######## design 1 ########
**config.mk**
```make
export PLATFORM = sky130hd
export DESIGN_NAME = control_sequencer
export DESIGN_NICKNAME = d
export VERILOG_FILES = /design/src/rtl/cpu_pkg.sv /design/src/rtl/control_decode.sv /design/src/rtl/control_sequencer.sv
export SDC_FILE = /design/constraint.sdc
export NUM_CORES = 1
export LEC_CHECK = 0
export ABC_CLOCK_PERIOD_IN_PS = 2100
export CAP_MARGIN = 20
export CORE_MARGIN = 5
export CORE_UTILIZATION = 38
export CTS_CLUSTER_DIAMETER = 40
export DETAILED_ROUTE_END_ITERATION = 10
export PLACE_DENSITY = 0.78
export SYNTH_ARGS = -nofsm -noshare
export SYNTH_HDL_FRONTEND = slang
export SYNTH_SLANG_ARGS = --single-unit
```
**constraint.sdc**
```tcl
create_clock -name clk -period 2.1 [get_ports clk]
set_clock_uncertainty 0.1 [all_clocks]
set_input_delay 0.42 -clock clk [delete_from_list [all_inputs] [get_ports clk]]
set_output_delay 0.42 -clock clk [all_outputs]
set_load 0.03 [all_outputs]
```
**src/rtl/cpu_pkg.sv**
```systemverilog
`timescale 1ns/1ps
// Shared types for the 8-bit computer's control path: opcodes, microsteps and
// the control word that drives every bus register strobe.
package cpu_pkg;

  localparam int OPCODE_W = 4;
  localparam int STEP_W   = 3;

  typedef enum logic [OPCODE_W-1:0] {
    OP_NOP = 4'h0,
    OP_LDA = 4'h1,
    OP_ADD = 4'h2,
    OP_SUB = 4'h3,
    OP_STA = 4'h4,
    OP_LDI = 4'h5,
    OP_JMP = 4'h6,
    OP_JC  = 4'h7,
    OP_JZ  = 4'h8,
    OP_OUT = 4'hE,
    OP_HLT = 4'hF
  } opcode_e;

  typedef enum logic [STEP_W-1:0] {
    T0 = 3'd0,
    T1 = 3'd1,
    T2 = 3'd2,
    T3 = 3'd3,
    T4 = 3'd4
  } step_e;

  // halt is not a bus strobe: it asks the sequencer to set its halted flag.
  typedef struct packed {
    logic pc_out;
    logic pc_inc;
    logic pc_load;
    logic mar_load;
    logic ram_out;
    logic ram_load;
    logic ir_load;
    logic ir_out;
    logic a_load;
    logic a_out;
    logic b_load;
    logic alu_out;
    logic alu_sub;
    logic flags_load;
    logic out_load;
    logic halt;
  } control_word_t;

endpackage

```
**src/rtl/control_decode.sv**
```systemverilog
`timescale 1ns/1ps
// Pure microcode decoder: maps (step, opcode, flags) to the control word for
// this cycle and says whether this step ends the instruction.
module control_decode
  import cpu_pkg::*;
(
  input  step_e                step,
  input  logic [OPCODE_W-1:0]  opcode,
  input  logic                 flag_carry,
  input  logic                 flag_zero,
  output control_word_t        cw,
  output logic                 last_step
);

  // Microcode table; any step/opcode pair not listed drives no strobes.
  always_comb begin
    cw        = '0;
    last_step = 1'b0;
    case (step)
      T0: begin
        cw.pc_out   = 1'b1;
        cw.mar_load = 1'b1;
      end
      T1: begin
        cw.ram_out = 1'b1;
        cw.ir_load = 1'b1;
        cw.pc_inc  = 1'b1;
      end
      T2: begin
        case (opcode_e'(opcode))
          OP_LDA, OP_ADD, OP_SUB, OP_STA: begin
            cw.ir_out   = 1'b1;
            cw.mar_load = 1'b1;
          end
          OP_LDI: begin
            cw.ir_out  = 1'b1;
            cw.a_load  = 1'b1;
            last_step  = 1'b1;
          end
          OP_JMP: begin
            cw.ir_out  = 1'b1;
            cw.pc_load = 1'b1;
            last_step  = 1'b1;
          end
          OP_JC: begin
            cw.ir_out  = 1'b1;
            cw.pc_load = flag_carry;
            last_step  = 1'b1;
          end
          OP_JZ: begin
            cw.ir_out  = 1'b1;
            cw.pc_load = flag_zero;
            last_step  = 1'b1;
          end
          OP_OUT: begin
            cw.a_out    = 1'b1;
            cw.out_load = 1'b1;
            last_step   = 1'b1;
          end
          OP_HLT: begin
            cw.halt   = 1'b1;
            last_step = 1'b1;
          end
          // NOP and the unassigned opcodes 0x9..0xD.
          default: last_step = 1'b1;
        endcase
      end
      T3: begin
        case (opcode_e'(opcode))
          OP_LDA: begin
            cw.ram_out = 1'b1;
            cw.a_load  = 1'b1;
            last_step  = 1'b1;
          end
          OP_ADD, OP_SUB: begin
            cw.ram_out = 1'b1;
            cw.b_load  = 1'b1;
          end
          OP_STA: begin
            cw.a_out    = 1'b1;
            cw.ram_load = 1'b1;
            last_step   = 1'b1;
          end
          // Only reachable if the opcode changed mid-instruction; bail to fetch.
          default: last_step = 1'b1;
        endcase
      end
      T4: begin
        last_step = 1'b1;
        if (opcode_e'(opcode) == OP_ADD || opcode_e'(opcode) == OP_SUB) begin
          cw.alu_out    = 1'b1;
          cw.a_load     = 1'b1;
          cw.flags_load = 1'b1;
          cw.alu_sub    = (opcode_e'(opcode) == OP_SUB);
        end
      end
      default: last_step = 1'b1;
    endcase
  end

endmodule

```
**src/rtl/control_sequencer.sv**
```systemverilog
`timescale 1ns/1ps
// Fetch/execute microstep sequencer. Holds the step counter and halted flag,
// gates the decoded control word and fans it out to the register strobes.
// run acts as an advance qualifier: with run=0 the step holds and no strobe
// fires, so an instruction resumes exactly where it paused.
module control_sequencer
  import cpu_pkg::*;
(
  input  logic                clk,
  input  logic                reset,
  input  logic                run,
  input  logic [OPCODE_W-1:0] opcode,
  input  logic                flag_carry,
  input  logic                flag_zero,
  output logic                pc_out,
  output logic                pc_inc,
  output logic                pc_load,
  output logic                mar_load,
  output logic                ram_out,
  output logic                ram_load,
  output logic                ir_load,
  output logic                ir_out,
  output logic                a_load,
  output logic                a_out,
  output logic                b_load,
  output logic                alu_out,
  output logic                alu_sub,
  output logic                flags_load,
  output logic                out_load,
  output logic                halted,
  output logic [STEP_W-1:0]   step
);

  step_e         step_q, step_d;
  logic          halted_q, halted_d;
  logic          active;
  logic          last_step;
  control_word_t cw_raw, cw;

  control_decode u_decode (
    .step       (step_q),
    .opcode     (opcode),
    .flag_carry (flag_carry),
    .flag_zero  (flag_zero),
    .cw         (cw_raw),
    .last_step  (last_step)
  );

  // Next step / halted and strobe gating.
  always_comb begin
    step_d   = step_q;
    halted_d = halted_q;
    active   = run && !halted_q && !reset;
    cw       = active ? cw_raw : '0;
    if (run && !halted_q) begin
      if (cw_raw.halt) begin
        halted_d = 1'b1;
      end else if (last_step || step_q == T4) begin
        step_d = T0;
      end else begin
        step_d = step_e'(step_q + 3'd1);
      end
    end
  end

  // State registers; reset has priority, including over a HLT at T2.
  always_ff @(posedge clk) begin
    if (reset) begin
      step_q   <= T0;
      halted_q <= 1'b0;
    end else begin
      step_q   <= step_d;
      halted_q <= halted_d;
    end
  end

  assign pc_out     = cw.pc_out;
  assign pc_inc     = cw.pc_inc;
  assign pc_load    = cw.pc_load;
  assign mar_load   = cw.mar_load;
  assign ram_out    = cw.ram_out;
  assign ram_load   = cw.ram_load;
  assign ir_load    = cw.ir_load;
  assign ir_out     = cw.ir_out;
  assign a_load     = cw.a_load;
  assign a_out      = cw.a_out;
  assign b_load     = cw.b_load;
  assign alu_out    = cw.alu_out;
  assign alu_sub    = cw.alu_sub;
  assign flags_load = cw.flags_load;
  assign out_load   = cw.out_load;
  assign halted     = halted_q;
  assign step       = step_q;

endmodule

```
######## design 2 ########
--- src/rtl/if_pc_fetch_if.sv ---
// Fetch-stage bus bundle: instruction-memory req/ack port plus the IF/ID presentation port.
// The master modport is the fetch unit's view; slave is the memory/pipeline side.
interface if_pc_fetch_if #(
   parameter int XLEN = 32
);
   // Control from the rest of the pipeline
   logic            stall_i;
   logic            redirect_i;
   logic [XLEN-1:0] redirect_pc_i;

   // Instruction memory: a word moves when imem_req_o & imem_ack_i at a rising edge.
   // imem_req_o is not withdrawn without an ack except by reset or redirect, and
   // imem_addr_o stays stable while req is waiting; imem_rdata_i is used only in the ack cycle.
   // On the IF/ID side an instruction is taken when if_valid_o & ~stall_i at a rising edge.
   logic            imem_req_o;
   logic [XLEN-1:0] imem_addr_o;
   logic            imem_ack_i;
   logic [XLEN-1:0] imem_rdata_i;

   // Presentation to the IF/ID register
   logic            if_valid_o;
   logic [XLEN-1:0] if_pc_o;
   logic [XLEN-1:0] if_pc_plus4_o;
   logic [XLEN-1:0] if_instr_o;

   modport master (
      input  stall_i, redirect_i, redirect_pc_i, imem_ack_i, imem_rdata_i,
      output imem_req_o, imem_addr_o, if_valid_o, if_pc_o, if_pc_plus4_o, if_instr_o
   );

   modport slave (
      output stall_i, redirect_i, redirect_pc_i, imem_ack_i, imem_rdata_i,
      input  imem_req_o, imem_addr_o, if_valid_o, if_pc_o, if_pc_plus4_o, if_instr_o
   );
endinterface

--- src/rtl/if_pc_fetch.sv ---
// IF-stage program counter and fetch control: one fetch per cycle, output register plus
// one-entry skid buffer, carry-select PC+4, and redirect handling from EX.
module if_pc_fetch #(
   parameter int              XLEN     = 32,
   parameter logic [XLEN-1:0] RESET_PC = '0
) (
   input  logic             clk,
   input  logic             rst,
   if_pc_fetch_if.master    bus,
   output logic [1:0]       dbg_state
);

   typedef enum logic [1:0] {
      BOOT  = 2'd0,
      FETCH = 2'd1,
      HOLD  = 2'd2
   } state_t;

   localparam int              NSLICE     = XLEN / 4;
   localparam logic [XLEN-1:0] INC        = XLEN'(4);
   localparam logic [XLEN-1:0] ALIGN_MASK = {{(XLEN-2){1'b1}}, 2'b00};

   state_t          state;
   logic [XLEN-1:0] pc;
   logic [XLEN-1:0] pc_plus4;

   logic            out_valid;
   logic [XLEN-1:0] out_pc;
   logic [XLEN-1:0] out_pc_plus4;
   logic [XLEN-1:0] out_instr;

   // Skid holds the word accepted while the output register was blocked;
   // it is occupied exactly while the FSM sits in HOLD.
   logic [XLEN-1:0] skid_pc;
   logic [XLEN-1:0] skid_pc_plus4;
   logic [XLEN-1:0] skid_instr;

   logic            req;
   logic            transfer;
   logic            consume;

   assign req      = (state == FETCH);
   assign transfer = req & bus.imem_ack_i;
   assign consume  = out_valid & ~bus.stall_i;

   // Carry-select PC+4: each 4-bit slice precomputes both carry-in cases and the
   // incoming carry only selects, so the critical path is one mux per slice.
   logic [NSLICE-1:0] carry;
   assign carry[0] = 1'b0;

   for (genvar g = 0; g < NSLICE; g++) begin : g_slice
      if (g < NSLICE - 1) begin : g_mid
         logic [4:0] sum0;
         logic [4:0] sum1;
         assign sum0 = {1'b0, pc[4*g +: 4]} + {1'b0, INC[4*g +: 4]};
         assign sum1 = {1'b0, pc[4*g +: 4]} + {1'b0, INC[4*g +: 4]} + 5'd1;
         assign pc_plus4[4*g +: 4] = carry[g] ? sum1[3:0] : sum0[3:0];
         assign carry[g+1]         = carry[g] ? sum1[4]   : sum0[4];
      end else begin : g_top
         // Top slice drops its carry-out: PC arithmetic wraps modulo 2^XLEN.
         logic [3:0] sum0;
         logic [3:0] sum1;
         assign sum0 = pc[4*g +: 4] + INC[4*g +: 4];
         assign sum1 = pc[4*g +: 4] + INC[4*g +: 4] + 4'd1;
         assign pc_plus4[4*g +: 4] = carry[g] ? sum1 : sum0;
      end
   end

   always_ff @(posedge clk) begin
      if (rst) begin
         state         <= BOOT;
         pc            <= RESET_PC;
         out_valid     <= 1'b0;
         out_pc        <= '0;
         out_pc_plus4  <= '0;
         out_instr     <= '0;
         skid_pc       <= '0;
         skid_pc_plus4 <= '0;
         skid_instr    <= '0;
      end else if (bus.redirect_i) begin
         // Redirect overrides stall, ack and consume; any word acked this cycle is dropped.
         pc        <= bus.redirect_pc_i & ALIGN_MASK;
         out_valid <= 1'b0;
         state     <= BOOT;
      end else begin
         case (state)
            BOOT: begin
               state <= FETCH;
               if (consume) out_valid <= 1'b0;
            end

            FETCH: begin
               if (transfer) begin
                  pc <= pc_plus4;
                  if (!out_valid || consume) begin
                     out_valid    <= 1'b1;
                     out_pc       <= pc;
                     out_pc_plus4 <= pc_plus4;
                     out_instr    <= bus.imem_rdata_i;
                  end else begin
                     skid_pc       <= pc;
                     skid_pc_plus4 <= pc_plus4;
                     skid_instr    <= bus.imem_rdata_i;
                     state         <= HOLD;
                  end
               end else if (consume) begin
                  out_valid <= 1'b0;
               end
            end

            HOLD: begin
               if (consume) begin
                  out_valid    <= 1'b1;
                  out_pc       <= skid_pc;
                  out_pc_plus4 <= skid_pc_plus4;
                  out_instr    <= skid_instr;
                  state        <= FETCH;
               end
            end

            default: state <= BOOT;
         endcase
      end
   end

   assign bus.imem_req_o    = req;
   assign bus.imem_addr_o   = pc;
   assign bus.if_valid_o    = out_valid;
   assign bus.if_pc_o       = out_pc;
   assign bus.if_pc_plus4_o = out_pc_plus4;
   assign bus.if_instr_o    = out_instr;
   assign dbg_state         = state;

endmodule

--- src/flat_wrapper.sv ---
// flat-port wrapper written by rule: the top's interface ports become plain ports
module if_pc_fetch_flat 
#(
   parameter int              XLEN     = 32,
   parameter logic [XLEN-1:0] RESET_PC = '0
)
  (clk, rst, dbg_state, bus_stall_i, bus_redirect_i, bus_redirect_pc_i, bus_imem_ack_i, bus_imem_rdata_i, bus_imem_req_o, bus_imem_addr_o, bus_if_valid_o, bus_if_pc_o, bus_if_pc_plus4_o, bus_if_instr_o);
  if_pc_fetch_if #(.XLEN(XLEN)) bus_i ();
  input  logic clk;
  input  logic rst;
  output logic [1:0] dbg_state;
  input wire logic [$bits(bus_i.stall_i)-1:0] bus_stall_i;
  input wire logic [$bits(bus_i.redirect_i)-1:0] bus_redirect_i;
  input wire logic [$bits(bus_i.redirect_pc_i)-1:0] bus_redirect_pc_i;
  input wire logic [$bits(bus_i.imem_ack_i)-1:0] bus_imem_ack_i;
  input wire logic [$bits(bus_i.imem_rdata_i)-1:0] bus_imem_rdata_i;
  output wire logic [$bits(bus_i.imem_req_o)-1:0] bus_imem_req_o;
  output wire logic [$bits(bus_i.imem_addr_o)-1:0] bus_imem_addr_o;
  output wire logic [$bits(bus_i.if_valid_o)-1:0] bus_if_valid_o;
  output wire logic [$bits(bus_i.if_pc_o)-1:0] bus_if_pc_o;
  output wire logic [$bits(bus_i.if_pc_plus4_o)-1:0] bus_if_pc_plus4_o;
  output wire logic [$bits(bus_i.if_instr_o)-1:0] bus_if_instr_o;
  assign bus_i.stall_i = bus_stall_i;
  assign bus_i.redirect_i = bus_redirect_i;
  assign bus_i.redirect_pc_i = bus_redirect_pc_i;
  assign bus_i.imem_ack_i = bus_imem_ack_i;
  assign bus_i.imem_rdata_i = bus_imem_rdata_i;
  assign bus_imem_req_o = bus_i.imem_req_o;
  assign bus_imem_addr_o = bus_i.imem_addr_o;
  assign bus_if_valid_o = bus_i.if_valid_o;
  assign bus_if_pc_o = bus_i.if_pc_o;
  assign bus_if_pc_plus4_o = bus_i.if_pc_plus4_o;
  assign bus_if_instr_o = bus_i.if_instr_o;
  if_pc_fetch #(.XLEN(XLEN), .RESET_PC(RESET_PC)) u_core (.clk(clk), .rst(rst), .bus(bus_i), .dbg_state(dbg_state));
endmodule
--- config.mk ---
export PLATFORM = sky130hd
export DESIGN_NAME = if_pc_fetch_flat
export DESIGN_NICKNAME = d
export VERILOG_FILES = /design/src/rtl/if_pc_fetch_if.sv /design/src/rtl/if_pc_fetch.sv /design/src/flat_wrapper.sv
export SDC_FILE = /design/constraint.sdc
export NUM_CORES = 1
export LEC_CHECK = 0
export CORE_MARGIN = 2
export CORE_UTILIZATION = 50
export CTS_BUF_LIST = sky130_fd_sc_hd__clkbuf_16
export CTS_CLUSTER_SIZE = 20
export DETAILED_ROUTE_END_ITERATION = 10
export PLACE_DENSITY = 0.79
export SLEW_MARGIN = 5
export SYNTH_ARGS = -nofsm -noshare
export SYNTH_HDL_FRONTEND = slang
export SYNTH_SLANG_ARGS = --single-unit
--- constraint.sdc ---
create_clock -name clk -period 2.7 [get_ports clk]
set_input_delay 0.675 -clock clk [delete_from_list [all_inputs] [get_ports clk]]
set_output_delay 0.675 -clock clk [all_outputs]
set_load 0.02 [all_outputs]
######## design 3 ########
==> src/rtl/cdb_arbiter_pkg.sv <==
// Shared widths and source encoding for the common data bus arbiter.
package cdb_arbiter_pkg;

  // Reorder-id, register-value and opcode widths used by the ROB/RS/LSB.
  localparam int RBID_W = 4;
  localparam int RLEN_W = 32;
  localparam int OPC_W  = 6;

  typedef enum logic {
    SRC_ALU = 1'b0,
    SRC_LSB = 1'b1
  } cdb_src_e;

  // Round-robin pick: a lone non-empty source wins; on a tie rr selects
  // (0 = ALU preferred, 1 = LSB preferred).
  function automatic cdb_src_e rr_pick(input logic alu_ne, input logic lsb_ne,
                                       input logic rr);
    return (lsb_ne && (!alu_ne || rr)) ? SRC_LSB : SRC_ALU;
  endfunction

endpackage

==> src/rtl/cdb_fifo.sv <==
// Small per-source result FIFO: push/pop/flush with occupancy flags.
// DEPTH must be a power of two so the pointers wrap naturally.
module cdb_fifo #(
  parameter int DEPTH = 2,
  parameter int W     = 8
) (
  input  logic         clk,
  input  logic         rst,
  input  logic         en,
  input  logic         flush,
  input  logic         push,
  input  logic         pop,
  input  logic [W-1:0] din,
  output logic [W-1:0] dout,
  output logic         empty,
  output logic         full
);
  localparam int PTR_W = $clog2(DEPTH);
  localparam logic [PTR_W:0] FULL_CNT = DEPTH[PTR_W:0];

  logic [PTR_W-1:0] wr_ptr_q, wr_ptr_d;
  logic [PTR_W-1:0] rd_ptr_q, rd_ptr_d;
  logic [PTR_W:0]   count_q, count_d;
  logic [W-1:0]     mem_q [DEPTH];
  logic             wr_en, rd_en;

  assign empty = (count_q == '0);
  assign full  = (count_q == FULL_CNT);
  assign dout  = mem_q[rd_ptr_q];

  // Next pointer/count: flush empties the FIFO, otherwise push and pop update independently.
  always_comb begin
    wr_en    = en && !flush && push && !full;
    rd_en    = en && !flush && pop && !empty;
    wr_ptr_d = wr_ptr_q;
    rd_ptr_d = rd_ptr_q;
    count_d  = count_q;
    if (en && flush) begin
      wr_ptr_d = '0;
      rd_ptr_d = '0;
      count_d  = '0;
    end else begin
      if (wr_en) wr_ptr_d = wr_ptr_q + 1'b1;
      if (rd_en) rd_ptr_d = rd_ptr_q + 1'b1;
      case ({wr_en, rd_en})
        2'b10:   count_d = count_q + 1'b1;
        2'b01:   count_d = count_q - 1'b1;
        default: count_d = count_q;
      endcase
    end
  end

  // Control state: pointers and occupancy, cleared by async reset.
  always_ff @(posedge clk or negedge rst) begin
    if (!rst) begin
      wr_ptr_q <= '0;
      rd_ptr_q <= '0;
      count_q  <= '0;
    end else begin
      wr_ptr_q <= wr_ptr_d;
      rd_ptr_q <= rd_ptr_d;
      count_q  <= count_d;
    end
  end

  // Payload storage: data only, no reset needed since count gates visibility.
  always_ff @(posedge clk) begin
    if (wr_en) mem_q[wr_ptr_q] <= din;
  end

endmodule

==> src/rtl/cdb_arbiter.sv <==
// Round-robin arbiter putting ALU and LSB writebacks onto one registered CDB.
// Each source is buffered in its own FIFO; a flush discards everything pending.
module cdb_arbiter
  import cdb_arbiter_pkg::*;
#(
  parameter int RB_W   = RBID_W,
  parameter int DATA_W = RLEN_W,
  parameter int OP_W   = OPC_W,
  parameter int DEPTH  = 2
) (
  input  logic              clk,
  input  logic              rst,
  input  logic              rdy,
  input  logic              flush,
  input  logic              alu_valid,
  output logic              alu_ready,
  input  logic [RB_W-1:0]   alu_reorder,
  input  logic [DATA_W-1:0] alu_val,
  input  logic [OP_W-1:0]   alu_op,
  input  logic              lsb_valid,
  output logic              lsb_ready,
  input  logic [RB_W-1:0]   lsb_reorder,
  input  logic [DATA_W-1:0] lsb_val,
  input  logic [OP_W-1:0]   lsb_op,
  output logic              cdb_valid,
  output logic [RB_W-1:0]   cdb_reorder,
  output logic [DATA_W-1:0] cdb_val,
  output logic [OP_W-1:0]   cdb_op,
  output logic              cdb_src
);
  localparam int ENT_W = RB_W + DATA_W + OP_W;

  logic [ENT_W-1:0]  alu_head, lsb_head, win_head;
  logic              alu_empty, alu_full, lsb_empty, lsb_full;
  logic              alu_push, lsb_push, alu_pop, lsb_pop;
  cdb_src_e          winner;
  logic              rr_q, rr_d;
  logic              cdb_valid_q, cdb_valid_d;
  logic [RB_W-1:0]   cdb_reorder_q, cdb_reorder_d;
  logic [DATA_W-1:0] cdb_val_q, cdb_val_d;
  logic [OP_W-1:0]   cdb_op_q, cdb_op_d;
  logic              cdb_src_q, cdb_src_d;

  // Ready looks only at pre-edge occupancy, so a full FIFO never passes through.
  assign alu_ready = !alu_full && rdy && !flush && rst;
  assign lsb_ready = !lsb_full && rdy && !flush && rst;
  assign alu_push  = alu_valid && alu_ready;
  assign lsb_push  = lsb_valid && lsb_ready;

  cdb_fifo #(.DEPTH(DEPTH), .W(ENT_W)) u_alu_fifo (
    .clk   (clk),
    .rst   (rst),
    .en    (rdy),
    .flush (flush),
    .push  (alu_push),
    .pop   (alu_pop),
    .din   ({alu_reorder, alu_val, alu_op}),
    .dout  (alu_head),
    .empty (alu_empty),
    .full  (alu_full)
  );

  cdb_fifo #(.DEPTH(DEPTH), .W(ENT_W)) u_lsb_fifo (
    .clk   (clk),
    .rst   (rst),
    .en    (rdy),
    .flush (flush),
    .push  (lsb_push),
    .pop   (lsb_pop),
    .din   ({lsb_reorder, lsb_val, lsb_op}),
    .dout  (lsb_head),
    .empty (lsb_empty),
    .full  (lsb_full)
  );

  // Grant selection: pop one head per enabled cycle and flip preference away from the winner.
  always_comb begin
    winner        = rr_pick(!alu_empty, !lsb_empty, rr_q);
    win_head      = (winner == SRC_LSB) ? lsb_head : alu_head;
    alu_pop       = 1'b0;
    lsb_pop       = 1'b0;
    rr_d          = rr_q;
    cdb_valid_d   = cdb_valid_q;
    cdb_reorder_d = cdb_reorder_q;
    cdb_val_d     = cdb_val_q;
    cdb_op_d      = cdb_op_q;
    cdb_src_d     = cdb_src_q;
    if (rdy) begin
      if (flush || (alu_empty && lsb_empty)) begin
        cdb_valid_d = 1'b0;
      end else begin
        alu_pop     = (winner == SRC_ALU);
        lsb_pop     = (winner == SRC_LSB);
        rr_d        = (winner == SRC_ALU);
        cdb_valid_d = 1'b1;
        cdb_src_d   = winner;
        {cdb_reorder_d, cdb_val_d, cdb_op_d} = win_head;
      end
    end
  end

  // CDB output registers and round-robin pointer, cleared by async reset.
  always_ff @(posedge clk or negedge rst) begin
    if (!rst) begin
      rr_q          <= 1'b0;
      cdb_valid_q   <= 1'b0;
      cdb_reorder_q <= '0;
      cdb_val_q     <= '0;
      cdb_op_q      <= '0;
      cdb_src_q     <= 1'b0;
    end else begin
      rr_q          <= rr_d;
      cdb_valid_q   <= cdb_valid_d;
      cdb_reorder_q <= cdb_reorder_d;
      cdb_val_q     <= cdb_val_d;
      cdb_op_q      <= cdb_op_d;
      cdb_src_q     <= cdb_src_d;
    end
  end

  assign cdb_valid   = cdb_valid_q;
  assign cdb_reorder = cdb_reorder_q;
  assign cdb_val     = cdb_val_q;
  assign cdb_op      = cdb_op_q;
  assign cdb_src     = cdb_src_q;

endmodule

==> config.mk <==
export PLATFORM = sky130hd
export DESIGN_NAME = cdb_arbiter
export DESIGN_NICKNAME = d
export VERILOG_FILES = /design/src/rtl/cdb_arbiter_pkg.sv /design/src/rtl/cdb_fifo.sv /design/src/rtl/cdb_arbiter.sv
export SDC_FILE = /design/constraint.sdc
export NUM_CORES = 1
export LEC_CHECK = 0
export ABC_AREA = 1
export CORE_ASPECT_RATIO = 0.8
export CORE_UTILIZATION = 35
export CTS_CLUSTER_DIAMETER = 30
export CTS_CLUSTER_SIZE = 16
export DETAILED_ROUTE_END_ITERATION = 16
export PLACE_DENSITY_LB_ADDON = 0.1
export REMOVE_ABC_BUFFERS = 1
export SYNTH_ARGS = -nofsm -noshare
export SYNTH_HDL_FRONTEND = slang
export SYNTH_HIERARCHICAL = 1
export SYNTH_SLANG_ARGS = --single-unit
==> constraint.sdc <==
create_clock -name clk -period 3.18 [get_ports clk]
set_input_delay 0.477 -clock clk [delete_from_list [all_inputs] [get_ports clk]]
set_output_delay 0.477 -clock clk [all_outputs]
set_load 0.01 [all_outputs]
Design 3, met1 routing:
Supply wires on this layer in gray.
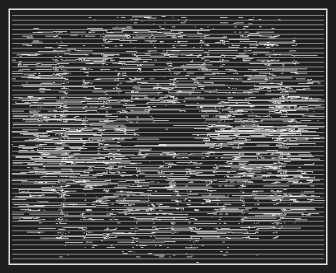
main direction: horizontal
wire length on this layer: 9890 um

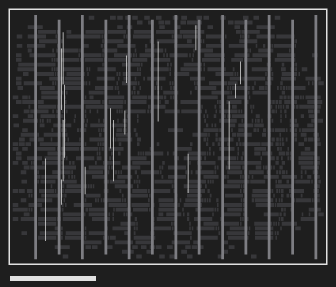
Design 3: met4 routing
The bar under the picture is 50 um long. Supply wires on this layer in gray. Cells faint in the background.
wire length on this layer: 452 um
nets with wire on the layer: 11
longest straight run: 47.6 um

==> results.toml, design 3 <==
# flow metrics
[drt]
wl_met3_um = 1250

[cells_and_area]
layout_top_cells = "nand2_1, edfxtp_1, clkdlybuf4s50_1, inv_1, nand3_1"
final-seq-area_um2 = 6370

[timing]
rsz0062_at_grt = "false"

[worst_setup_path]
startpoint = "flush"
crit_fanout = 5
crit_type = "input port to primary output"

[worst_hold_path]
hp-class = "input port to asynchronous set/reset pin"

[floorplan]
core_util_floorplan_pct = 36.0
die_y_um = 147

[power_and_ir_drop]
irDropWorstVdd_v = 0.000415
power.total_uw = 9710

[synth]
top_cell_area_share_pct = 54.6

[clock_network]
hold_buffers = 0

[global_route]
antenna_found_initial = 0

[status]
status = "finished, final reports clean"
-- design 3: flip-flops by register name, summed over array words and instances (netlist names) --
name	cells
cdb_op	6
cdb_reorder	4
cdb_src	1
cdb_val	32
cdb_valid	1
rr_q	1
u_alu_fifo/count_q	2
u_alu_fifo/mem_q	84
u_alu_fifo/rd_ptr_q	1
u_alu_fifo/wr_ptr_q	1
u_lsb_fifo/count_q	2
u_lsb_fifo/mem_q	84
u_lsb_fifo/rd_ptr_q	1
u_lsb_fifo/wr_ptr_q	1
-- design 3: worst min path at each step --
| stage | startpoint | endpoint | slack [ns] |
|---|---|---|---|
| after floorplan | rst | cdb_op[0] | 0.18 |
| after global placement | cdb_val[0] | cdb_val[0] | 0.46 |
| after detailed placement | cdb_val[30] | cdb_val[30] | 0.47 |
| after CTS | rst | cdb_val[24] | 0.18 |
| after global routing | rst | u_alu_fifo/count_q[0] | 0.22 |
| final | rst | cdb_src | 0.15 |
-- design 3: worst max-delay path: cells and delay by family --
kind / cells / cell delay [ns]
simple gates: 2 / 0.30
buf+inv: 3 / 1.21
-- design 3: where the power goes --
group | switching [uW] | internal [uW] | total, uW
logic | 825 | 755 | 1580
clock network | 1510 | 3020 | 4530
registers | 211 | 3390 | 3600
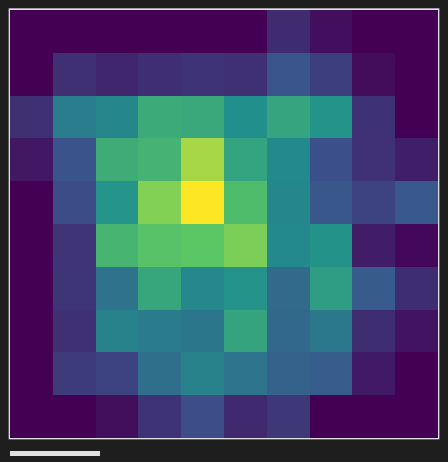
Design 1: signal metal coverage by tile
The bar under the picture is 10 um long. 10 x 10 tiles, from dark purple (low) to yellow (high), scaled to the fullest tile. Values are wire area over tile area, all layers added.
tiles over half the peak: 21%
mean over tiles: 0.19
densest ninth of the die: center
fullest tile: 0.68
nearly empty tiles: 22%

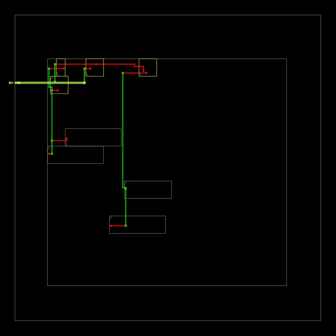
Design 1: the clock network
clock buffers: 4
Sink Count: 4
clock buffer count from CTS: 3

==> results.toml, design 1 <==
# flow metrics
[timing]
setup_viol = 7
setup_ws_ns = -0.181
hold_ws_ns = 0.503
min_period_ns = 2.28
max_freq_ghz = 0.438

[synth]
synthFlopType = "dfxtp_1"
edf_count = 0
ys_cells = 71
yosys_area_um2 = 538
synthArstFlopShare_pct = 0

[floorplan]
coreArea_um2 = 1320
chipArea_um2 = 2270
tap_cells = 15

[clock_network]
clkSlewWorstSetupHoldPaths_ns = 0.04
cts_tree = "built"
htreeDepth = 1

[power_and_ir_drop]
swShare_pct = 36.9
p_leak_uw = 0.000523
p_int_uw = 252
p_clk_uw = 109

[place]
dp_hpwl_um = 1560

[cells_and_area]
ff_count = 4
n_all_buffers = 56
comb-cell-share_pct = 45.1

[drt]
top_layer_used = "met4"
avgRoutedWirePerCell_um = 18.8
drt-initial-drc-count = 35
drc_errors = 0
wl_met2_um = 1370
vias_per_cell = 5.74

[status]
violations = "negative setup slack"
status = "complete, but fails checks"

[worst_setup_path]
r2r-start = "step[2]"
crit_fanout = 5

[worst_hold_path]
hp-start = "reset"
==> design 1: critical path, stage by stage <==
cell and delay, ns:
dlygate4sd2_1 0.41, nand3_1 0.13, or3_4 0.40, a211oi_4 0.23
buf_6 0.16
==> design 1: per-stage QoR <==
step           total power, uW  setup slack (ns)  area, um^2  setup TNS [ns]
6_report                   400            -0.181        1190          -0.275
5_1_grt                    426            -0.223        1190          -0.674
4_1_cts                    379            -0.170        1100          -0.354
3_5_place_dp               242            -0.554         970           -5.00
3_3_place_gp               238            -0.512         970           -4.47
2_1_floorplan              169            -0.113         602          -0.205
==> design 1: worst min-delay path by stage <==
stage | depth (start not counted) | slack (ns) | endpoint
2_1_floorplan | 1 | 0.39 | halted
3_3_place_gp | 1 | 0.38 | step[0]
3_5_place_dp | 1 | 0.39 | step[0]
4_1_cts | 3 | 0.47 | halted
5_1_grt | 3 | 0.52 | halted
6_report | 3 | 0.50 | halted
==> design 1: state kept, by name, summed over array words and instances (netlist names) <==
| register | count |
|---|---|
| halted | 1 |
| step | 3 |
==> design 1: routing by layer <==
metal,up-vias,global-route usage (%)
met1,385,25.6
met4,0,4.84
li1,364,-
met5,-,0
met3,8,3.38
met2,46,38.8
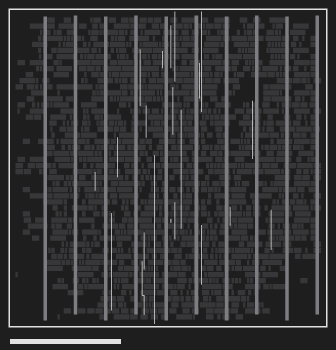
Design 2: met4 routing
The bar under the picture is 50 um long. Supply wires on this layer in gray. Cells faint in the background.
wire length on this layer: 514 um
share of all routed wire: 1.9%
main direction: vertical

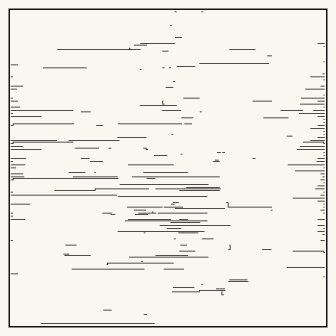
Design 2: met3 routing
wire length on this layer: 1700 um
nets with wire on the layer: 155
main direction: horizontal
longest straight run: 50.8 um

==> results.toml, design 2 <==
# flow metrics
[status]
status = "finished, final reports clean"

[synth]
edf_count = 0
top_cell = "dfxtp_1"
yosys_area_um2 = 9510
topCellsByArea = "dfxtp_1, mux2i_1, a211oi_1"
synthFlopType = "dfxtp_1"
top_cell_area_share_pct = 45.7

[worst_setup_path]
startpoint = "u_core.bus.imem_addr_o[8]"
critPathMaxStageDelay_ns = 0.60
start_kind = "flip-flop"
r2r-start = "u_core.bus.imem_addr_o[8]"
crit_type = "flip-flop to flip-flop"
crit_arrival_ns = 2.80

[floorplan]
num_rows = 50
die_y_um = 142
die_x_um = 142
tap_cells = 234

[worst_hold_path]
hp-class = "flip-flop to flip-flop"
hold_depth = 2
holdPathEnd = "u_core.skid_instr[31]"
hp-start = "u_core.skid_instr[31]"

[drt]
dr.pass1.iters = 5
wl_met1_um = 11800
ant_nets = 0
wirelength_um = 26500
drc_errors = 0

[cells_and_area]
largest_class = "multi-input combinational cells"
drive_above_1_share_pct = 8.57
area_delta_synth_final_pct = 32.4

[timing]
setup_ws_ns = 0.284
finalSetupTns_ns = 0

[place]
gp_congestion = 0.947

[global_route]
grt.overflow.total = 0
grt_pass1_wl_um = 42000

[power_and_ir_drop]
power.total_uw = 7380

[clock_network]
post-cts-setup-buffers = 0
## design 2: power breakdown
group / internal [uW] / switching [uW]
logic: 498 / 579
registers: 3310 / 79.4
clock network: 1640 / 1270
## design 2: per-stage QoR
step | instance area, um^2 | std cells | utilization (%) | hold slack, ns
4_1_cts | 12600 | 1552 | 67.3 | 0.455
3_5_place_dp | 11900 | 1510 | 63.6 | 0.447
3_3_place_gp | 11900 | 1510 | 63.6 | 0.440
2_1_floorplan | 9530 | 1129 | - | 0.436
6_report | 12600 | 1553 | 67.3 | 0.455
5_1_grt | 12600 | 1552 | 67.3 | 0.468
## design 2: sequential cells by signal, indices dropped and copies added (netlist names)
register	flops
u_core.bus.if_instr_o	32
u_core.skid_instr	32
u_core.bus.if_pc_o	30
u_core.bus.if_pc_plus4_o	30
u_core.bus.imem_addr_o	30
u_core.skid_pc	30
u_core.skid_pc_plus4	30
u_core.dbg_state	2
u_core.bus.if_valid_o	1
## design 2: cells by family after synthesis
kind of cell    share of synthesized area [%]
fa+ha+maj                                1.71
mux                                      8.02
other cells                            0.0394
flops                                    45.7
buf+inv                                  5.00
compound gates                           19.2
xor+xnor                                 3.13
simple gates                             17.3

######## design 4 ########
Design 4, met2 routing:
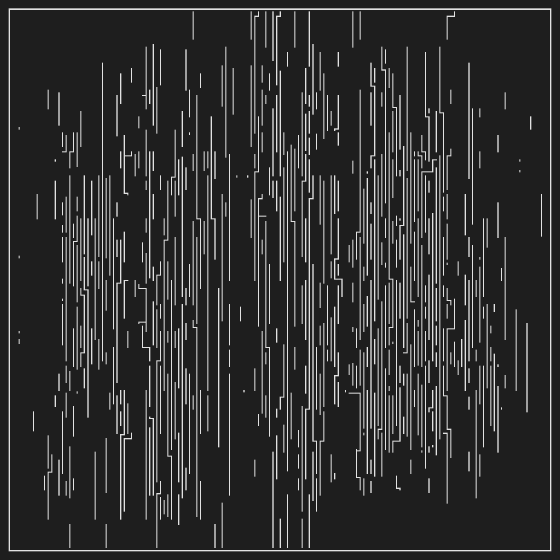

$ cat config.mk
export PLATFORM = sky130hd
export DESIGN_NAME = operand_forward_ctrl
export DESIGN_NICKNAME = d
export VERILOG_FILES = /design/src/rtl/operand_forward_ctrl.sv
export SDC_FILE = /design/constraint.sdc
export NUM_CORES = 1
export LEC_CHECK = 0
export ABC_AREA = 1
export CAP_MARGIN = 10
export CORE_MARGIN = 2
export CORE_UTILIZATION = 51
export CTS_CLUSTER_DIAMETER = 150
export DETAILED_ROUTE_END_ITERATION = 8
export PLACE_DENSITY = 0.8
export SETUP_SLACK_MARGIN = 0.5
export SLEW_MARGIN = 20
export SYNTH_ARGS = -nofsm -noshare
export SYNTH_HDL_FRONTEND = slang
export SYNTH_SLANG_ARGS = --single-unit
export TNS_END_PERCENT = 20
$ cat constraint.sdc
create_clock -name clk -period 2.04 [get_ports clk]
set_input_delay 0.408 -clock clk [delete_from_list [all_inputs] [get_ports clk]]
set_output_delay 0.408 -clock clk [all_outputs]
set_load 0.005 [all_outputs]
$ cat src/rtl/operand_forward_ctrl.sv
// operand_forward_ctrl: forwarding and load-use control for EX operands.
// Tracks in-flight destinations and registers operand-mux selects.

package Mux3Type;
  typedef enum logic [1:0] {
    DEFAULT = 2'd0,
    TOP     = 2'd1,
    BOTTOM  = 2'd2,
    ZERO    = 2'd3
  } cmd_t;
endpackage

module operand_forward_ctrl
  import Mux3Type::*;
#(
  parameter int REG_ADDR_W  = 5,
  parameter bit ZERO_REG_EN = 1'b1,
  parameter int STALL_CNT_W = 16
) (
  input  logic                   clk,
  input  logic                   rst,
  input  logic                   id_valid,
  output logic                   id_ready,
  input  logic [REG_ADDR_W-1:0]  id_rs1,
  input  logic [REG_ADDR_W-1:0]  id_rs2,
  input  logic                   id_rs1_used,
  input  logic                   id_rs2_used,
  input  logic [REG_ADDR_W-1:0]  id_rd,
  input  logic                   id_wb_en,
  input  logic                   id_is_load,
  input  logic                   pipe_hold,
  input  logic                   flush,
  output logic                   ex_valid,
  output cmd_t                   ex_op1_cmd,
  output cmd_t                   ex_op2_cmd,
  output logic [STALL_CNT_W-1:0] stall_cnt
);

  typedef struct packed {
    logic                  valid;
    logic [REG_ADDR_W-1:0] rd;
    logic                  wb_en;
    logic                  is_load;
  } slot_t;

  typedef enum logic {
    RUN   = 1'b0,
    STALL = 1'b1
  } state_t;

  slot_t  ex_q;
  slot_t  mem_q;
  slot_t  wb_q;
  state_t state_q;
  state_t state_d;

  logic   hazard;
  logic   accept;
  logic   stall_evt;
  cmd_t   op1_sel;
  cmd_t   op2_sel;

  function automatic logic is_zero(
    input logic [REG_ADDR_W-1:0] s,
    input logic                  used
  );
    return !used || (ZERO_REG_EN && (s == '0));
  endfunction

  function automatic logic hit(
    input slot_t                 sl,
    input logic [REG_ADDR_W-1:0] s
  );
    return sl.valid && sl.wb_en && (sl.rd == s);
  endfunction

  // Youngest producer wins; a WB-slot producer is already in the
  // register file because writes pass straight through.
  function automatic cmd_t pick(
    input logic [REG_ADDR_W-1:0] s,
    input logic                  used,
    input slot_t                 ex_s,
    input slot_t                 mem_s,
    input slot_t                 wb_s
  );
    cmd_t c;
    c = DEFAULT;
    if (is_zero(s, used))
      c = ZERO;
    else if (hit(ex_s, s))
      c = TOP;
    else if (hit(mem_s, s))
      c = BOTTOM;
    else if (hit(wb_s, s))
      c = DEFAULT;
    return c;
  endfunction

  function automatic logic load_hit(
    input slot_t                 sl,
    input logic [REG_ADDR_W-1:0] s,
    input logic                  used
  );
    return sl.is_load && !is_zero(s, used) && hit(sl, s);
  endfunction

  // In STALL the EX slot is the bubble, so no hazard can be seen.
  assign hazard = (state_q == RUN) &&
                  (load_hit(ex_q, id_rs1, id_rs1_used) ||
                   load_hit(ex_q, id_rs2, id_rs2_used));

  assign id_ready  = !pipe_hold && !hazard && !flush;
  assign accept    = id_valid && id_ready;
  assign stall_evt = id_valid && hazard && !flush && !pipe_hold;

  assign op1_sel = pick(id_rs1, id_rs1_used, ex_q, mem_q, wb_q);
  assign op2_sel = pick(id_rs2, id_rs2_used, ex_q, mem_q, wb_q);

  // Next-state: enter STALL on a bubble insertion, leave next advance.
  always_comb begin
    state_d = state_q;
    if (!pipe_hold) begin
      if (flush) begin
        state_d = RUN;
      end else begin
        unique case (state_q)
          RUN:     if (stall_evt) state_d = STALL;
          STALL:   state_d = RUN;
          default: state_d = RUN;
        endcase
      end
    end
  end

  // FSM state register.
  always_ff @(posedge clk or posedge rst) begin
    if (rst)
      state_q <= RUN;
    else
      state_q <= state_d;
  end

  // Shadow pipeline advance; flush kills EX and MEM contents.
  always_ff @(posedge clk or posedge rst) begin
    if (rst) begin
      ex_q  <= '0;
      mem_q <= '0;
      wb_q  <= '0;
    end else if (!pipe_hold) begin
      wb_q <= mem_q;
      if (flush)
        mem_q <= '0;
      else
        mem_q <= ex_q;
      if (accept) begin
        ex_q.valid   <= 1'b1;
        ex_q.rd      <= id_rd;
        ex_q.wb_en   <= id_wb_en;
        ex_q.is_load <= id_is_load;
      end else begin
        ex_q <= '0;
      end
    end
  end

  // Registered selects for the instruction entering EX.
  always_ff @(posedge clk or posedge rst) begin
    if (rst) begin
      ex_valid   <= 1'b0;
      ex_op1_cmd <= ZERO;
      ex_op2_cmd <= ZERO;
    end else if (!pipe_hold) begin
      ex_valid   <= accept;
      ex_op1_cmd <= accept ? op1_sel : ZERO;
      ex_op2_cmd <= accept ? op2_sel : ZERO;
    end
  end

  // Saturating count of inserted load-use bubbles.
  always_ff @(posedge clk or posedge rst) begin
    if (rst)
      stall_cnt <= '0;
    else if (stall_evt && (stall_cnt != '1))
      stall_cnt <= stall_cnt + 1'b1;
  end

endmodule
######## design 5 ########
--- src/rtl/mem_port_arbiter.sv ---
// mem_port_arbiter: shares one single-port RAM between the instruction-fetch
// and load/store requesters. One transaction is in flight at a time. Data wins
// ties unless fetch has been passed over MAX_DATA_STREAK times in a row.
//
// Handshake: a requester holds req (and its address/data) high until it sees
// its one-cycle gnt pulse. The arbiter only samples requests in IDLE, so the
// request may change from the cycle after gnt. Completion is a one-cycle
// rvalid (reads) or d_wdone (stores) pulse, with no backpressure.
module mem_port_arbiter #(
  parameter int ADDR_W          = 14,
  parameter int DATA_W          = 32,
  parameter int RD_LATENCY      = 1,
  parameter int MAX_DATA_STREAK = 4
) (
  input  logic              clk,
  input  logic              rst_n,
  input  logic              if_req,
  input  logic [ADDR_W-1:0] if_addr,
  output logic              if_gnt,
  output logic              if_rvalid,
  output logic [DATA_W-1:0] if_rdata,
  input  logic              d_req,
  input  logic              d_we,
  input  logic [ADDR_W-1:0] d_addr,
  input  logic [DATA_W-1:0] d_wdata,
  output logic              d_gnt,
  output logic              d_rvalid,
  output logic [DATA_W-1:0] d_rdata,
  output logic              d_wdone,
  output logic              mem_en,
  output logic              mem_we,
  output logic [ADDR_W-1:0] mem_addr,
  output logic [DATA_W-1:0] mem_wdata,
  input  logic [DATA_W-1:0] mem_rdata,
  output logic              busy
);

  localparam logic [2:0] LAT_INIT   = 3'(RD_LATENCY);
  localparam logic [3:0] STREAK_MAX = 4'(MAX_DATA_STREAK);

  typedef enum logic [1:0] {IDLE, RD_WAIT, WR_DONE} state_t;

  state_t            state, state_d;
  logic [2:0]        lat_cnt, lat_cnt_d;
  logic [3:0]        streak, streak_d;
  logic              owner_data, owner_data_d;
  logic              data_wins;

  logic              if_gnt_d, d_gnt_d, mem_en_d, mem_we_d;
  logic              if_rvalid_d, d_rvalid_d, d_wdone_d, busy_d;
  logic [ADDR_W-1:0] mem_addr_d;
  logic [DATA_W-1:0] mem_wdata_d, if_rdata_d, d_rdata_d;

  // Next-state and next-output logic; every output is registered below.
  always_comb begin
    state_d      = state;
    lat_cnt_d    = lat_cnt;
    streak_d     = streak;
    owner_data_d = owner_data;
    if_gnt_d     = 1'b0;
    d_gnt_d      = 1'b0;
    mem_en_d     = 1'b0;
    mem_we_d     = 1'b0;
    mem_addr_d   = mem_addr;
    mem_wdata_d  = mem_wdata;
    if_rvalid_d  = 1'b0;
    d_rvalid_d   = 1'b0;
    d_wdone_d    = 1'b0;
    if_rdata_d   = if_rdata;
    d_rdata_d    = d_rdata;
    data_wins    = d_req && (!if_req || (streak < STREAK_MAX));

    case (state)
      IDLE: begin
        if (data_wins) begin
          d_gnt_d      = 1'b1;
          mem_en_d     = 1'b1;
          mem_addr_d   = d_addr;
          owner_data_d = 1'b1;
          // Only grants that actually make fetch wait count toward the streak.
          if (if_req && (streak < STREAK_MAX)) streak_d = streak + 4'd1;
          if (d_we) begin
            mem_we_d    = 1'b1;
            mem_wdata_d = d_wdata;
            state_d     = WR_DONE;
          end else begin
            lat_cnt_d = LAT_INIT;
            state_d   = RD_WAIT;
          end
        end else if (if_req) begin
          if_gnt_d     = 1'b1;
          mem_en_d     = 1'b1;
          mem_addr_d   = if_addr;
          owner_data_d = 1'b0;
          streak_d     = 4'd0;
          lat_cnt_d    = LAT_INIT;
          state_d      = RD_WAIT;
        end
      end
      RD_WAIT: begin
        // Counter reaches zero in the cycle the RAM presents the read word.
        if (lat_cnt == 3'd0) begin
          state_d = IDLE;
          if (owner_data) begin
            d_rvalid_d = 1'b1;
            d_rdata_d  = mem_rdata;
          end else begin
            if_rvalid_d = 1'b1;
            if_rdata_d  = mem_rdata;
          end
        end else begin
          lat_cnt_d = lat_cnt - 3'd1;
        end
      end
      WR_DONE: begin
        d_wdone_d = 1'b1;
        state_d   = IDLE;
      end
      default: state_d = IDLE;
    endcase

    busy_d = (state_d != IDLE);
  end

  // State and registered outputs; reset abandons any transaction in flight.
  always_ff @(posedge clk or negedge rst_n) begin
    if (!rst_n) begin
      state      <= IDLE;
      lat_cnt    <= 3'd0;
      streak     <= 4'd0;
      owner_data <= 1'b0;
      if_gnt     <= 1'b0;
      d_gnt      <= 1'b0;
      mem_en     <= 1'b0;
      mem_we     <= 1'b0;
      mem_addr   <= '0;
      mem_wdata  <= '0;
      if_rvalid  <= 1'b0;
      d_rvalid   <= 1'b0;
      d_wdone    <= 1'b0;
      if_rdata   <= '0;
      d_rdata    <= '0;
      busy       <= 1'b0;
    end else begin
      state      <= state_d;
      lat_cnt    <= lat_cnt_d;
      streak     <= streak_d;
      owner_data <= owner_data_d;
      if_gnt     <= if_gnt_d;
      d_gnt      <= d_gnt_d;
      mem_en     <= mem_en_d;
      mem_we     <= mem_we_d;
      mem_addr   <= mem_addr_d;
      mem_wdata  <= mem_wdata_d;
      if_rvalid  <= if_rvalid_d;
      d_rvalid   <= d_rvalid_d;
      d_wdone    <= d_wdone_d;
      if_rdata   <= if_rdata_d;
      d_rdata    <= d_rdata_d;
      busy       <= busy_d;
    end
  end

endmodule

--- config.mk ---
export PLATFORM = sky130hd
export DESIGN_NAME = mem_port_arbiter
export DESIGN_NICKNAME = d
export VERILOG_FILES = /design/src/rtl/mem_port_arbiter.sv
export SDC_FILE = /design/constraint.sdc
export NUM_CORES = 1
export LEC_CHECK = 0
export CORE_MARGIN = 5
export CORE_UTILIZATION = 43
export CTS_BUF_LIST = sky130_fd_sc_hd__clkbuf_8 sky130_fd_sc_hd__clkbuf_16
export CTS_CLUSTER_SIZE = 16
export DETAILED_ROUTE_END_ITERATION = 6
export PLACE_DENSITY = 0.83
export SYNTH_ARGS = -nofsm -noshare
export SYNTH_HDL_FRONTEND = slang
export SYNTH_SLANG_ARGS = --single-unit
export TNS_END_PERCENT = 1
--- constraint.sdc ---
create_clock -name clk -period 4.1 [get_ports clk]
set_input_delay 1.025 -clock clk [delete_from_list [all_inputs] [get_ports clk]]
set_output_delay 1.025 -clock clk [all_outputs]
set_load 0.05 [all_outputs]
######## design 6 ########
<file path="src/rtl/serial_adder_pkg.sv">
// Shared definitions for the bit-serial adder controller.
//   state_e   : controller FSM states, 2-bit encoding IDLE=00, RUN=01, DONE=10
//   MAX_WIDTH : largest supported operand width
package serial_adder_pkg;

  localparam int unsigned MAX_WIDTH = 32;

  typedef enum logic [1:0] {
    IDLE = 2'b00,
    RUN  = 2'b01,
    DONE = 2'b10
  } state_e;

endpackage

</file>
<file path="src/rtl/full_adder_cell.sv">
// One-bit full adder built from two half adders and an OR gate.
// This is the only combinational datapath of the serial adder.
//   a, b, cin : input bits
//   s         : sum bit
//   co        : carry-out bit
module full_adder_cell (
  input  logic a,
  input  logic b,
  input  logic cin,
  output logic s,
  output logic co
);

  logic s0;
  logic c0;
  logic c1;

  half_adder u_ha0 (
    .a (a),
    .b (b),
    .s (s0),
    .c (c0)
  );

  half_adder u_ha1 (
    .a (s0),
    .b (cin),
    .s (s),
    .c (c1)
  );

  // Both half-adder carries can never be high together, so OR is exact.
  assign co = c0 | c1;

endmodule

</file>
<file path="src/rtl/half_adder.sv">
// Half adder cell.
//   a, b : input bits
//   s    : sum bit (a ^ b)
//   c    : carry bit (a & b)
module half_adder (
  input  logic a,
  input  logic b,
  output logic s,
  output logic c
);

  assign s = a ^ b;
  assign c = a & b;

endmodule

</file>
<file path="src/rtl/serial_adder_ctrl.sv">
// Bit-serial adder controller: walks one full_adder_cell over WIDTH cycles, LSB first,
// to compute a + b + cin. Start/busy/done handshake; result held until the next done.
//   clk    : clock, all state updates on posedge
//   rst_n  : synchronous active-low reset
//   start  : request, honoured only in IDLE or DONE
//   a, b   : operands, captured on the accepted start
//   cin    : carry-in, captured on the accepted start
//   sub    : subtract select (only when SERIAL_ADDER_SUB_EN is defined)
//   busy   : high while in RUN
//   done   : one-cycle pulse, result valid from this cycle on
//   sum    : registered result
//   cout   : registered carry-out of the MSB (with sub: 1 means no borrow)
// Build option: define SERIAL_ADDER_SUB_EN to add the sub port and a - b support.
module serial_adder_ctrl
  import serial_adder_pkg::*;
#(
  parameter int unsigned WIDTH = 8  // legal range 1..MAX_WIDTH
) (
  input  logic             clk,
  input  logic             rst_n,
  input  logic             start,
  input  logic [WIDTH-1:0] a,
  input  logic [WIDTH-1:0] b,
  input  logic             cin,
`ifdef SERIAL_ADDER_SUB_EN
  input  logic             sub,
`endif
  output logic             busy,
  output logic             done,
  output logic [WIDTH-1:0] sum,
  output logic             cout
);

  localparam int unsigned CntW = $clog2(WIDTH + 1);

  state_e           state_q, state_d;
  logic [WIDTH-1:0] a_sr_q;
  logic [WIDTH-1:0] b_sr_q;
  logic [WIDTH-1:0] s_sr_q;
  logic             carry_q;
  logic [CntW-1:0]  cnt_q;
  logic [WIDTH-1:0] sum_q;
  logic             cout_q;

  logic             accept;
  logic             last_bit;
  logic             cell_s;
  logic             cell_co;
  logic [WIDTH-1:0] s_next;
  logic [WIDTH-1:0] b_load;
  logic             carry_load;

  full_adder_cell u_cell (
    .a   (a_sr_q[0]),
    .b   (b_sr_q[0]),
    .cin (carry_q),
    .s   (cell_s),
    .co  (cell_co)
  );

  assign accept   = start && ((state_q == IDLE) || (state_q == DONE));
  assign last_bit = (cnt_q == CntW'(WIDTH - 1));
  // New bit enters at the MSB; after WIDTH shifts bit 0 of the result sits at bit 0.
  assign s_next   = WIDTH'({cell_s, s_sr_q} >> 1);

  // Operand conditioning at load time; subtraction is a + ~b + 1.
  always_comb begin
`ifdef SERIAL_ADDER_SUB_EN
    b_load     = sub ? ~b : b;
    carry_load = sub | cin;
`else
    b_load     = b;
    carry_load = cin;
`endif
  end

  // FSM state register
  always_ff @(posedge clk) begin
    if (!rst_n) begin
      state_q <= IDLE;
    end else begin
      state_q <= state_d;
    end
  end

  // FSM next-state logic
  always_comb begin
    state_d = state_q;
    unique case (state_q)
      IDLE:    if (start) state_d = RUN;
      RUN:     if (last_bit) state_d = DONE;
      DONE:    state_d = start ? RUN : IDLE;
      default: state_d = IDLE;
    endcase
  end

  // FSM outputs
  always_comb begin
    busy = 1'b0;
    done = 1'b0;
    unique case (state_q)
      RUN:     busy = 1'b1;
      DONE:    done = 1'b1;
      default: ;
    endcase
  end

  // Datapath: shift registers, carry flop, bit counter, result holding registers
  always_ff @(posedge clk) begin
    if (!rst_n) begin
      a_sr_q  <= '0;
      b_sr_q  <= '0;
      s_sr_q  <= '0;
      carry_q <= 1'b0;
      cnt_q   <= '0;
      sum_q   <= '0;
      cout_q  <= 1'b0;
    end else if (accept) begin
      a_sr_q  <= a;
      b_sr_q  <= b_load;
      s_sr_q  <= '0;
      carry_q <= carry_load;
      cnt_q   <= '0;
    end else if (state_q == RUN) begin
      a_sr_q  <= a_sr_q >> 1;
      b_sr_q  <= b_sr_q >> 1;
      s_sr_q  <= s_next;
      carry_q <= cell_co;
      if (last_bit) begin
        sum_q  <= s_next;
        cout_q <= cell_co;
      end else begin
        cnt_q <= cnt_q + CntW'(1);
      end
    end
  end

  assign sum  = sum_q;
  assign cout = cout_q;

endmodule

</file>
<file path="config.mk">
export PLATFORM = sky130hd
export DESIGN_NAME = serial_adder_ctrl
export DESIGN_NICKNAME = d
export VERILOG_FILES = /design/src/rtl/serial_adder_pkg.sv /design/src/rtl/full_adder_cell.sv /design/src/rtl/half_adder.sv /design/src/rtl/serial_adder_ctrl.sv
export SDC_FILE = /design/constraint.sdc
export NUM_CORES = 1
export LEC_CHECK = 0
export CAP_MARGIN = 20
export CORE_MARGIN = 2
export CORE_UTILIZATION = 40
export CTS_CLUSTER_SIZE = 14
export DETAILED_ROUTE_END_ITERATION = 7
export HOLD_SLACK_MARGIN = 0.03
export PLACE_DENSITY = 0.65
export SLEW_MARGIN = 20
export SYNTH_ARGS = -nofsm -noshare
export SYNTH_HDL_FRONTEND = slang
export SYNTH_SLANG_ARGS = --single-unit
</file>
<file path="constraint.sdc">
create_clock -name clk -period 1.7 [get_ports clk]
set_input_delay 0.425 -clock clk [delete_from_list [all_inputs] [get_ports clk]]
set_output_delay 0.425 -clock clk [all_outputs]
set_load 0.01 [all_outputs]
</file>
######## design 7 ########
<file path="src/rtl/register_file_2r1w.sv">
// rtl/register_file_2r1w.sv - parametrised 2-read/1-write register file with bypass and background clear
module register_file_2r1w #(
    parameter int DATA_WIDTH = 8,
    parameter int ADDR_WIDTH = 4,
    parameter int ZERO_REG   = 0
) (
    input  logic                  clock,
    input  logic                  reset,
    input  logic                  load,
    input  logic [ADDR_WIDTH-1:0] waddr,
    input  logic [DATA_WIDTH-1:0] data_in,
    input  logic                  ren_a,
    input  logic [ADDR_WIDTH-1:0] raddr_a,
    output logic [DATA_WIDTH-1:0] data_out_a,
    input  logic                  ren_b,
    input  logic [ADDR_WIDTH-1:0] raddr_b,
    output logic [DATA_WIDTH-1:0] data_out_b,
    input  logic                  clear,
    output logic                  busy
);
    localparam int DEPTH = 1 << ADDR_WIDTH;

    typedef enum logic {IDLE, SWEEP} state_t;

    state_t                state;
    logic [ADDR_WIDTH-1:0] ptr;
    logic [DATA_WIDTH-1:0] mem [DEPTH];
    logic                  write_ok;
    logic [DATA_WIDTH-1:0] rd_a;
    logic [DATA_WIDTH-1:0] rd_b;

    assign write_ok = load && !busy && !((ZERO_REG != 0) && (waddr == '0));

    // Entry under the sweep pointer is zeroed this edge, so reads of it bypass to 0.
    always_comb begin
        rd_a = mem[raddr_a];
        if ((ZERO_REG != 0) && (raddr_a == '0))
            rd_a = '0;
        else if (busy && (raddr_a == ptr))
            rd_a = '0;
        else if (write_ok && (waddr == raddr_a))
            rd_a = data_in;
    end

    always_comb begin
        rd_b = mem[raddr_b];
        if ((ZERO_REG != 0) && (raddr_b == '0))
            rd_b = '0;
        else if (busy && (raddr_b == ptr))
            rd_b = '0;
        else if (write_ok && (waddr == raddr_b))
            rd_b = data_in;
    end

    always_ff @(posedge clock) begin
        if (reset) begin
            mem        <= '{default: '0};
            data_out_a <= '0;
            data_out_b <= '0;
            busy       <= 1'b0;
            ptr        <= '0;
            state      <= IDLE;
        end else begin
            if (ren_a)
                data_out_a <= rd_a;
            if (ren_b)
                data_out_b <= rd_b;
            if (write_ok)
                mem[waddr] <= data_in;

            case (state)
                IDLE: begin
                    if (clear) begin
                        state <= SWEEP;
                        ptr   <= '0;
                        busy  <= 1'b1;
                    end
                end
                SWEEP: begin
                    mem[ptr] <= '0;
                    if (ptr == ADDR_WIDTH'(DEPTH - 1)) begin
                        state <= IDLE;
                        busy  <= 1'b0;
                        ptr   <= '0;
                    end else begin
                        ptr <= ptr + 1'b1;
                    end
                end
                default: begin
                    state <= IDLE;
                    busy  <= 1'b0;
                    ptr   <= '0;
                end
            endcase
        end
    end
endmodule

</file>
<file path="config.mk">
export PLATFORM = sky130hd
export DESIGN_NAME = register_file_2r1w
export DESIGN_NICKNAME = d
export VERILOG_FILES = /design/src/rtl/register_file_2r1w.sv
export SDC_FILE = /design/constraint.sdc
export NUM_CORES = 1
export LEC_CHECK = 0
export CORE_MARGIN = 4
export CORE_UTILIZATION = 47
export DETAILED_ROUTE_END_ITERATION = 10
export PLACE_DENSITY = 0.75
export SLEW_MARGIN = 30
export SYNTH_ARGS = -nofsm -noshare
export SYNTH_HDL_FRONTEND = slang
export SYNTH_SLANG_ARGS = --single-unit
</file>
<file path="constraint.sdc">
create_clock -name clock -period 6.1 [get_ports clock]
set_input_delay 1.525 -clock clock [delete_from_list [all_inputs] [get_ports clock]]
set_output_delay 1.525 -clock clock [all_outputs]
set_load 0.005 [all_outputs]
</file>

## Gallery

The clock network.
image #1
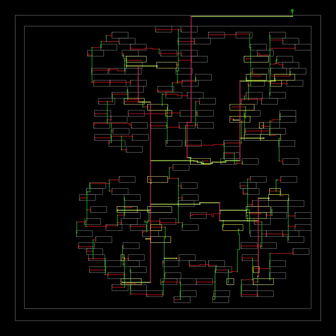
image #2
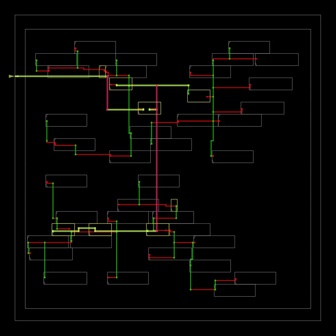
image #3
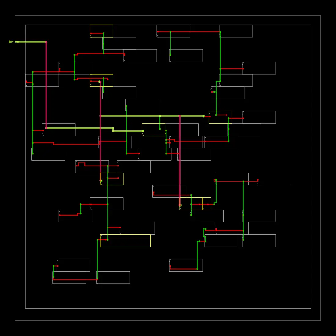
image #4
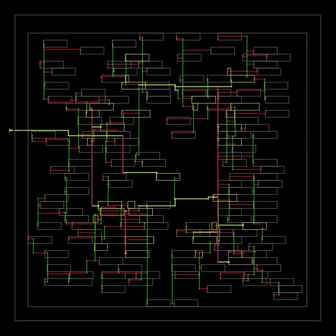
image #2: design 4
image #3: design 6
image #1: design 7
image #4: design 5

Design 6, met2 routing:
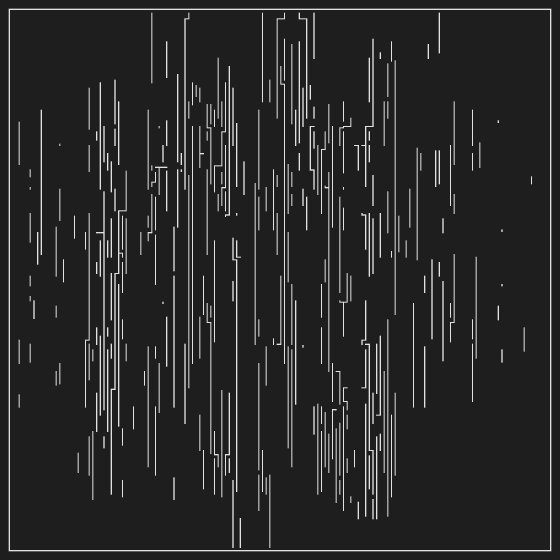
main direction: vertical
share of all routed wire: 51%
nets with wire on the layer: 185
wire length on this layer: 1730 um
longest straight run: 34.9 um

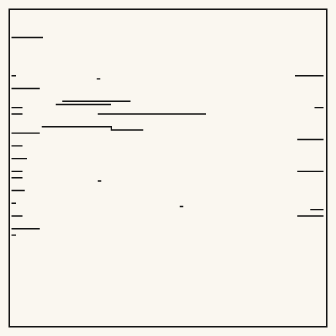
Design 6: met3 routing
nets with wire on the layer: 24
longest straight run: 22.8 um

==> results.toml, design 6 <==
# flow metrics
[status]
status = "finished, final reports clean"

[cells_and_area]
clockNetworkAreaShare_pct = 5.61
n_fill_cell = 345
comb_cells = 129
seq_share_pct = 37.3
fin_cells = 265
layout_top_cell = "nand2_1"
inverters = 1
clkbuf_count = 6
logic_area_um2 = 759

[floorplan]
core_util_floorplan_pct = 40.8

[synth]
top_cell_area_share_pct = 48.6
topCellsByArea = "dfxtp_1, nand2_1, mux2i_1"
avgSynthCellArea_um2 = 8.83
synth_area_leader_cell = "dfxtp_1"

[clock_network]
cts.path.max_buffers = 2
cts_sinks = 39

[place]
dpl.cell_count = 257
gp_congestion = 0.744
port_buffers = 30

[drt]
drt-initial-drc-count = 58
avgRoutedWirePerCell_um = 12.8
drc_errors = 0
wl_met1_um = 1460

[global_route]
antenna_found_initial = 0
track_usage_pct = 16.6

[timing]
tightest_slew_ns = 0.374
finalSetupTns_ns = 0
fin_crit_sh_pct = 93.5
hold_viol = 0

[worst_setup_path]
reg2reg_to = "sum[1]"
crit_arrival_ns = 1.17

[worst_hold_path]
holdPathEnd = "a_sr_q[7]"
design 6: logic make-up after synthesis:
| logic type | Yosys count | synth area share, % |
|---|---|---|
| and+or+nand+nor | 78 | 23.3 |
| AOI/OAI and AO/OA | 40 | 16.3 |
| DFF | 39 | 48.6 |
| buffers and inverters | 14 | 4.20 |
| muxes | 9 | 5.60 |
| adders and majority gates | 2 | 2.02 |
design 6: sequential cells by signal, indices dropped and copies added (netlist names):
| register | count |
|---|---|
| a_sr_q | 8 |
| b_sr_q | 8 |
| carry_q | 1 |
| cnt_q | 4 |
| cout | 1 |
| s_sr_q | 7 |
| state_q | 2 |
| sum | 8 |
design 6: tightest hold or removal path, cell delays in order, from the launching register on:
cell and delay (ns):
dfxtp_1 0.31, nand2_1 0.05, a21oi_1 0.05
design 6: cells in the mapped netlist (5+ instances only):
library cell  instances
dfxtp_1              39
a21boi_0              6
clkbuf_1              5
a22oi_1               5
nand3_1               8
o221ai_1              7
buf_2                 6
nor3_1                8
nor2_1                7
nand2_1              43
a21oi_1              11
o21ai_0               7
mux2i_1               9
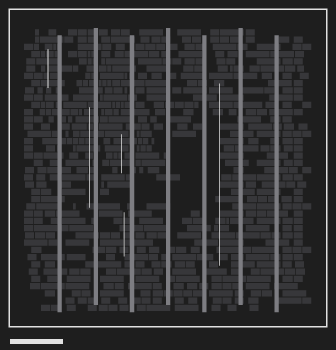
Design 5: met4 routing
The bar under the picture is 20 um long. Supply wires on this layer in gray. Cells faint in the background.
longest straight run: 68.0 um
main direction: vertical
share of all routed wire: 1.2%

==> results.toml, design 5 <==
# flow metrics
[timing]
hold_viol = 0
min_period_ns = 2.86
finalSetupTns_ns = 0
slew_violations = 0
setup_viol = 0
rsz0062_at_grt = "false"

[synth]
synthArstFlopShare_pct = 100
aoi_share_pct = 4.35
synthFlopType = "dfrtp_1"
yosys_area_um2 = 5070
ys.flops = 128

[worst_setup_path]
cp_top_family = "buffers and inverters"
crit_arrival_ns = 3.14
crit_fanout = 35
required_ns = 4.38
crit_path_top_delay_cell = "clkdlybuf4s50_1"

[global_route]
grtUsageMet1_pct = 21.1

[floorplan]
die_y_um = 119
num_rows = 39

[drt]
wl_met2_um = 6910

[clock_network]
cts.path.max_buffers = 2
cts_sinks = 128
htreeDepth = 4

[status]
status = "finished, final reports clean"

[place]
dp_hpwl_um = 9450
==> design 5: path summary, 6_finish.rpt <==
kind                                from       endpoint  depth (start not counted)
max                                d_req   mem_wdata[3]                          3
min                        mem_wdata[11]  mem_wdata[11]                          1
max reg2reg                   lat_cnt[0]    d_rdata[15]                          5
min reg2reg                mem_wdata[11]  mem_wdata[11]                          1
max in group asynchronous          rst_n    if_rdata[2]                          2
min in group asynchronous          rst_n    d_rdata[16]                          1
==> design 5: per-stage QoR <==
step | setup slack [ns] | hold WS (ns) | utilization, % | instances
final | 1.24 | 0.488 | 69.0 | 718
after global routing | 1.09 | 0.515 | 69.0 | 718
after CTS | 1.24 | 0.495 | 69.0 | 718
after detailed placement | 0.815 | 0.485 | 63.7 | 686
after global placement | 0.915 | 0.470 | 63.7 | 686
after floorplan | 1.99 | 0.458 | - | 347
==> design 5: layout make-up <==
class,instances,area [um^2],share of cell area [%]
Clock buffer,20,467,5.90
Sequential cell,128,3200,40.5
Timing Repair Buffer,217,2170,27.5
Clock inverter,12,141,1.79
Inverter,20,75.1,0.949
Tap cell,143,179,2.26
Multi-Input combinational cell,178,1670,21.1
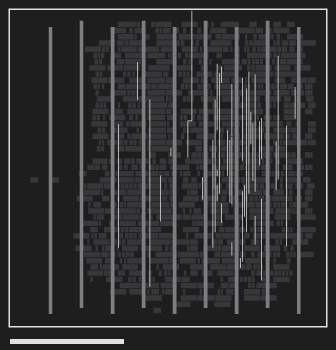
Design 7: met4 routing
The bar under the picture is 50 um long. Supply wires on this layer in gray. Cells faint in the background.
main direction: vertical
share of all routed wire: 4.6%

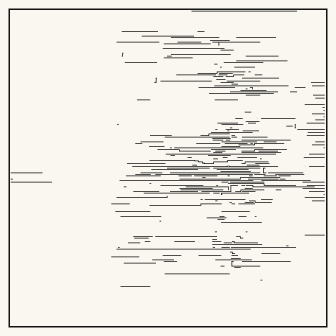
Design 7: met3 routing
longest straight run: 58.4 um
nets with wire on the layer: 164
share of all routed wire: 11%
main direction: horizontal
wire length on this layer: 2650 um

==> results.toml, design 7 <==
# flow metrics
[status]
status = "finished, final reports clean"

[global_route]
antenna_found_initial = 0
grt_pass1_vias = 6374

[synth]
top_cell = "dfxtp_1"
aoi_share_pct = 13.7
yosys_area_um2 = 7970
ys_cells = 819
synth_cell_types = 44
xor_share_pct = 1.76
synth_area_um2 = 7970
synth.top_cells.by_count = "dfxtp_1, nand2_1, a21oi_1"

[worst_setup_path]
reg2reg_to = "mem[36]"
reg2reg_slack_ns = 3.68
critPathMaxStageDelay_ns = 1.02
startpoint = "raddr_a[3]"
start_kind = "input port"
crit_path_top_delay_cell = "clkdlybuf4s50_1"
path_cells = "clkdlybuf4s50_1 -> buf_4 -> mux4_2 -> a22oi_1 -> nand2_1 -> a21o_1"

[floorplan]
die_y_um = 138
core_util_floorplan_pct = 48.0
coreArea_um2 = 16600

[worst_hold_path]
hp-start = "mem[49]"

[place]
placed_area_um2 = 8380

[clock_network]
post-cts-setup-buffers = 0
root_buffer = "clkbuf_16"
cts.path.max_buffers = 2
cts_resized = 0
worstSkewPairLatency_ns = 0.43

[timing]
fin_crit_sh_pct = 61.6
max_freq_ghz = 0.266

[cells_and_area]
antenna_cells = 0
==> design 7: stage by stage <==
| step | util (%) | setup slack [ns] |
|---|---|---|
| finish | 54.2 | 2.34 |
| global route | 54.2 | 2.28 |
| CTS | 54.3 | 2.49 |
| detailed placement | 50.5 | 2.04 |
| global placement | 50.6 | 1.98 |
| floorplan | - | 3.09 |
==> design 7: worst max-delay path, delay by kind of cell <==
kind	cells	cell delay [ns]
buffers and inverters	2	1.42
AND-OR/OR-AND	2	0.61
multiplexers	1	0.38
AND/OR/NAND/NOR	1	0.14
==> design 7: cell type report <==
| cell class | count | share of cell area, % |
|---|---|---|
| Multi-Input combinational cell | 592 | 51.0 |
| Inverter | 6 | 0.250 |
| Sequential cell | 150 | 33.4 |
| Clock buffer | 21 | 5.23 |
| Timing Repair Buffer | 54 | 5.43 |
| Clock inverter | 8 | 1.66 |
| Tap cell | 220 | 3.06 |
==> design 7: sequential cells by signal (all words and copies together) (netlist names) <==
signal and count:
busy 1, data_out_a 8, data_out_b 8, mem 128, ptr 4, state 1
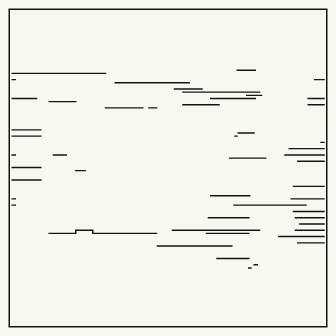
Design 4: met3 routing
main direction: horizontal
nets with wire on the layer: 40
wire length on this layer: 343 um

## Picture notes: 'met2 routing' of design 4
longest straight run: 40.5 um
main direction: vertical
nets with wire on the layer: 344

==> results.toml, design 4 <==
# flow metrics
[floorplan]
tap_cells = 50
chipArea_um2 = 4690
coreArea_um2 = 4000

[cells_and_area]
clockNetworkAreaShare_pct = 2.88
n_all_buffers = 78
seq_share_pct = 29.0
area_delta_synth_final_pct = 47.8
ff_count = 36
comb-cell-share_pct = 36.1
layout_top_cells = "nand2_1, inv_1, clkdlybuf4s50_1, dfrtp_1, buf_4"

[timing]
max_freq_ghz = 0.512
slew_violations = 0
rsz0062_at_grt = "true"

[synth]
ys_cells = 273
synthArstFlopShare_pct = 100
top_cell = "nand2_1"
synthSimpleGateAreaFrac_pct = 33.1
mux_share_pct = 0
edf_count = 0
synth_cell_types = 33
synthFlopType = "dfrtp_1"
netlist_instances = 273
synth_area_leader_cell = "dfrtp_1"
yosys_area_um2 = 2120

[global_route]
grt_pass1_vias = 2034
use_met3_pct = 4.61

[worst_setup_path]
r2r-start = "ex_q[6]"
path_cells = "inv_2 -> nand2_1 -> nand2_1 -> nand2_1 -> nor2_2 -> nand3_2 -> nand2_4 -> buf_6 -> buf_6 -> nand4_4 -> clkbuf_16 -> o21ai_2 -> nand2_1"
reg2reg_to = "stall_cnt[10]"
critPathMaxStageDelay_ns = 0.42

[place]
dp_hpwl_um = 3730

[worst_hold_path]
hp-class = "flip-flop to flip-flop"
hp-start = "state_q"
holdPathEnd = "state_q"

[status]
status = "finished, final reports clean"

[run]
cap_violations = 0

[clock_network]
clkSlewWorstSetupHoldPaths_ns = 0.07
worstSkewPairLatency_ns = 0.28
root_buffer = "clkbuf_8"

[drt]
dr.pass1.iters = 4
wirelength_um = 5600
vias_per_cell = 5.25
-- design 4: metrics by stage --
stage	utilization, %	TNS (ns)
final	78.3	0
after global routing	78.3	-0.103
after CTS	74.3	0
after detailed placement	69.8	-5.99
after global placement	69.8	-4.78
after floorplan	-	0
-- design 4: per-layer routing --
layer / part of all wire (%) / wire [um]
met1: 38 / 2150
met2: 54 / 3000
met3: 6.1 / 342
met4: 2.0 / 113
met5: 0 / 0
-- design 4: what timing repair did --
| action | CTS | global route |
|---|---|---|
| pin swaps | 8 | 10 |
| resized | 30 | 25 |
| cloned | 1 | 2 |
| endpoints found under the setup margin | 51 | 51 |
| setup buffers | 7 | 4 |
-- design 4: state kept, by name, summed over array words and instances, names as in the netlist --
signal,cells
state_q,1
stall_cnt,16
ex_op1_cmd,2
ex_valid,1
ex_q,7
mem_q,7
ex_op2_cmd,2
-- design 4: worst max-delay path, delay by kind of cell, from the launching register on --
family	cells	cell delay (ns)
buffers and inverters	4	0.52
and+or+nand+nor	8	0.77
DFF	1	0.42
AOI/OAI and AO/OA	1	0.11

######## design 8 ########
Design 8, met4 routing:
The bar under the picture is 20 um long. Supply wires on this layer in gray. Cells faint in the background.
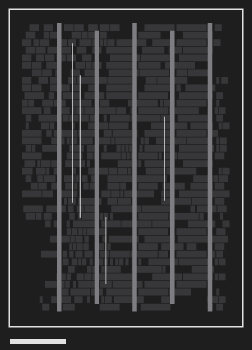

File: src/rtl/uart_rx_mmio.sv
`default_nettype none
// ============================================================================
//  Module   : uart_rx_mmio
//  Purpose  : 8N1 UART receiver with a small receive FIFO and two
//             memory-mapped read registers (status and data).
//  Revision : 1.0  - initial release
// ----------------------------------------------------------------------------
//  Ports
//    clk      in   1   single clock, rising edge
//    rst      in   1   synchronous active-high reset
//    rxd      in   1   asynchronous serial line, idles high, LSB first
//    rdEn     in   1   read strobe from the core data port
//    rdAddr   in  32   read address (full 32-bit compare)
//    rdData   out 32   registered read data (0 when not addressed)
//    rxAvail  out  1   high while the receive FIFO holds at least one byte
//
//  Register map
//    BASE_ADDR     status : bit0 notEmpty, bit1 overrun, bit2 frameErr,
//                           bits[11:8] FIFO count; read clears the flags
//    BASE_ADDR+4   data   : {24'b0, head byte}; read pops the FIFO
// ============================================================================
module uart_rx_mmio #(
  parameter int          CLKS_PER_BIT = 16,
  parameter int          FIFO_DEPTH   = 8,
  parameter logic [31:0] BASE_ADDR    = 32'hFFFF_FFF4
) (
  input  logic        clk,
  input  logic        rst,
  input  logic        rxd,
  input  logic        rdEn,
  input  logic [31:0] rdAddr,
  output logic [31:0] rdData,
  output logic        rxAvail
);

  localparam int CW = $clog2(CLKS_PER_BIT);
  localparam int AW = $clog2(FIFO_DEPTH);
  localparam int NW = AW + 1;

  localparam logic [CW-1:0] CNT_MID   = CW'(CLKS_PER_BIT / 2 - 1);
  localparam logic [CW-1:0] CNT_LAST  = CW'(CLKS_PER_BIT - 1);
  localparam logic [NW-1:0] FULL_CNT  = NW'(FIFO_DEPTH);
  localparam logic [31:0]   STAT_ADDR = BASE_ADDR;
  localparam logic [31:0]   DATA_ADDR = BASE_ADDR + 32'd4;

  typedef enum logic [1:0] {
    IDLE  = 2'd0,
    START = 2'd1,
    DATA  = 2'd2,
    STOP  = 2'd3
  } state_t;

  // --------------------------------------------------------------------------
  // Input synchronizer. rxs_d is one more delayed copy of rxs, used only to
  // spot the 1->0 start edge; everything downstream sees rxs alone.
  // --------------------------------------------------------------------------
  logic sync_a;
  logic rxs;
  logic rxs_d;

  always_ff @(posedge clk) begin
    if (rst) begin
      sync_a <= 1'b1;
      rxs    <= 1'b1;
      rxs_d  <= 1'b1;
    end else begin
      sync_a <= rxd;
      rxs    <= sync_a;
      rxs_d  <= rxs;
    end
  end

  // --------------------------------------------------------------------------
  // Receive FSM
  // --------------------------------------------------------------------------
  state_t        state,   state_n;
  logic [CW-1:0] cnt,     cnt_n;
  logic [2:0]    bit_idx, bit_idx_n;
  logic [7:0]    shift,   shift_n;
  logic          push_req;
  logic          ferr_set;

  always_ff @(posedge clk) begin
    if (rst) begin
      state   <= IDLE;
      cnt     <= '0;
      bit_idx <= '0;
      shift   <= '0;
    end else begin
      state   <= state_n;
      cnt     <= cnt_n;
      bit_idx <= bit_idx_n;
      shift   <= shift_n;
    end
  end

  always_comb begin
    state_n   = state;
    cnt_n     = cnt;
    bit_idx_n = bit_idx;
    shift_n   = shift;
    push_req  = 1'b0;
    ferr_set  = 1'b0;
    case (state)
      IDLE: begin
        if (rxs_d && !rxs) begin
          state_n = START;
          cnt_n   = '0;
        end
      end
      START: begin
        // Re-check the line at mid start bit; a high level means the
        // falling edge was only a glitch.
        if (cnt == CNT_MID) begin
          cnt_n = '0;
          if (!rxs) begin
            state_n   = DATA;
            bit_idx_n = '0;
          end else begin
            state_n = IDLE;
          end
        end else begin
          cnt_n = cnt + CW'(1);
        end
      end
      DATA: begin
        // Counting from mid start bit, each full bit period lands on the
        // middle of the next data bit.
        if (cnt == CNT_LAST) begin
          cnt_n     = '0;
          shift_n   = {rxs, shift[7:1]};
          bit_idx_n = bit_idx + 3'd1;
          if (bit_idx == 3'd7) begin
            state_n = STOP;
          end
        end else begin
          cnt_n = cnt + CW'(1);
        end
      end
      STOP: begin
        if (cnt == CNT_LAST) begin
          cnt_n   = '0;
          state_n = IDLE;
          if (rxs) begin
            push_req = 1'b1;
          end else begin
            ferr_set = 1'b1;
          end
        end else begin
          cnt_n = cnt + CW'(1);
        end
      end
      default: begin
        state_n = IDLE;
        cnt_n   = '0;
      end
    endcase
  end

  // --------------------------------------------------------------------------
  // Read decode and receive FIFO
  // --------------------------------------------------------------------------
  logic          stat_rd;
  logic          data_rd;
  logic          not_empty;
  logic          full;
  logic          pop;
  logic          push;
  logic          ovr_set;
  logic [7:0]    mem [FIFO_DEPTH];
  logic [AW-1:0] wr_ptr;
  logic [AW-1:0] rd_ptr;
  logic [NW-1:0] count;

  assign stat_rd   = rdEn && (rdAddr == STAT_ADDR);
  assign data_rd   = rdEn && (rdAddr == DATA_ADDR);
  assign not_empty = (count != '0);
  assign full      = (count == FULL_CNT);
  assign pop       = data_rd && not_empty;
  // A pop in the same cycle frees the slot the push needs, so a full FIFO
  // only overruns when nothing is being read out.
  assign push      = push_req && (!full || pop);
  assign ovr_set   = push_req && full && !pop;
  assign rxAvail   = not_empty;

  always_ff @(posedge clk) begin
    if (push) begin
      mem[wr_ptr] <= shift;
    end
  end

  always_ff @(posedge clk) begin
    if (rst) begin
      wr_ptr <= '0;
      rd_ptr <= '0;
      count  <= '0;
    end else begin
      if (push) begin
        wr_ptr <= wr_ptr + AW'(1);
      end
      if (pop) begin
        rd_ptr <= rd_ptr + AW'(1);
      end
      case ({push, pop})
        2'b10:   count <= count + NW'(1);
        2'b01:   count <= count - NW'(1);
        default: count <= count;
      endcase
    end
  end

  // --------------------------------------------------------------------------
  // Sticky error flags. A status read clears them, but an event landing in
  // the same cycle as the read must survive, so the set term wins.
  // --------------------------------------------------------------------------
  logic overrun;
  logic frame_err;

  always_ff @(posedge clk) begin
    if (rst) begin
      overrun   <= 1'b0;
      frame_err <= 1'b0;
    end else if (stat_rd) begin
      overrun   <= ovr_set;
      frame_err <= ferr_set;
    end else begin
      overrun   <= overrun   | ovr_set;
      frame_err <= frame_err | ferr_set;
    end
  end

  // --------------------------------------------------------------------------
  // Registered read data
  // --------------------------------------------------------------------------
  logic [31:0] status_word;

  always_comb begin
    status_word    = 32'(count) << 8;
    status_word[0] = not_empty;
    status_word[1] = overrun;
    status_word[2] = frame_err;
  end

  always_ff @(posedge clk) begin
    if (rst) begin
      rdData <= '0;
    end else if (stat_rd) begin
      rdData <= status_word;
    end else if (data_rd && not_empty) begin
      rdData <= {24'd0, mem[rd_ptr]};
    end else begin
      rdData <= '0;
    end
  end

endmodule
`default_nettype wire

File: config.mk
export PLATFORM = sky130hd
export DESIGN_NAME = uart_rx_mmio
export DESIGN_NICKNAME = d
export VERILOG_FILES = /design/src/rtl/uart_rx_mmio.sv
export SDC_FILE = /design/constraint.sdc
export NUM_CORES = 1
export LEC_CHECK = 0
export CAP_MARGIN = 20
export CORE_ASPECT_RATIO = 1.4
export CORE_MARGIN = 4
export CORE_UTILIZATION = 58
export CTS_BUF_LIST = sky130_fd_sc_hd__clkbuf_4 sky130_fd_sc_hd__clkbuf_8 sky130_fd_sc_hd__clkbuf_16
export DETAILED_ROUTE_END_ITERATION = 8
export GPL_TIMING_DRIVEN = 0
export PLACE_DENSITY_LB_ADDON = 0.15
export SETUP_SLACK_MARGIN = 0.05
export SLEW_MARGIN = 20
export SYNTH_ARGS = -nofsm -noshare
export SYNTH_HDL_FRONTEND = slang
export SYNTH_SLANG_ARGS = --single-unit
export TNS_END_PERCENT = 50
File: constraint.sdc
create_clock -name clk -period 4.6 [get_ports clk]
set_clock_uncertainty 0.05 [all_clocks]
set_input_delay 0.92 -clock clk [delete_from_list [all_inputs] [get_ports clk]]
set_output_delay 0.92 -clock clk [all_outputs]
set_load 0.03 [all_outputs]
######## design 9 ########
$ cat config.mk
export PLATFORM = sky130hd
export DESIGN_NAME = mem_stage_lsu
export DESIGN_NICKNAME = d
export VERILOG_FILES = /design/src/rtl/mem_stage_lsu_pkg.sv /design/src/rtl/mem_stage_lsu_mem_wb_reg.sv /design/src/rtl/mem_stage_lsu.sv
export SDC_FILE = /design/constraint.sdc
export NUM_CORES = 1
export LEC_CHECK = 0
export CAP_MARGIN = 30
export CORE_AREA = 2 2 107 109
export DETAILED_ROUTE_END_ITERATION = 8
export DIE_AREA = 0 0 109 111
export GPL_ROUTABILITY_DRIVEN = 0
export PLACE_DENSITY = 0.86
export SYNTH_ARGS = -nofsm -noshare
export SYNTH_HDL_FRONTEND = slang
export SYNTH_SLANG_ARGS = --single-unit
$ cat constraint.sdc
create_clock -name clk -period 4.45 [get_ports clk]
set_input_delay 0.445 -clock clk [delete_from_list [all_inputs] [get_ports clk]]
set_output_delay 0.445 -clock clk [all_outputs]
set_load 0.05 [all_outputs]
$ cat src/rtl/mem_stage_lsu_pkg.sv
// Shared types and constants for the memory-stage load/store unit.
package mem_stage_lsu_pkg;

   typedef logic [4:0] RegAddr;

   typedef enum logic [1:0] {IDLE, REQ, RESP} LsuState;

   localparam logic [31:0] DEADBEEF_WORD   = 32'hDEAD_BEEF;
   localparam logic [1:0]  WORD_ALIGN_MASK = 2'b11;

   function automatic logic is_misaligned(input logic [1:0] low_bits);
      return (low_bits & WORD_ALIGN_MASK) != 2'b00;
   endfunction

endpackage

$ cat src/rtl/mem_stage_lsu_mem_wb_reg.sv
// Memory/writeback pipeline register; inserts a bubble while the memory stage stalls.
module mem_wb_reg
   import mem_stage_lsu_pkg::*;
#(
   parameter int DATA_W = 32
) (
   input  logic              clk,
   input  logic              rst,
   input  logic              bubble,
   input  logic              kill,
   input  logic              load_mem,
   input  logic              reg_write,
   input  logic              memToReg,
   input  logic [DATA_W-1:0] alu_out,
   input  logic [DATA_W-1:0] mem_word,
   input  RegAddr            rd_a,
   output logic              reg_write_o,
   output logic              memToReg_o,
   output logic [DATA_W-1:0] mem_data_o,
   output logic [DATA_W-1:0] alu_out_o,
   output RegAddr            rd_a_o
);

   // A bubble clears the control bits but leaves the data registers holding their last value.
   always_ff @(posedge clk or posedge rst) begin
      if (rst) begin
         reg_write_o <= 1'b0;
         memToReg_o  <= 1'b0;
         mem_data_o  <= '0;
         alu_out_o   <= '0;
         rd_a_o      <= '0;
      end else begin
         if (bubble) begin
            reg_write_o <= 1'b0;
            memToReg_o  <= 1'b0;
            rd_a_o      <= '0;
         end else begin
            reg_write_o <= reg_write & ~kill;
            memToReg_o  <= memToReg;
            alu_out_o   <= alu_out;
            rd_a_o      <= rd_a;
         end
         if (load_mem)
            mem_data_o <= mem_word;
      end
   end

endmodule

$ cat src/rtl/mem_stage_lsu.sv
// Memory-stage load/store unit: dmem handshake FSM, pipeline stall and MW register.
// Optional watchdog with bus_err_o is enabled by defining MEM_TIMEOUT_EN.
module mem_stage_lsu
   import mem_stage_lsu_pkg::*;
#(
   parameter int DATA_W  = 32,
   parameter int TIMEOUT = 255
) (
   input  logic              clk,
   input  logic              rst,
   input  logic              reg_write,
   input  logic              read_mem,
   input  logic              write_mem,
   input  logic              memToReg,
   input  logic [DATA_W-1:0] alu_out,
   input  logic [DATA_W-1:0] write_d,
   input  RegAddr            rd_a,
   output logic              dmem_req,
   output logic              dmem_we,
   output logic [DATA_W-1:0] dmem_addr,
   output logic [DATA_W-1:0] dmem_wdata,
   input  logic              dmem_gnt,
   input  logic              dmem_rvalid,
   input  logic [DATA_W-1:0] dmem_rdata,
   output logic              stall_o,
   output logic              misalign_o,
`ifdef MEM_TIMEOUT_EN
   output logic              bus_err_o,
`endif
   output logic              reg_write_o,
   output logic              memToReg_o,
   output logic [DATA_W-1:0] mem_data_o,
   output logic [DATA_W-1:0] alu_out_o,
   output RegAddr            rd_a_o,
   output logic [DATA_W-1:0] M_d
);

   LsuState           state;
   logic              mem_op;
   logic              is_store;
   logic              misaligned;
   logic              done;
   logic              timeout;
   logic              load_mem;
   logic [DATA_W-1:0] mem_word;

   // A simultaneous read and write request is handled as a load.
   assign mem_op     = read_mem | write_mem;
   assign is_store   = write_mem & ~read_mem;
   assign misaligned = mem_op & is_misaligned(alu_out[1:0]);
   assign done       = (state == REQ && dmem_gnt && is_store) ||
                       (state == RESP && dmem_rvalid) || timeout;
   assign stall_o    = mem_op & ~misaligned & ~done;

   assign dmem_addr  = alu_out;
   assign dmem_wdata = write_d;

   assign load_mem   = (state == RESP && dmem_rvalid) || (timeout && !is_store);
   assign mem_word   = timeout ? DATA_W'(DEADBEEF_WORD) : dmem_rdata;

   always_ff @(posedge clk or posedge rst) begin
      if (rst) begin
         state      <= IDLE;
         dmem_req   <= 1'b0;
         dmem_we    <= 1'b0;
         misalign_o <= 1'b0;
      end else begin
         misalign_o <= misaligned;
         case (state)
            IDLE: begin
               if (mem_op && !misaligned) begin
                  state    <= REQ;
                  dmem_req <= 1'b1;
                  dmem_we  <= is_store;
               end
            end
            REQ: begin
               if (done) begin
                  state    <= IDLE;
                  dmem_req <= 1'b0;
                  dmem_we  <= 1'b0;
               end else if (dmem_gnt) begin
                  state    <= RESP;
                  dmem_req <= 1'b0;
                  dmem_we  <= 1'b0;
               end
            end
            RESP: begin
               if (done)
                  state <= IDLE;
            end
            default: begin
               state    <= IDLE;
               dmem_req <= 1'b0;
               dmem_we  <= 1'b0;
            end
         endcase
      end
   end

`ifdef MEM_TIMEOUT_EN
   logic [7:0] wdog;

   // The watchdog spans REQ and RESP together and restarts with every new op.
   always_ff @(posedge clk or posedge rst) begin
      if (rst) begin
         wdog      <= '0;
         bus_err_o <= 1'b0;
      end else begin
         bus_err_o <= timeout;
         if (state == IDLE || done)
            wdog <= '0;
         else
            wdog <= wdog + 8'd1;
      end
   end

   assign timeout = (state != IDLE) && (wdog == 8'(TIMEOUT - 1));
`else
   assign timeout = 1'b0;
`endif

   mem_wb_reg #(.DATA_W(DATA_W)) u_mem_wb_reg (
      .clk         (clk),
      .rst         (rst),
      .bubble      (stall_o),
      .kill        (misaligned | timeout),
      .load_mem    (load_mem),
      .reg_write   (reg_write),
      .memToReg    (memToReg),
      .alu_out     (alu_out),
      .mem_word    (mem_word),
      .rd_a        (rd_a),
      .reg_write_o (reg_write_o),
      .memToReg_o  (memToReg_o),
      .mem_data_o  (mem_data_o),
      .alu_out_o   (alu_out_o),
      .rd_a_o      (rd_a_o)
   );

   assign M_d = memToReg_o ? mem_data_o : alu_out_o;

endmodule

######## design 10 ########
==> src/rtl/multicycle_ctrl_if.sv <==
`default_nettype none
// ============================================================================
//  Module   : multicycle_ctrl_if
//  Purpose  : Bundle between the multi-cycle CPU control FSM and its datapath.
//             The controller takes the 'master' modport and the datapath (or a
//             testbench standing in for it) takes the 'slave' modport.
//  Signals  : opcode/funct (IR fields), zero (ALU flag), mem_ready (memory
//             done) flow into the controller. Datapath enables, mux selects,
//             retire/illegal pulses, the debug state and the two performance
//             counters flow out of it.
//  Revision : 1.0  initial release
// ============================================================================
interface multicycle_ctrl_if #(
    parameter int CNT_W = 32
);
    logic [5:0]       opcode;
    logic [5:0]       funct;
    logic             zero;
    logic             mem_ready;

    logic             pc_write;
    logic             pc_write_cond;
    logic             ir_write;
    logic             mem_read;
    logic             mem_write;
    logic             reg_write;
    logic             iord;
    logic             alu_srca_sel;
    logic [1:0]       alu_srcb_sel;
    logic             imm_shl2;
    logic [1:0]       pc_src_sel;
    logic [1:0]       reg_dst_sel;
    logic [1:0]       mem_to_reg_sel;
    logic [1:0]       alu_op;
    logic             instr_done;
    logic             illegal;
    logic [3:0]       state;
    logic [CNT_W-1:0] cycle_cnt;
    logic [CNT_W-1:0] instr_cnt;

    modport master (
        input  opcode, funct, zero, mem_ready,
        output pc_write, pc_write_cond, ir_write, mem_read, mem_write,
               reg_write, iord, alu_srca_sel, alu_srcb_sel, imm_shl2,
               pc_src_sel, reg_dst_sel, mem_to_reg_sel, alu_op,
               instr_done, illegal, state, cycle_cnt, instr_cnt
    );

    modport slave (
        output opcode, funct, zero, mem_ready,
        input  pc_write, pc_write_cond, ir_write, mem_read, mem_write,
               reg_write, iord, alu_srca_sel, alu_srcb_sel, imm_shl2,
               pc_src_sel, reg_dst_sel, mem_to_reg_sel, alu_op,
               instr_done, illegal, state, cycle_cnt, instr_cnt
    );
endinterface

`default_nettype wire

==> src/rtl/multicycle_ctrl.sv <==
`default_nettype none
// ============================================================================
//  Module   : multicycle_ctrl
//  Purpose  : Main control FSM of the multi-cycle CPU. Steps each instruction
//             through fetch, decode, execute, memory and write-back, drives
//             the datapath enables and 2-bit mux selects (0 = middle input,
//             1 = first input, 2 = third input, 3 never driven), and keeps
//             free-running cycle and retired-instruction counters.
//  Ports    : clk  - clock, rising edge
//             rst  - synchronous reset, active high
//             bus  - multicycle_ctrl_if.master (IR fields, zero, mem_ready in;
//                    enables, selects, instr_done, illegal, state, counters
//                    out)
//  Revision : 1.0  initial release
// ============================================================================
module multicycle_ctrl #(
    parameter int CNT_W = 32
) (
    input  wire logic         clk,
    input  wire logic         rst,
    multicycle_ctrl_if.master bus
);

    // ------------------------------------------------------------------
    // State encoding (exposed on bus.state for debug)
    // ------------------------------------------------------------------
    localparam logic [3:0] c_IDLE   = 4'd0;
    localparam logic [3:0] c_FETCH  = 4'd1;
    localparam logic [3:0] c_DECODE = 4'd2;
    localparam logic [3:0] c_MEMADR = 4'd3;
    localparam logic [3:0] c_MEMRD  = 4'd4;
    localparam logic [3:0] c_MEMWB  = 4'd5;
    localparam logic [3:0] c_MEMWR  = 4'd6;
    localparam logic [3:0] c_EXEC   = 4'd7;
    localparam logic [3:0] c_RWB    = 4'd8;
    localparam logic [3:0] c_BRANCH = 4'd9;
    localparam logic [3:0] c_JUMP   = 4'd10;
    localparam logic [3:0] c_ADDIEX = 4'd11;
    localparam logic [3:0] c_ADDIWB = 4'd12;

    localparam logic [5:0] c_OP_RTYPE = 6'h00;
    localparam logic [5:0] c_OP_J     = 6'h02;
    localparam logic [5:0] c_OP_BEQ   = 6'h04;
    localparam logic [5:0] c_OP_ADDI  = 6'h08;
    localparam logic [5:0] c_OP_LW    = 6'h23;
    localparam logic [5:0] c_OP_SW    = 6'h2B;

    localparam logic [5:0] c_FN_ADD = 6'h20;
    localparam logic [5:0] c_FN_SUB = 6'h22;
    localparam logic [5:0] c_FN_AND = 6'h24;
    localparam logic [5:0] c_FN_OR  = 6'h25;
    localparam logic [5:0] c_FN_SLT = 6'h2A;

    localparam logic [CNT_W-1:0] c_CNT_ONE = {{(CNT_W-1){1'b0}}, 1'b1};

    // ------------------------------------------------------------------
    // Registered Moore outputs. They are computed from the next state so
    // that they line up with the state register in the same cycle. The
    // in_* / retire flags are qualifiers for the few outputs that also
    // depend on live inputs.
    // ------------------------------------------------------------------
    typedef struct packed {
        logic       mem_read;
        logic       mem_write;
        logic       iord;
        logic       alu_srca_sel;
        logic [1:0] alu_srcb_sel;
        logic       imm_shl2;
        logic [1:0] pc_src_sel;
        logic [1:0] reg_dst_sel;
        logic [1:0] mem_to_reg_sel;
        logic [1:0] alu_op;
        logic       reg_write;
        logic       pc_write_cond;
        logic       jump_write;   // unconditional PC write in JUMP
        logic       in_fetch;     // gates ir_write/pc_write with mem_ready
        logic       in_decode;    // gates illegal
        logic       in_memwr;     // store retires on mem_ready
        logic       retire;       // states that always retire
    } moore_t;

    function automatic moore_t f_moore(input logic [3:0] st);
        moore_t m;
        m = '0;
        case (st)
            c_FETCH: begin
                m.mem_read     = 1'b1;
                m.alu_srcb_sel = 2'd1;
                m.in_fetch     = 1'b1;
            end
            c_DECODE: begin
                // Branch target is precomputed here into ALUOut.
                m.alu_srcb_sel = 2'd2;
                m.imm_shl2     = 1'b1;
                m.in_decode    = 1'b1;
            end
            c_MEMADR, c_ADDIEX: begin
                m.alu_srca_sel = 1'b1;
                m.alu_srcb_sel = 2'd2;
            end
            c_MEMRD: begin
                m.mem_read = 1'b1;
                m.iord     = 1'b1;
            end
            c_MEMWR: begin
                m.mem_write = 1'b1;
                m.iord      = 1'b1;
                m.in_memwr  = 1'b1;
            end
            c_MEMWB: begin
                m.reg_write      = 1'b1;
                m.mem_to_reg_sel = 2'd1;
                m.retire         = 1'b1;
            end
            c_ADDIWB: begin
                m.reg_write = 1'b1;
                m.retire    = 1'b1;
            end
            c_EXEC: begin
                m.alu_srca_sel = 1'b1;
                m.alu_op       = 2'b10;
            end
            c_RWB: begin
                m.reg_write   = 1'b1;
                m.reg_dst_sel = 2'd1;
                m.retire      = 1'b1;
            end
            c_BRANCH: begin
                m.alu_srca_sel  = 1'b1;
                m.alu_op        = 2'b01;
                m.pc_write_cond = 1'b1;
                m.pc_src_sel    = 2'd1;
                m.retire        = 1'b1;
            end
            c_JUMP: begin
                m.jump_write = 1'b1;
                m.pc_src_sel = 2'd2;
                m.retire     = 1'b1;
            end
            default: m = '0;
        endcase
        return m;
    endfunction

    logic [3:0]       r_state;
    moore_t           r_out;
    logic [CNT_W-1:0] r_cycle_cnt;
    logic [CNT_W-1:0] r_instr_cnt;

    logic [3:0]       w_next;
    logic [3:0]       w_dec_next;
    logic             w_dec_legal;
    logic             w_funct_ok;
    logic             w_fetch_done;
    logic             w_instr_done;

    assign w_funct_ok = (bus.funct == c_FN_ADD) || (bus.funct == c_FN_SUB) ||
                        (bus.funct == c_FN_AND) || (bus.funct == c_FN_OR)  ||
                        (bus.funct == c_FN_SLT);

    // Instruction decode; only meaningful while in DECODE.
    always_comb begin
        w_dec_next  = c_FETCH;
        w_dec_legal = 1'b1;
        case (bus.opcode)
            c_OP_LW, c_OP_SW: w_dec_next = c_MEMADR;
            c_OP_RTYPE: begin
                if (w_funct_ok) begin
                    w_dec_next = c_EXEC;
                end else begin
                    w_dec_legal = 1'b0;
                end
            end
            c_OP_BEQ:  w_dec_next = c_BRANCH;
            c_OP_J:    w_dec_next = c_JUMP;
            c_OP_ADDI: w_dec_next = c_ADDIEX;
            default:   w_dec_legal = 1'b0;
        endcase
    end

    always_comb begin
        w_next = r_state;
        case (r_state)
            c_IDLE:   w_next = c_FETCH;
            c_FETCH:  w_next = bus.mem_ready ? c_DECODE : c_FETCH;
            c_DECODE: w_next = w_dec_next;
            // Only lw and sw reach MEMADR, so anything but sw is a load.
            c_MEMADR: w_next = (bus.opcode == c_OP_SW) ? c_MEMWR : c_MEMRD;
            c_MEMRD:  w_next = bus.mem_ready ? c_MEMWB : c_MEMRD;
            c_MEMWR:  w_next = bus.mem_ready ? c_FETCH : c_MEMWR;
            c_EXEC:   w_next = c_RWB;
            c_ADDIEX: w_next = c_ADDIWB;
            c_MEMWB, c_RWB, c_BRANCH, c_JUMP, c_ADDIWB: w_next = c_FETCH;
            // Unused encodings fall back to a clean restart.
            default:  w_next = c_IDLE;
        endcase
    end

    assign w_fetch_done = r_out.in_fetch & bus.mem_ready;
    assign w_instr_done = r_out.retire | (r_out.in_memwr & bus.mem_ready);

    always_ff @(posedge clk) begin
        if (rst) begin
            r_state     <= c_IDLE;
            r_out       <= '0;
            r_cycle_cnt <= '0;
            r_instr_cnt <= '0;
        end else begin
            r_state     <= w_next;
            r_out       <= f_moore(w_next);
            r_cycle_cnt <= r_cycle_cnt + c_CNT_ONE;
            if (w_instr_done) begin
                r_instr_cnt <= r_instr_cnt + c_CNT_ONE;
            end
        end
    end

    assign bus.pc_write       = r_out.jump_write | w_fetch_done;
    assign bus.pc_write_cond  = r_out.pc_write_cond;
    assign bus.ir_write       = w_fetch_done;
    assign bus.mem_read       = r_out.mem_read;
    assign bus.mem_write      = r_out.mem_write;
    assign bus.reg_write      = r_out.reg_write;
    assign bus.iord           = r_out.iord;
    assign bus.alu_srca_sel   = r_out.alu_srca_sel;
    assign bus.alu_srcb_sel   = r_out.alu_srcb_sel;
    assign bus.imm_shl2       = r_out.imm_shl2;
    assign bus.pc_src_sel     = r_out.pc_src_sel;
    assign bus.reg_dst_sel    = r_out.reg_dst_sel;
    assign bus.mem_to_reg_sel = r_out.mem_to_reg_sel;
    assign bus.alu_op         = r_out.alu_op;
    assign bus.instr_done     = w_instr_done;
    assign bus.illegal        = r_out.in_decode & ~w_dec_legal;
    assign bus.state          = r_state;
    assign bus.cycle_cnt      = r_cycle_cnt;
    assign bus.instr_cnt      = r_instr_cnt;

endmodule

`default_nettype wire

==> src/flat_wrapper.sv <==
// flat-port wrapper written by rule: the top's interface ports become plain ports
module multicycle_ctrl_flat 
#(
    parameter int CNT_W = 32
)
  (clk, rst, bus_opcode, bus_funct, bus_zero, bus_mem_ready, bus_pc_write, bus_pc_write_cond, bus_ir_write, bus_mem_read, bus_mem_write, bus_reg_write, bus_iord, bus_alu_srca_sel, bus_alu_srcb_sel, bus_imm_shl2, bus_pc_src_sel, bus_reg_dst_sel, bus_mem_to_reg_sel, bus_alu_op, bus_instr_done, bus_illegal, bus_state, bus_cycle_cnt, bus_instr_cnt);
  multicycle_ctrl_if #(.CNT_W(CNT_W)) bus_i ();
  input  wire logic clk;
  input  wire logic rst;
  input wire logic [$bits(bus_i.opcode)-1:0] bus_opcode;
  input wire logic [$bits(bus_i.funct)-1:0] bus_funct;
  input wire logic [$bits(bus_i.zero)-1:0] bus_zero;
  input wire logic [$bits(bus_i.mem_ready)-1:0] bus_mem_ready;
  output wire logic [$bits(bus_i.pc_write)-1:0] bus_pc_write;
  output wire logic [$bits(bus_i.pc_write_cond)-1:0] bus_pc_write_cond;
  output wire logic [$bits(bus_i.ir_write)-1:0] bus_ir_write;
  output wire logic [$bits(bus_i.mem_read)-1:0] bus_mem_read;
  output wire logic [$bits(bus_i.mem_write)-1:0] bus_mem_write;
  output wire logic [$bits(bus_i.reg_write)-1:0] bus_reg_write;
  output wire logic [$bits(bus_i.iord)-1:0] bus_iord;
  output wire logic [$bits(bus_i.alu_srca_sel)-1:0] bus_alu_srca_sel;
  output wire logic [$bits(bus_i.alu_srcb_sel)-1:0] bus_alu_srcb_sel;
  output wire logic [$bits(bus_i.imm_shl2)-1:0] bus_imm_shl2;
  output wire logic [$bits(bus_i.pc_src_sel)-1:0] bus_pc_src_sel;
  output wire logic [$bits(bus_i.reg_dst_sel)-1:0] bus_reg_dst_sel;
  output wire logic [$bits(bus_i.mem_to_reg_sel)-1:0] bus_mem_to_reg_sel;
  output wire logic [$bits(bus_i.alu_op)-1:0] bus_alu_op;
  output wire logic [$bits(bus_i.instr_done)-1:0] bus_instr_done;
  output wire logic [$bits(bus_i.illegal)-1:0] bus_illegal;
  output wire logic [$bits(bus_i.state)-1:0] bus_state;
  output wire logic [$bits(bus_i.cycle_cnt)-1:0] bus_cycle_cnt;
  output wire logic [$bits(bus_i.instr_cnt)-1:0] bus_instr_cnt;
  assign bus_i.opcode = bus_opcode;
  assign bus_i.funct = bus_funct;
  assign bus_i.zero = bus_zero;
  assign bus_i.mem_ready = bus_mem_ready;
  assign bus_pc_write = bus_i.pc_write;
  assign bus_pc_write_cond = bus_i.pc_write_cond;
  assign bus_ir_write = bus_i.ir_write;
  assign bus_mem_read = bus_i.mem_read;
  assign bus_mem_write = bus_i.mem_write;
  assign bus_reg_write = bus_i.reg_write;
  assign bus_iord = bus_i.iord;
  assign bus_alu_srca_sel = bus_i.alu_srca_sel;
  assign bus_alu_srcb_sel = bus_i.alu_srcb_sel;
  assign bus_imm_shl2 = bus_i.imm_shl2;
  assign bus_pc_src_sel = bus_i.pc_src_sel;
  assign bus_reg_dst_sel = bus_i.reg_dst_sel;
  assign bus_mem_to_reg_sel = bus_i.mem_to_reg_sel;
  assign bus_alu_op = bus_i.alu_op;
  assign bus_instr_done = bus_i.instr_done;
  assign bus_illegal = bus_i.illegal;
  assign bus_state = bus_i.state;
  assign bus_cycle_cnt = bus_i.cycle_cnt;
  assign bus_instr_cnt = bus_i.instr_cnt;
  multicycle_ctrl #(.CNT_W(CNT_W)) u_core (.clk(clk), .rst(rst), .bus(bus_i));
endmodule
==> config.mk <==
export PLATFORM = sky130hd
export DESIGN_NAME = multicycle_ctrl_flat
export DESIGN_NICKNAME = d
export VERILOG_FILES = /design/src/rtl/multicycle_ctrl_if.sv /design/src/rtl/multicycle_ctrl.sv /design/src/flat_wrapper.sv
export SDC_FILE = /design/constraint.sdc
export NUM_CORES = 1
export LEC_CHECK = 0
export ABC_AREA = 0
export CORE_UTILIZATION = 45
export CTS_CLUSTER_DIAMETER = 60
export DETAILED_ROUTE_END_ITERATION = 7
export HOLD_SLACK_MARGIN = 0.12
export PLACE_DENSITY_LB_ADDON = 0.2
export SLEW_MARGIN = 20
export SYNTH_ARGS = -nofsm -noshare
export SYNTH_HDL_FRONTEND = slang
export SYNTH_SLANG_ARGS = --single-unit
export TNS_END_PERCENT = 5
==> constraint.sdc <==
create_clock -name clk -period 6.9 [get_ports clk]
set_input_delay 1.38 -clock clk [delete_from_list [all_inputs] [get_ports clk]]
set_output_delay 1.38 -clock clk [all_outputs]
set_load 0.02 [all_outputs]
######## design 11 ########
[config.mk]
export PLATFORM = sky130hd
export DESIGN_NAME = bcd_counter
export DESIGN_NICKNAME = d
export VERILOG_FILES = /design/src/rtl/bcd_pkg.sv /design/src/rtl/bcd_digit.sv /design/src/rtl/bcd_counter.sv
export SDC_FILE = /design/constraint.sdc
export NUM_CORES = 1
export LEC_CHECK = 0
export CORE_UTILIZATION = 46
export DETAILED_ROUTE_END_ITERATION = 10
export GPL_ROUTABILITY_DRIVEN = 0
export PLACE_DENSITY = 0.8
export SLEW_MARGIN = 0
export SYNTH_ARGS = -nofsm -noshare
export SYNTH_HDL_FRONTEND = slang
export SYNTH_HIERARCHICAL = 1
export SYNTH_SLANG_ARGS = --single-unit
[constraint.sdc]
create_clock -name clk -period 2.85 [get_ports clk]
set_clock_uncertainty 0.2 [all_clocks]
set_input_delay 0.57 -clock clk [delete_from_list [all_inputs] [get_ports clk]]
set_output_delay 0.57 -clock clk [all_outputs]
set_load 0.01 [all_outputs]
[src/rtl/bcd_pkg.sv]
// Shared BCD types, constants and helpers for the counter and its decade cells.
package bcd_pkg;

  localparam int         BCD_W   = 4;
  localparam logic [3:0] BCD_MAX = 4'd9;

  typedef logic [BCD_W-1:0] bcd_t;

  function automatic logic is_bcd(input bcd_t v);
    return (v <= BCD_MAX);
  endfunction

  // Replaces any illegal nibble with zero so a load can never create a non-BCD state.
  function automatic bcd_t sanitize(input bcd_t v);
    return is_bcd(v) ? v : '0;
  endfunction

endpackage

[src/rtl/bcd_digit.sv]
// Single decade cell: steps one BCD digit up or down when ci is high and
// reports a carry/borrow to the next decade.
module bcd_digit
  import bcd_pkg::*;
(
  input  logic ci,
  input  logic up,
  input  bcd_t cur,
  output bcd_t nxt,
  output logic co
);

  // NOTE: defaults assigned first so every path drives nxt and co; no latches.
  always_comb begin
    nxt = cur;
    co  = 1'b0;
    if (ci) begin
      if (up) begin
        // >= rather than == lets a corrupted nibble recover to 0 on the next step.
        if (cur >= BCD_MAX) begin
          nxt = '0;
          co  = 1'b1;
        end else begin
          nxt = cur + 4'd1;
        end
      end else begin
        if (cur == '0) begin
          nxt = BCD_MAX;
          co  = 1'b1;
        end else if (cur > BCD_MAX) begin
          nxt = BCD_MAX;
        end else begin
          nxt = cur - 4'd1;
        end
      end
    end
  end

endmodule

[src/rtl/bcd_counter.sv]
// Multi-decade BCD up/down counter with parallel load, illegal-load flag and
// cascade carry/borrow. Define BCD_COUNTER_SAT_EN to saturate at the limits instead of wrapping.
module bcd_counter
  import bcd_pkg::*;
#(
  parameter int DIGITS = 2
) (
  input  logic                clk,
  input  logic                rst_n,
  input  logic                en,
  input  logic                up,
  input  logic                load,
  input  logic [4*DIGITS-1:0] load_val,
  output logic [4*DIGITS-1:0] q,
  output logic                co,
  output logic                load_err
);

  localparam int W = BCD_W * DIGITS;

  logic [DIGITS:0] carry;
  logic [W-1:0]    cnt_nxt;
  logic [W-1:0]    step_val;
  logic [W-1:0]    load_clean;
  logic            load_bad;
  logic            terminal;

  // Ripple chain: digit 0 is stepped by en, each later digit by its neighbour's carry.
  assign carry[0] = en;

  for (genvar i = 0; i < DIGITS; i++) begin : g_digit
    bcd_digit u_digit (
      .ci  (carry[i]),
      .up  (up),
      .cur (q[BCD_W*i +: BCD_W]),
      .nxt (cnt_nxt[BCD_W*i +: BCD_W]),
      .co  (carry[i+1])
    );
  end

  // Carry out of the top decade means every digit was at its limit in this direction.
  assign terminal = carry[DIGITS];

`ifdef BCD_COUNTER_SAT_EN
  assign step_val = terminal ? q : cnt_nxt;
`else
  assign step_val = cnt_nxt;
`endif

  always_comb begin
    load_clean = '0;
    load_bad   = 1'b0;
    for (int i = 0; i < DIGITS; i++) begin
      load_clean[BCD_W*i +: BCD_W] = sanitize(load_val[BCD_W*i +: BCD_W]);
      if (!is_bcd(load_val[BCD_W*i +: BCD_W])) load_bad = 1'b1;
    end
  end

  // NOTE: sequential state uses non-blocking assignments only.
  always_ff @(posedge clk or negedge rst_n) begin
    if (!rst_n) begin
      q        <= '0;
      load_err <= 1'b0;
    end else if (load) begin
      q        <= load_clean;
      load_err <= load_bad;
    end else begin
      load_err <= 1'b0;
      if (en) q <= step_val;
    end
  end

  assign co = rst_n & ~load & terminal;

endmodule
Design 8, the clock network:
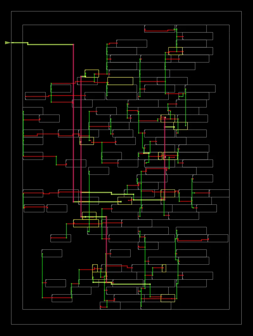
P_clk: 587 uW
Sink Count: 111
flop count: 111
Worst-Skew Late Latency: 0.36 ns
clock buffer count from CTS: 9

Notes on 'met4 routing' of design 8 above:
nets with wire on the layer: 2
main direction: vertical
wire length on this layer: 162 um
share of all routed wire: 1.8%
longest straight run: 57.1 um

==> results.toml, design 8 <==
# flow metrics
[status]
status = "finished, final reports clean"

[synth]
synthArstFlopShare_pct = 0
ys_warn_count = 0
synth_area_um2 = 4630
synthFlopType = "edfxtp_1"
yosysSeqAreaShare_pct = 61.8
logic_family = "simple AND/OR/NAND/NOR gates"

[cells_and_area]
largest_class = "flip-flops and latches"
clkbuf_count = 13
n_all_buffers = 83
fin_cells = 517
final-seq-area_um2 = 2860
layout_top_cell = "edfxtp_1"

[worst_setup_path]
reg2reg_slack_ns = 1.91
startpoint = "rdAddr[20]"
setup.worst_path.end = "count[2]"

[global_route]
grt_pass1_vias = 2897
grt.overflow.total = 0

[place]
gp_congestion = 0.754
place_worst_setup_slack_ns = 0.768

[floorplan]
chipArea_um2 = 9500
tap_cells = 100

[clock_network]
cts.path.max_buffers = 2
clkSlewWorstSetupHoldPaths_ns = 0.09
cts_tree = "built"
cts_resized = 0
root_buffer = "clkbuf_8"

[timing]
rsz0062_at_grt = "false"
setup_viol = 0
maxSlewHeadroom_pct = 52.2
max_freq_ghz = 0.292

[drt]
drc_errors = 0

[power_and_ir_drop]
irDropWorstVdd_v = 0.000221
seq_power_share_pct = 60.5
p_seq_uw = 1040

[worst_hold_path]
holdPathEnd = "rxs"

[run]
warnings = 26
## design 8: sequential cells by signal, indices dropped and copies added (netlist names), named ones only
signal and cells:
frame_err 1, rxs 1, bit_idx 3, wr_ptr 3
shift 8, rd_ptr 3, state 1, mem 64
rdData 12, rxs_d 1, overrun 1, count 4
sync_a 1, cnt 4
## design 8: Yosys cell counts (4+ instances only)
cell type / number / area share, %
a21oi_1: 16 / 1.7
a22oi_1: 5 / 0.81
and2_1: 5 / 0.68
buf_4: 20 / 3.2
clkbuf_1: 9 / 0.73
dfxtp_1: 47 / 20
edfxtp_1: 64 / 41
ha_1: 6 / 1.6
mux2_1: 4 / 0.97
mux2i_1: 9 / 1.9
mux4_2: 16 / 7.8
nand2_1: 19 / 1.5
nand4_1: 7 / 0.95
nor2_1: 23 / 1.9
nor2b_1: 7 / 0.95
nor3_1: 7 / 0.76
or2_2: 4 / 0.54
## design 8: metal layers
| layer | up-vias | share of wire [%] | global-route usage [%] |
|---|---|---|---|
| met5 | - | 0 | 0 |
| met4 | 0 | 1.8 | 7.83 |
| met3 | 12 | 4.5 | 3.83 |
| met2 | 67 | 56 | 35.9 |
| met1 | 1359 | 38 | 23.8 |
| li1 | 1372 | - | - |
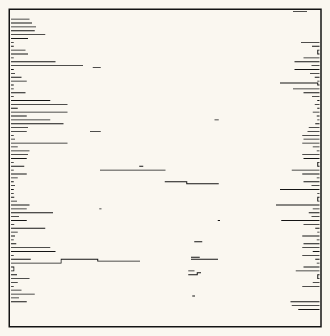
Design 9: met3 routing
main direction: horizontal
longest straight run: 25.1 um
nets with wire on the layer: 136
share of all routed wire: 8.2%

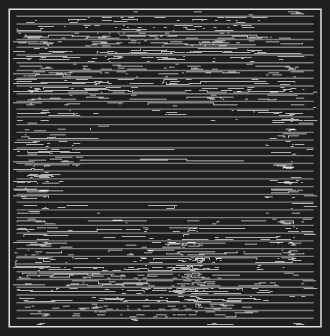
Design 9: met1 routing
Supply wires on this layer in gray.
wire length on this layer: 3570 um
share of all routed wire: 36%

==> results.toml, design 9 <==
# flow metrics
[floorplan]
coreArea_um2 = 11100
tap_cells = 143
chipArea_um2 = 12100

[place]
port_buffers = 215

[cells_and_area]
area_delta_synth_final_pct = 58.0
inverters = 4
comb_cells = 124

[synth]
ys_warn_count = 0
synth_area_leader_cell = "dfrtp_1"

[power_and_ir_drop]
power_leader = "combinational logic"
p_int_uw = 2270
power.total_uw = 3960
p_clk_uw = 941

[worst_setup_path]
reg2reg_slack_ns = 2.00
worst-path-stages = 3
path_cells = "buf_4 -> mux2_2 -> clkdlybuf4s50_1"

[timing]
maxSlewHeadroom_pct = 40.7
slew_violations = 0
fin_crit_sh_pct = 70.5

[run]
warnings = 26

[drt]
drc_errors = 0

[status]
status = "finished, final reports clean"
==> design 9: flip-flops by register name, indices dropped and copies added, names as in the netlist <==
register / cells
dmem_req: 1
u_mem_wb_reg.alu_out_o: 32
dmem_we: 1
misalign_o: 1
u_mem_wb_reg.reg_write_o: 1
u_mem_wb_reg.rd_a_o: 5
u_mem_wb_reg.mem_data_o: 32
state: 2
u_mem_wb_reg.memToReg_o: 1
==> design 9: path summary, 6_finish.rpt <==
check	from	end
worst min-delay path	rst	u_mem_wb_reg.mem_data_o[9]
max in group asynchronous	rst	u_mem_wb_reg.mem_data_o[13]
worst min register to register	u_mem_wb_reg.alu_out_o[0]	u_mem_wb_reg.alu_out_o[0]
worst max-delay path	u_mem_wb_reg.memToReg_o	M_d[6]
min in group clk	u_mem_wb_reg.alu_out_o[0]	u_mem_wb_reg.alu_out_o[0]
worst max register to register	state[1]	u_mem_wb_reg.alu_out_o[9]
==> design 9: metal layers <==
metal	up-vias	part of all wire (%)	wire length, um	global-route usage [%]
li1	1210	-	-	-
met4	0	2.3	224	7.09
met1	1337	36	3570	17.4
met2	137	53	5190	29.9
met3	25	8.2	807	4.12
met5	-	0	0	0
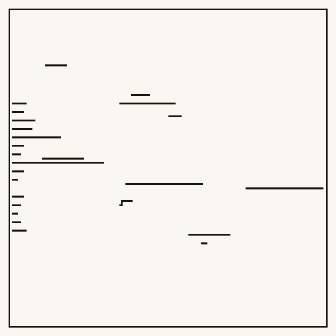
Design 11: met3 routing
main direction: horizontal
nets with wire on the layer: 24
share of all routed wire: 3.8%

==> results.toml, design 11 <==
# flow metrics
[worst_hold_path]
hp-class = "input port to asynchronous set/reset pin"

[clock_network]
clkSlewWorstSetupHoldPaths_ns = 0.06

[global_route]
busiest_layer = "met2"
use_met3_pct = 3.94
antenna_found_initial = 0

[power_and_ir_drop]
p_seq_uw = 161

[timing]
tightest_slew_ns = 0.320
maxSlewHeadroom_pct = 78.7
rsz0062_at_grt = "true"
setup_ws_ns = -0.0134
setup_viol = 1

[cells_and_area]
clkbuf_count = 4

[floorplan]
core_util_floorplan_pct = 48.9
tap_cells = 28

[synth]
top_cell = "inv_1"
ys_cells = 129
fp_nets = 150
synth.top_cells.by_count = "inv_1, dfrtp_1, nor2_1"
avgSynthCellArea_um2 = 8.46
edf_count = 0

[status]
violations = "negative setup slack"
status = "complete, but fails checks"

[worst_setup_path]
crit_path_top_delay_cell = "dfrtp_2"
r2r-start = "q[0]"
cp_top_family = "simple AND/OR/NAND/NOR gates"
path_cells = "inv_2 -> ha_4 -> and4bb_4 -> nor4_4 -> inv_2 -> nor4_4 -> nand2_1 -> nor2_1 -> buf_2"

[drt]
avgRoutedWirePerCell_um = 13.2
vias_per_cell = 5.55
wl_met2_um = 1340
ant_nets = 0
-- design 11: per-stage QoR --
stage	hold slack, ns	total power [uW]	instances	utilization, %	setup WS, ns
global route	0.456	656	203	69.6	-0.141
detailed placement	0.496	491	196	65.7	-0.604
CTS	0.433	604	202	68.8	-0.00417
finish	0.442	611	203	69.6	-0.0134
floorplan	0.0744	359	129	-	0.0415
global placement	0.467	482	196	65.7	-0.594
-- design 11: cells by family (layout without fill, tap and decap cells) --
kind of cell               after synthesis  count (layout)  share of synthesized area (%)
DFF                                      9               9                           20.6
and+or+nand+nor                         44              44                           24.9
AOI/OAI and AO/OA                       41              41                           25.6
adders and majority gates                8               8                           9.17
buffers and inverters                   17              63                           10.3
muxes                                   10              10                           9.40
-- design 11: how the worst max path moves through the flow --
stage | startpoint | endpoint | slack (ns) | depth (start not counted)
2_1_floorplan | q[0] | co | 0.04 | 8
3_3_place_gp | up | co | -0.59 | 9
3_5_place_dp | up | co | -0.60 | 9
4_1_cts | q[1] | co | -0.004 | 9
5_1_grt | q[0] | co | -0.14 | 9
6_report | q[0] | co | -0.01 | 9
-- design 11: sequential cells by signal (all words and copies together) (netlist names) --
| signal | flops |
|---|---|
| load_err | 1 |
| q | 8 |
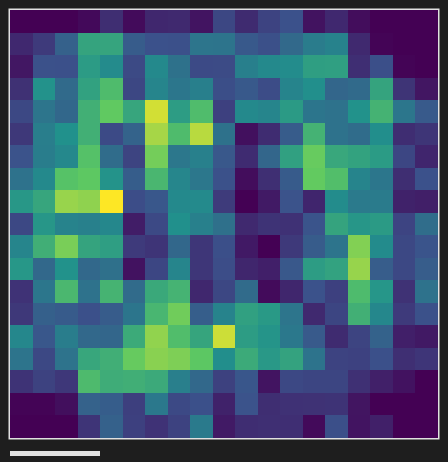
Design 10: signal metal coverage by tile
The bar under the picture is 20 um long. 19 x 19 tiles, from dark purple (low) to yellow (high), scaled to the fullest tile. Values are wire area over tile area, all layers added.
densest ninth of the die: middle left
mean over tiles: 0.16
emptiest ninth of the die: lower right
fullest tile: 0.46
tiles over half the peak: 24%
nearly empty tiles: 6.6%

==> results.toml, design 10 <==
# flow metrics
[worst_setup_path]
setup.worst_path.end = "bus_illegal"
cp_top_family = "buffers and inverters"
cp.buffers_inverters = 2

[place]
dp_hpwl_um = 6070
placed_area_um2 = 4870

[synth]
ys.flops = 84
yosysSeqAreaShare_pct = 43.2
yosys_area_um2 = 3900
aoi_share_pct = 10.4

[worst_hold_path]
hp-class = "flip-flop to flip-flop"
hp-start = "u_core.bus.cycle_cnt[31]"
holdPathEnd = "u_core.bus.cycle_cnt[31]"

[drt]
wirelength_um = 8830

[cells_and_area]
inverters = 13
n_all_buffers = 102
layout_top_cells = "clkdlybuf4s50_1, dfxtp_1, nor2_1, nand2_1, xnor2_1"
comb_cells = 336
logic_area_um2 = 1990
final-seq-area_um2 = 1680

[clock_network]
post-cts-setup-buffers = 0
hold_buffers = 0

[timing]
fin_crit_sh_pct = 68.1

[floorplan]
core_util_floorplan_pct = 46.9
io_pins = 105
die_y_um = 95.1

[power_and_ir_drop]
clkPwrFrac_pct = 37.1
p_per_area_nw_per_um2 = 175

[status]
status = "finished, final reports clean"
-- design 10: through the flow --
step	hold slack, ns	setup slack, ns
6_report	0.485	2.20
5_1_grt	0.517	2.04
4_1_cts	0.487	2.21
3_5_place_dp	0.476	2.22
3_3_place_gp	0.470	2.26
2_1_floorplan	0.528	3.21
-- design 10: cells by family (layout without fill, tap and decap cells) --
| kind of cell | count (synthesis) | count (layout) |
|---|---|---|
| AND-OR/OR-AND | 69 | 69 |
| adder cells (fa/ha/maj) | 3 | 3 |
| other | 1 | 2 |
| XOR/XNOR | 41 | 41 |
| buffers and inverters | 48 | 131 |
| AND/OR/NAND/NOR | 217 | 217 |
| multiplexers | 4 | 4 |
| flip-flops | 84 | 84 |
-- design 10: cell usage after synthesis, types with 3 or more instances --
cell	n
clkbuf_1	20
o21ai_0	24
nor3_1	18
dfxtp_1	84
nand4_1	7
a211oi_1	3
and3_1	6
nand3b_1	3
nor2_1	50
and4_1	5
or4_1	7
or2_2	3
nand2_1	37
a21oi_1	25
xor2_1	11
nor4_1	22
inv_1	13
or3_1	17
nor2b_1	7
buf_4	10
nand3_1	21
o21a_1	4
nand2b_1	3
xnor2_1	30


==> screenshots <==
Met1 routing.
Supply wires on this layer in gray.
Plate I
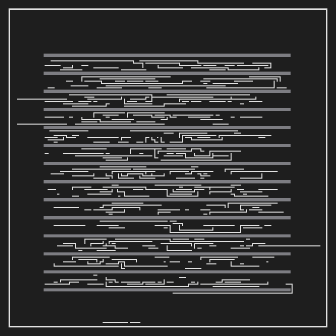
Plate II
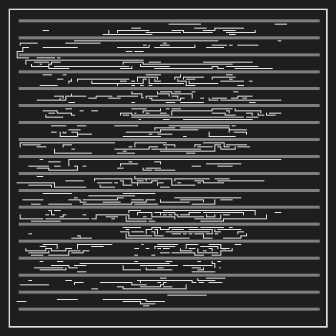
Plate III
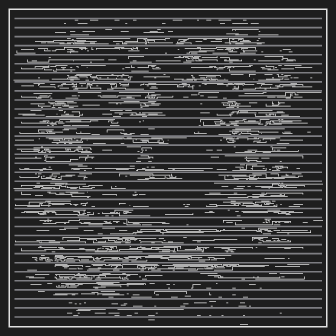
Plate IV
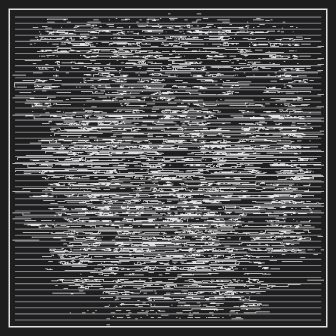
Plate V
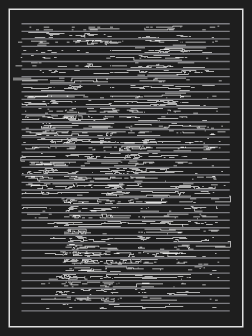
Plate VI
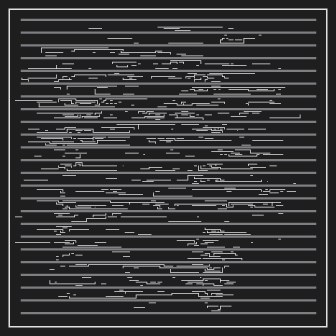
Plate II is design 11.
Plate III is design 10.
Plate VI is design 6.
Plate V is design 8.
Plate I is design 1.
Plate IV is design 2.

Key to Plate I:
nets with wire on the layer: 124
main direction: horizontal
wire length on this layer: 1080 um
longest straight run: 17.9 um


==> screenshots <==
Met3 routing.
(a)
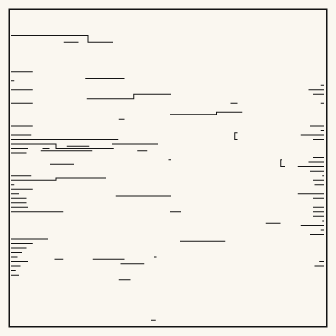
(b)
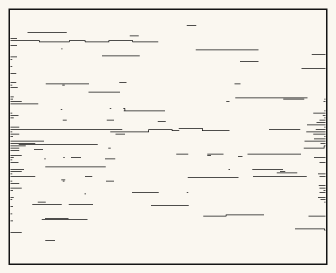
(c)
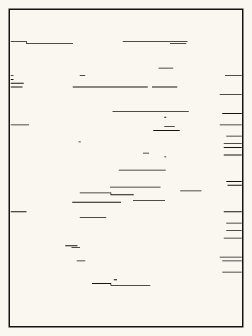
(d)
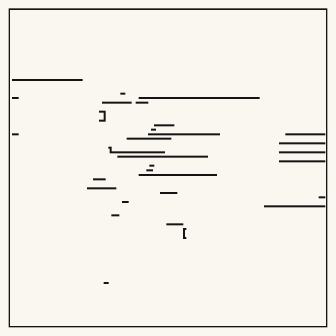
(e)
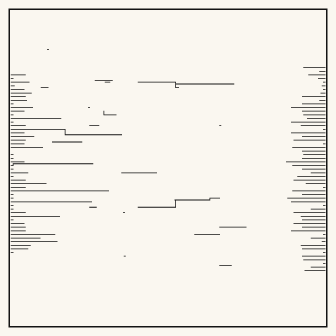
design 5 -> (e)
design 3 -> (b)
design 1 -> (d)
design 10 -> (a)
design 8 -> (c)

Key to (b):
share of all routed wire: 5.6%
main direction: horizontal
longest straight run: 64.6 um

No activity file was given, so power comes from the tool's default toggle rates.
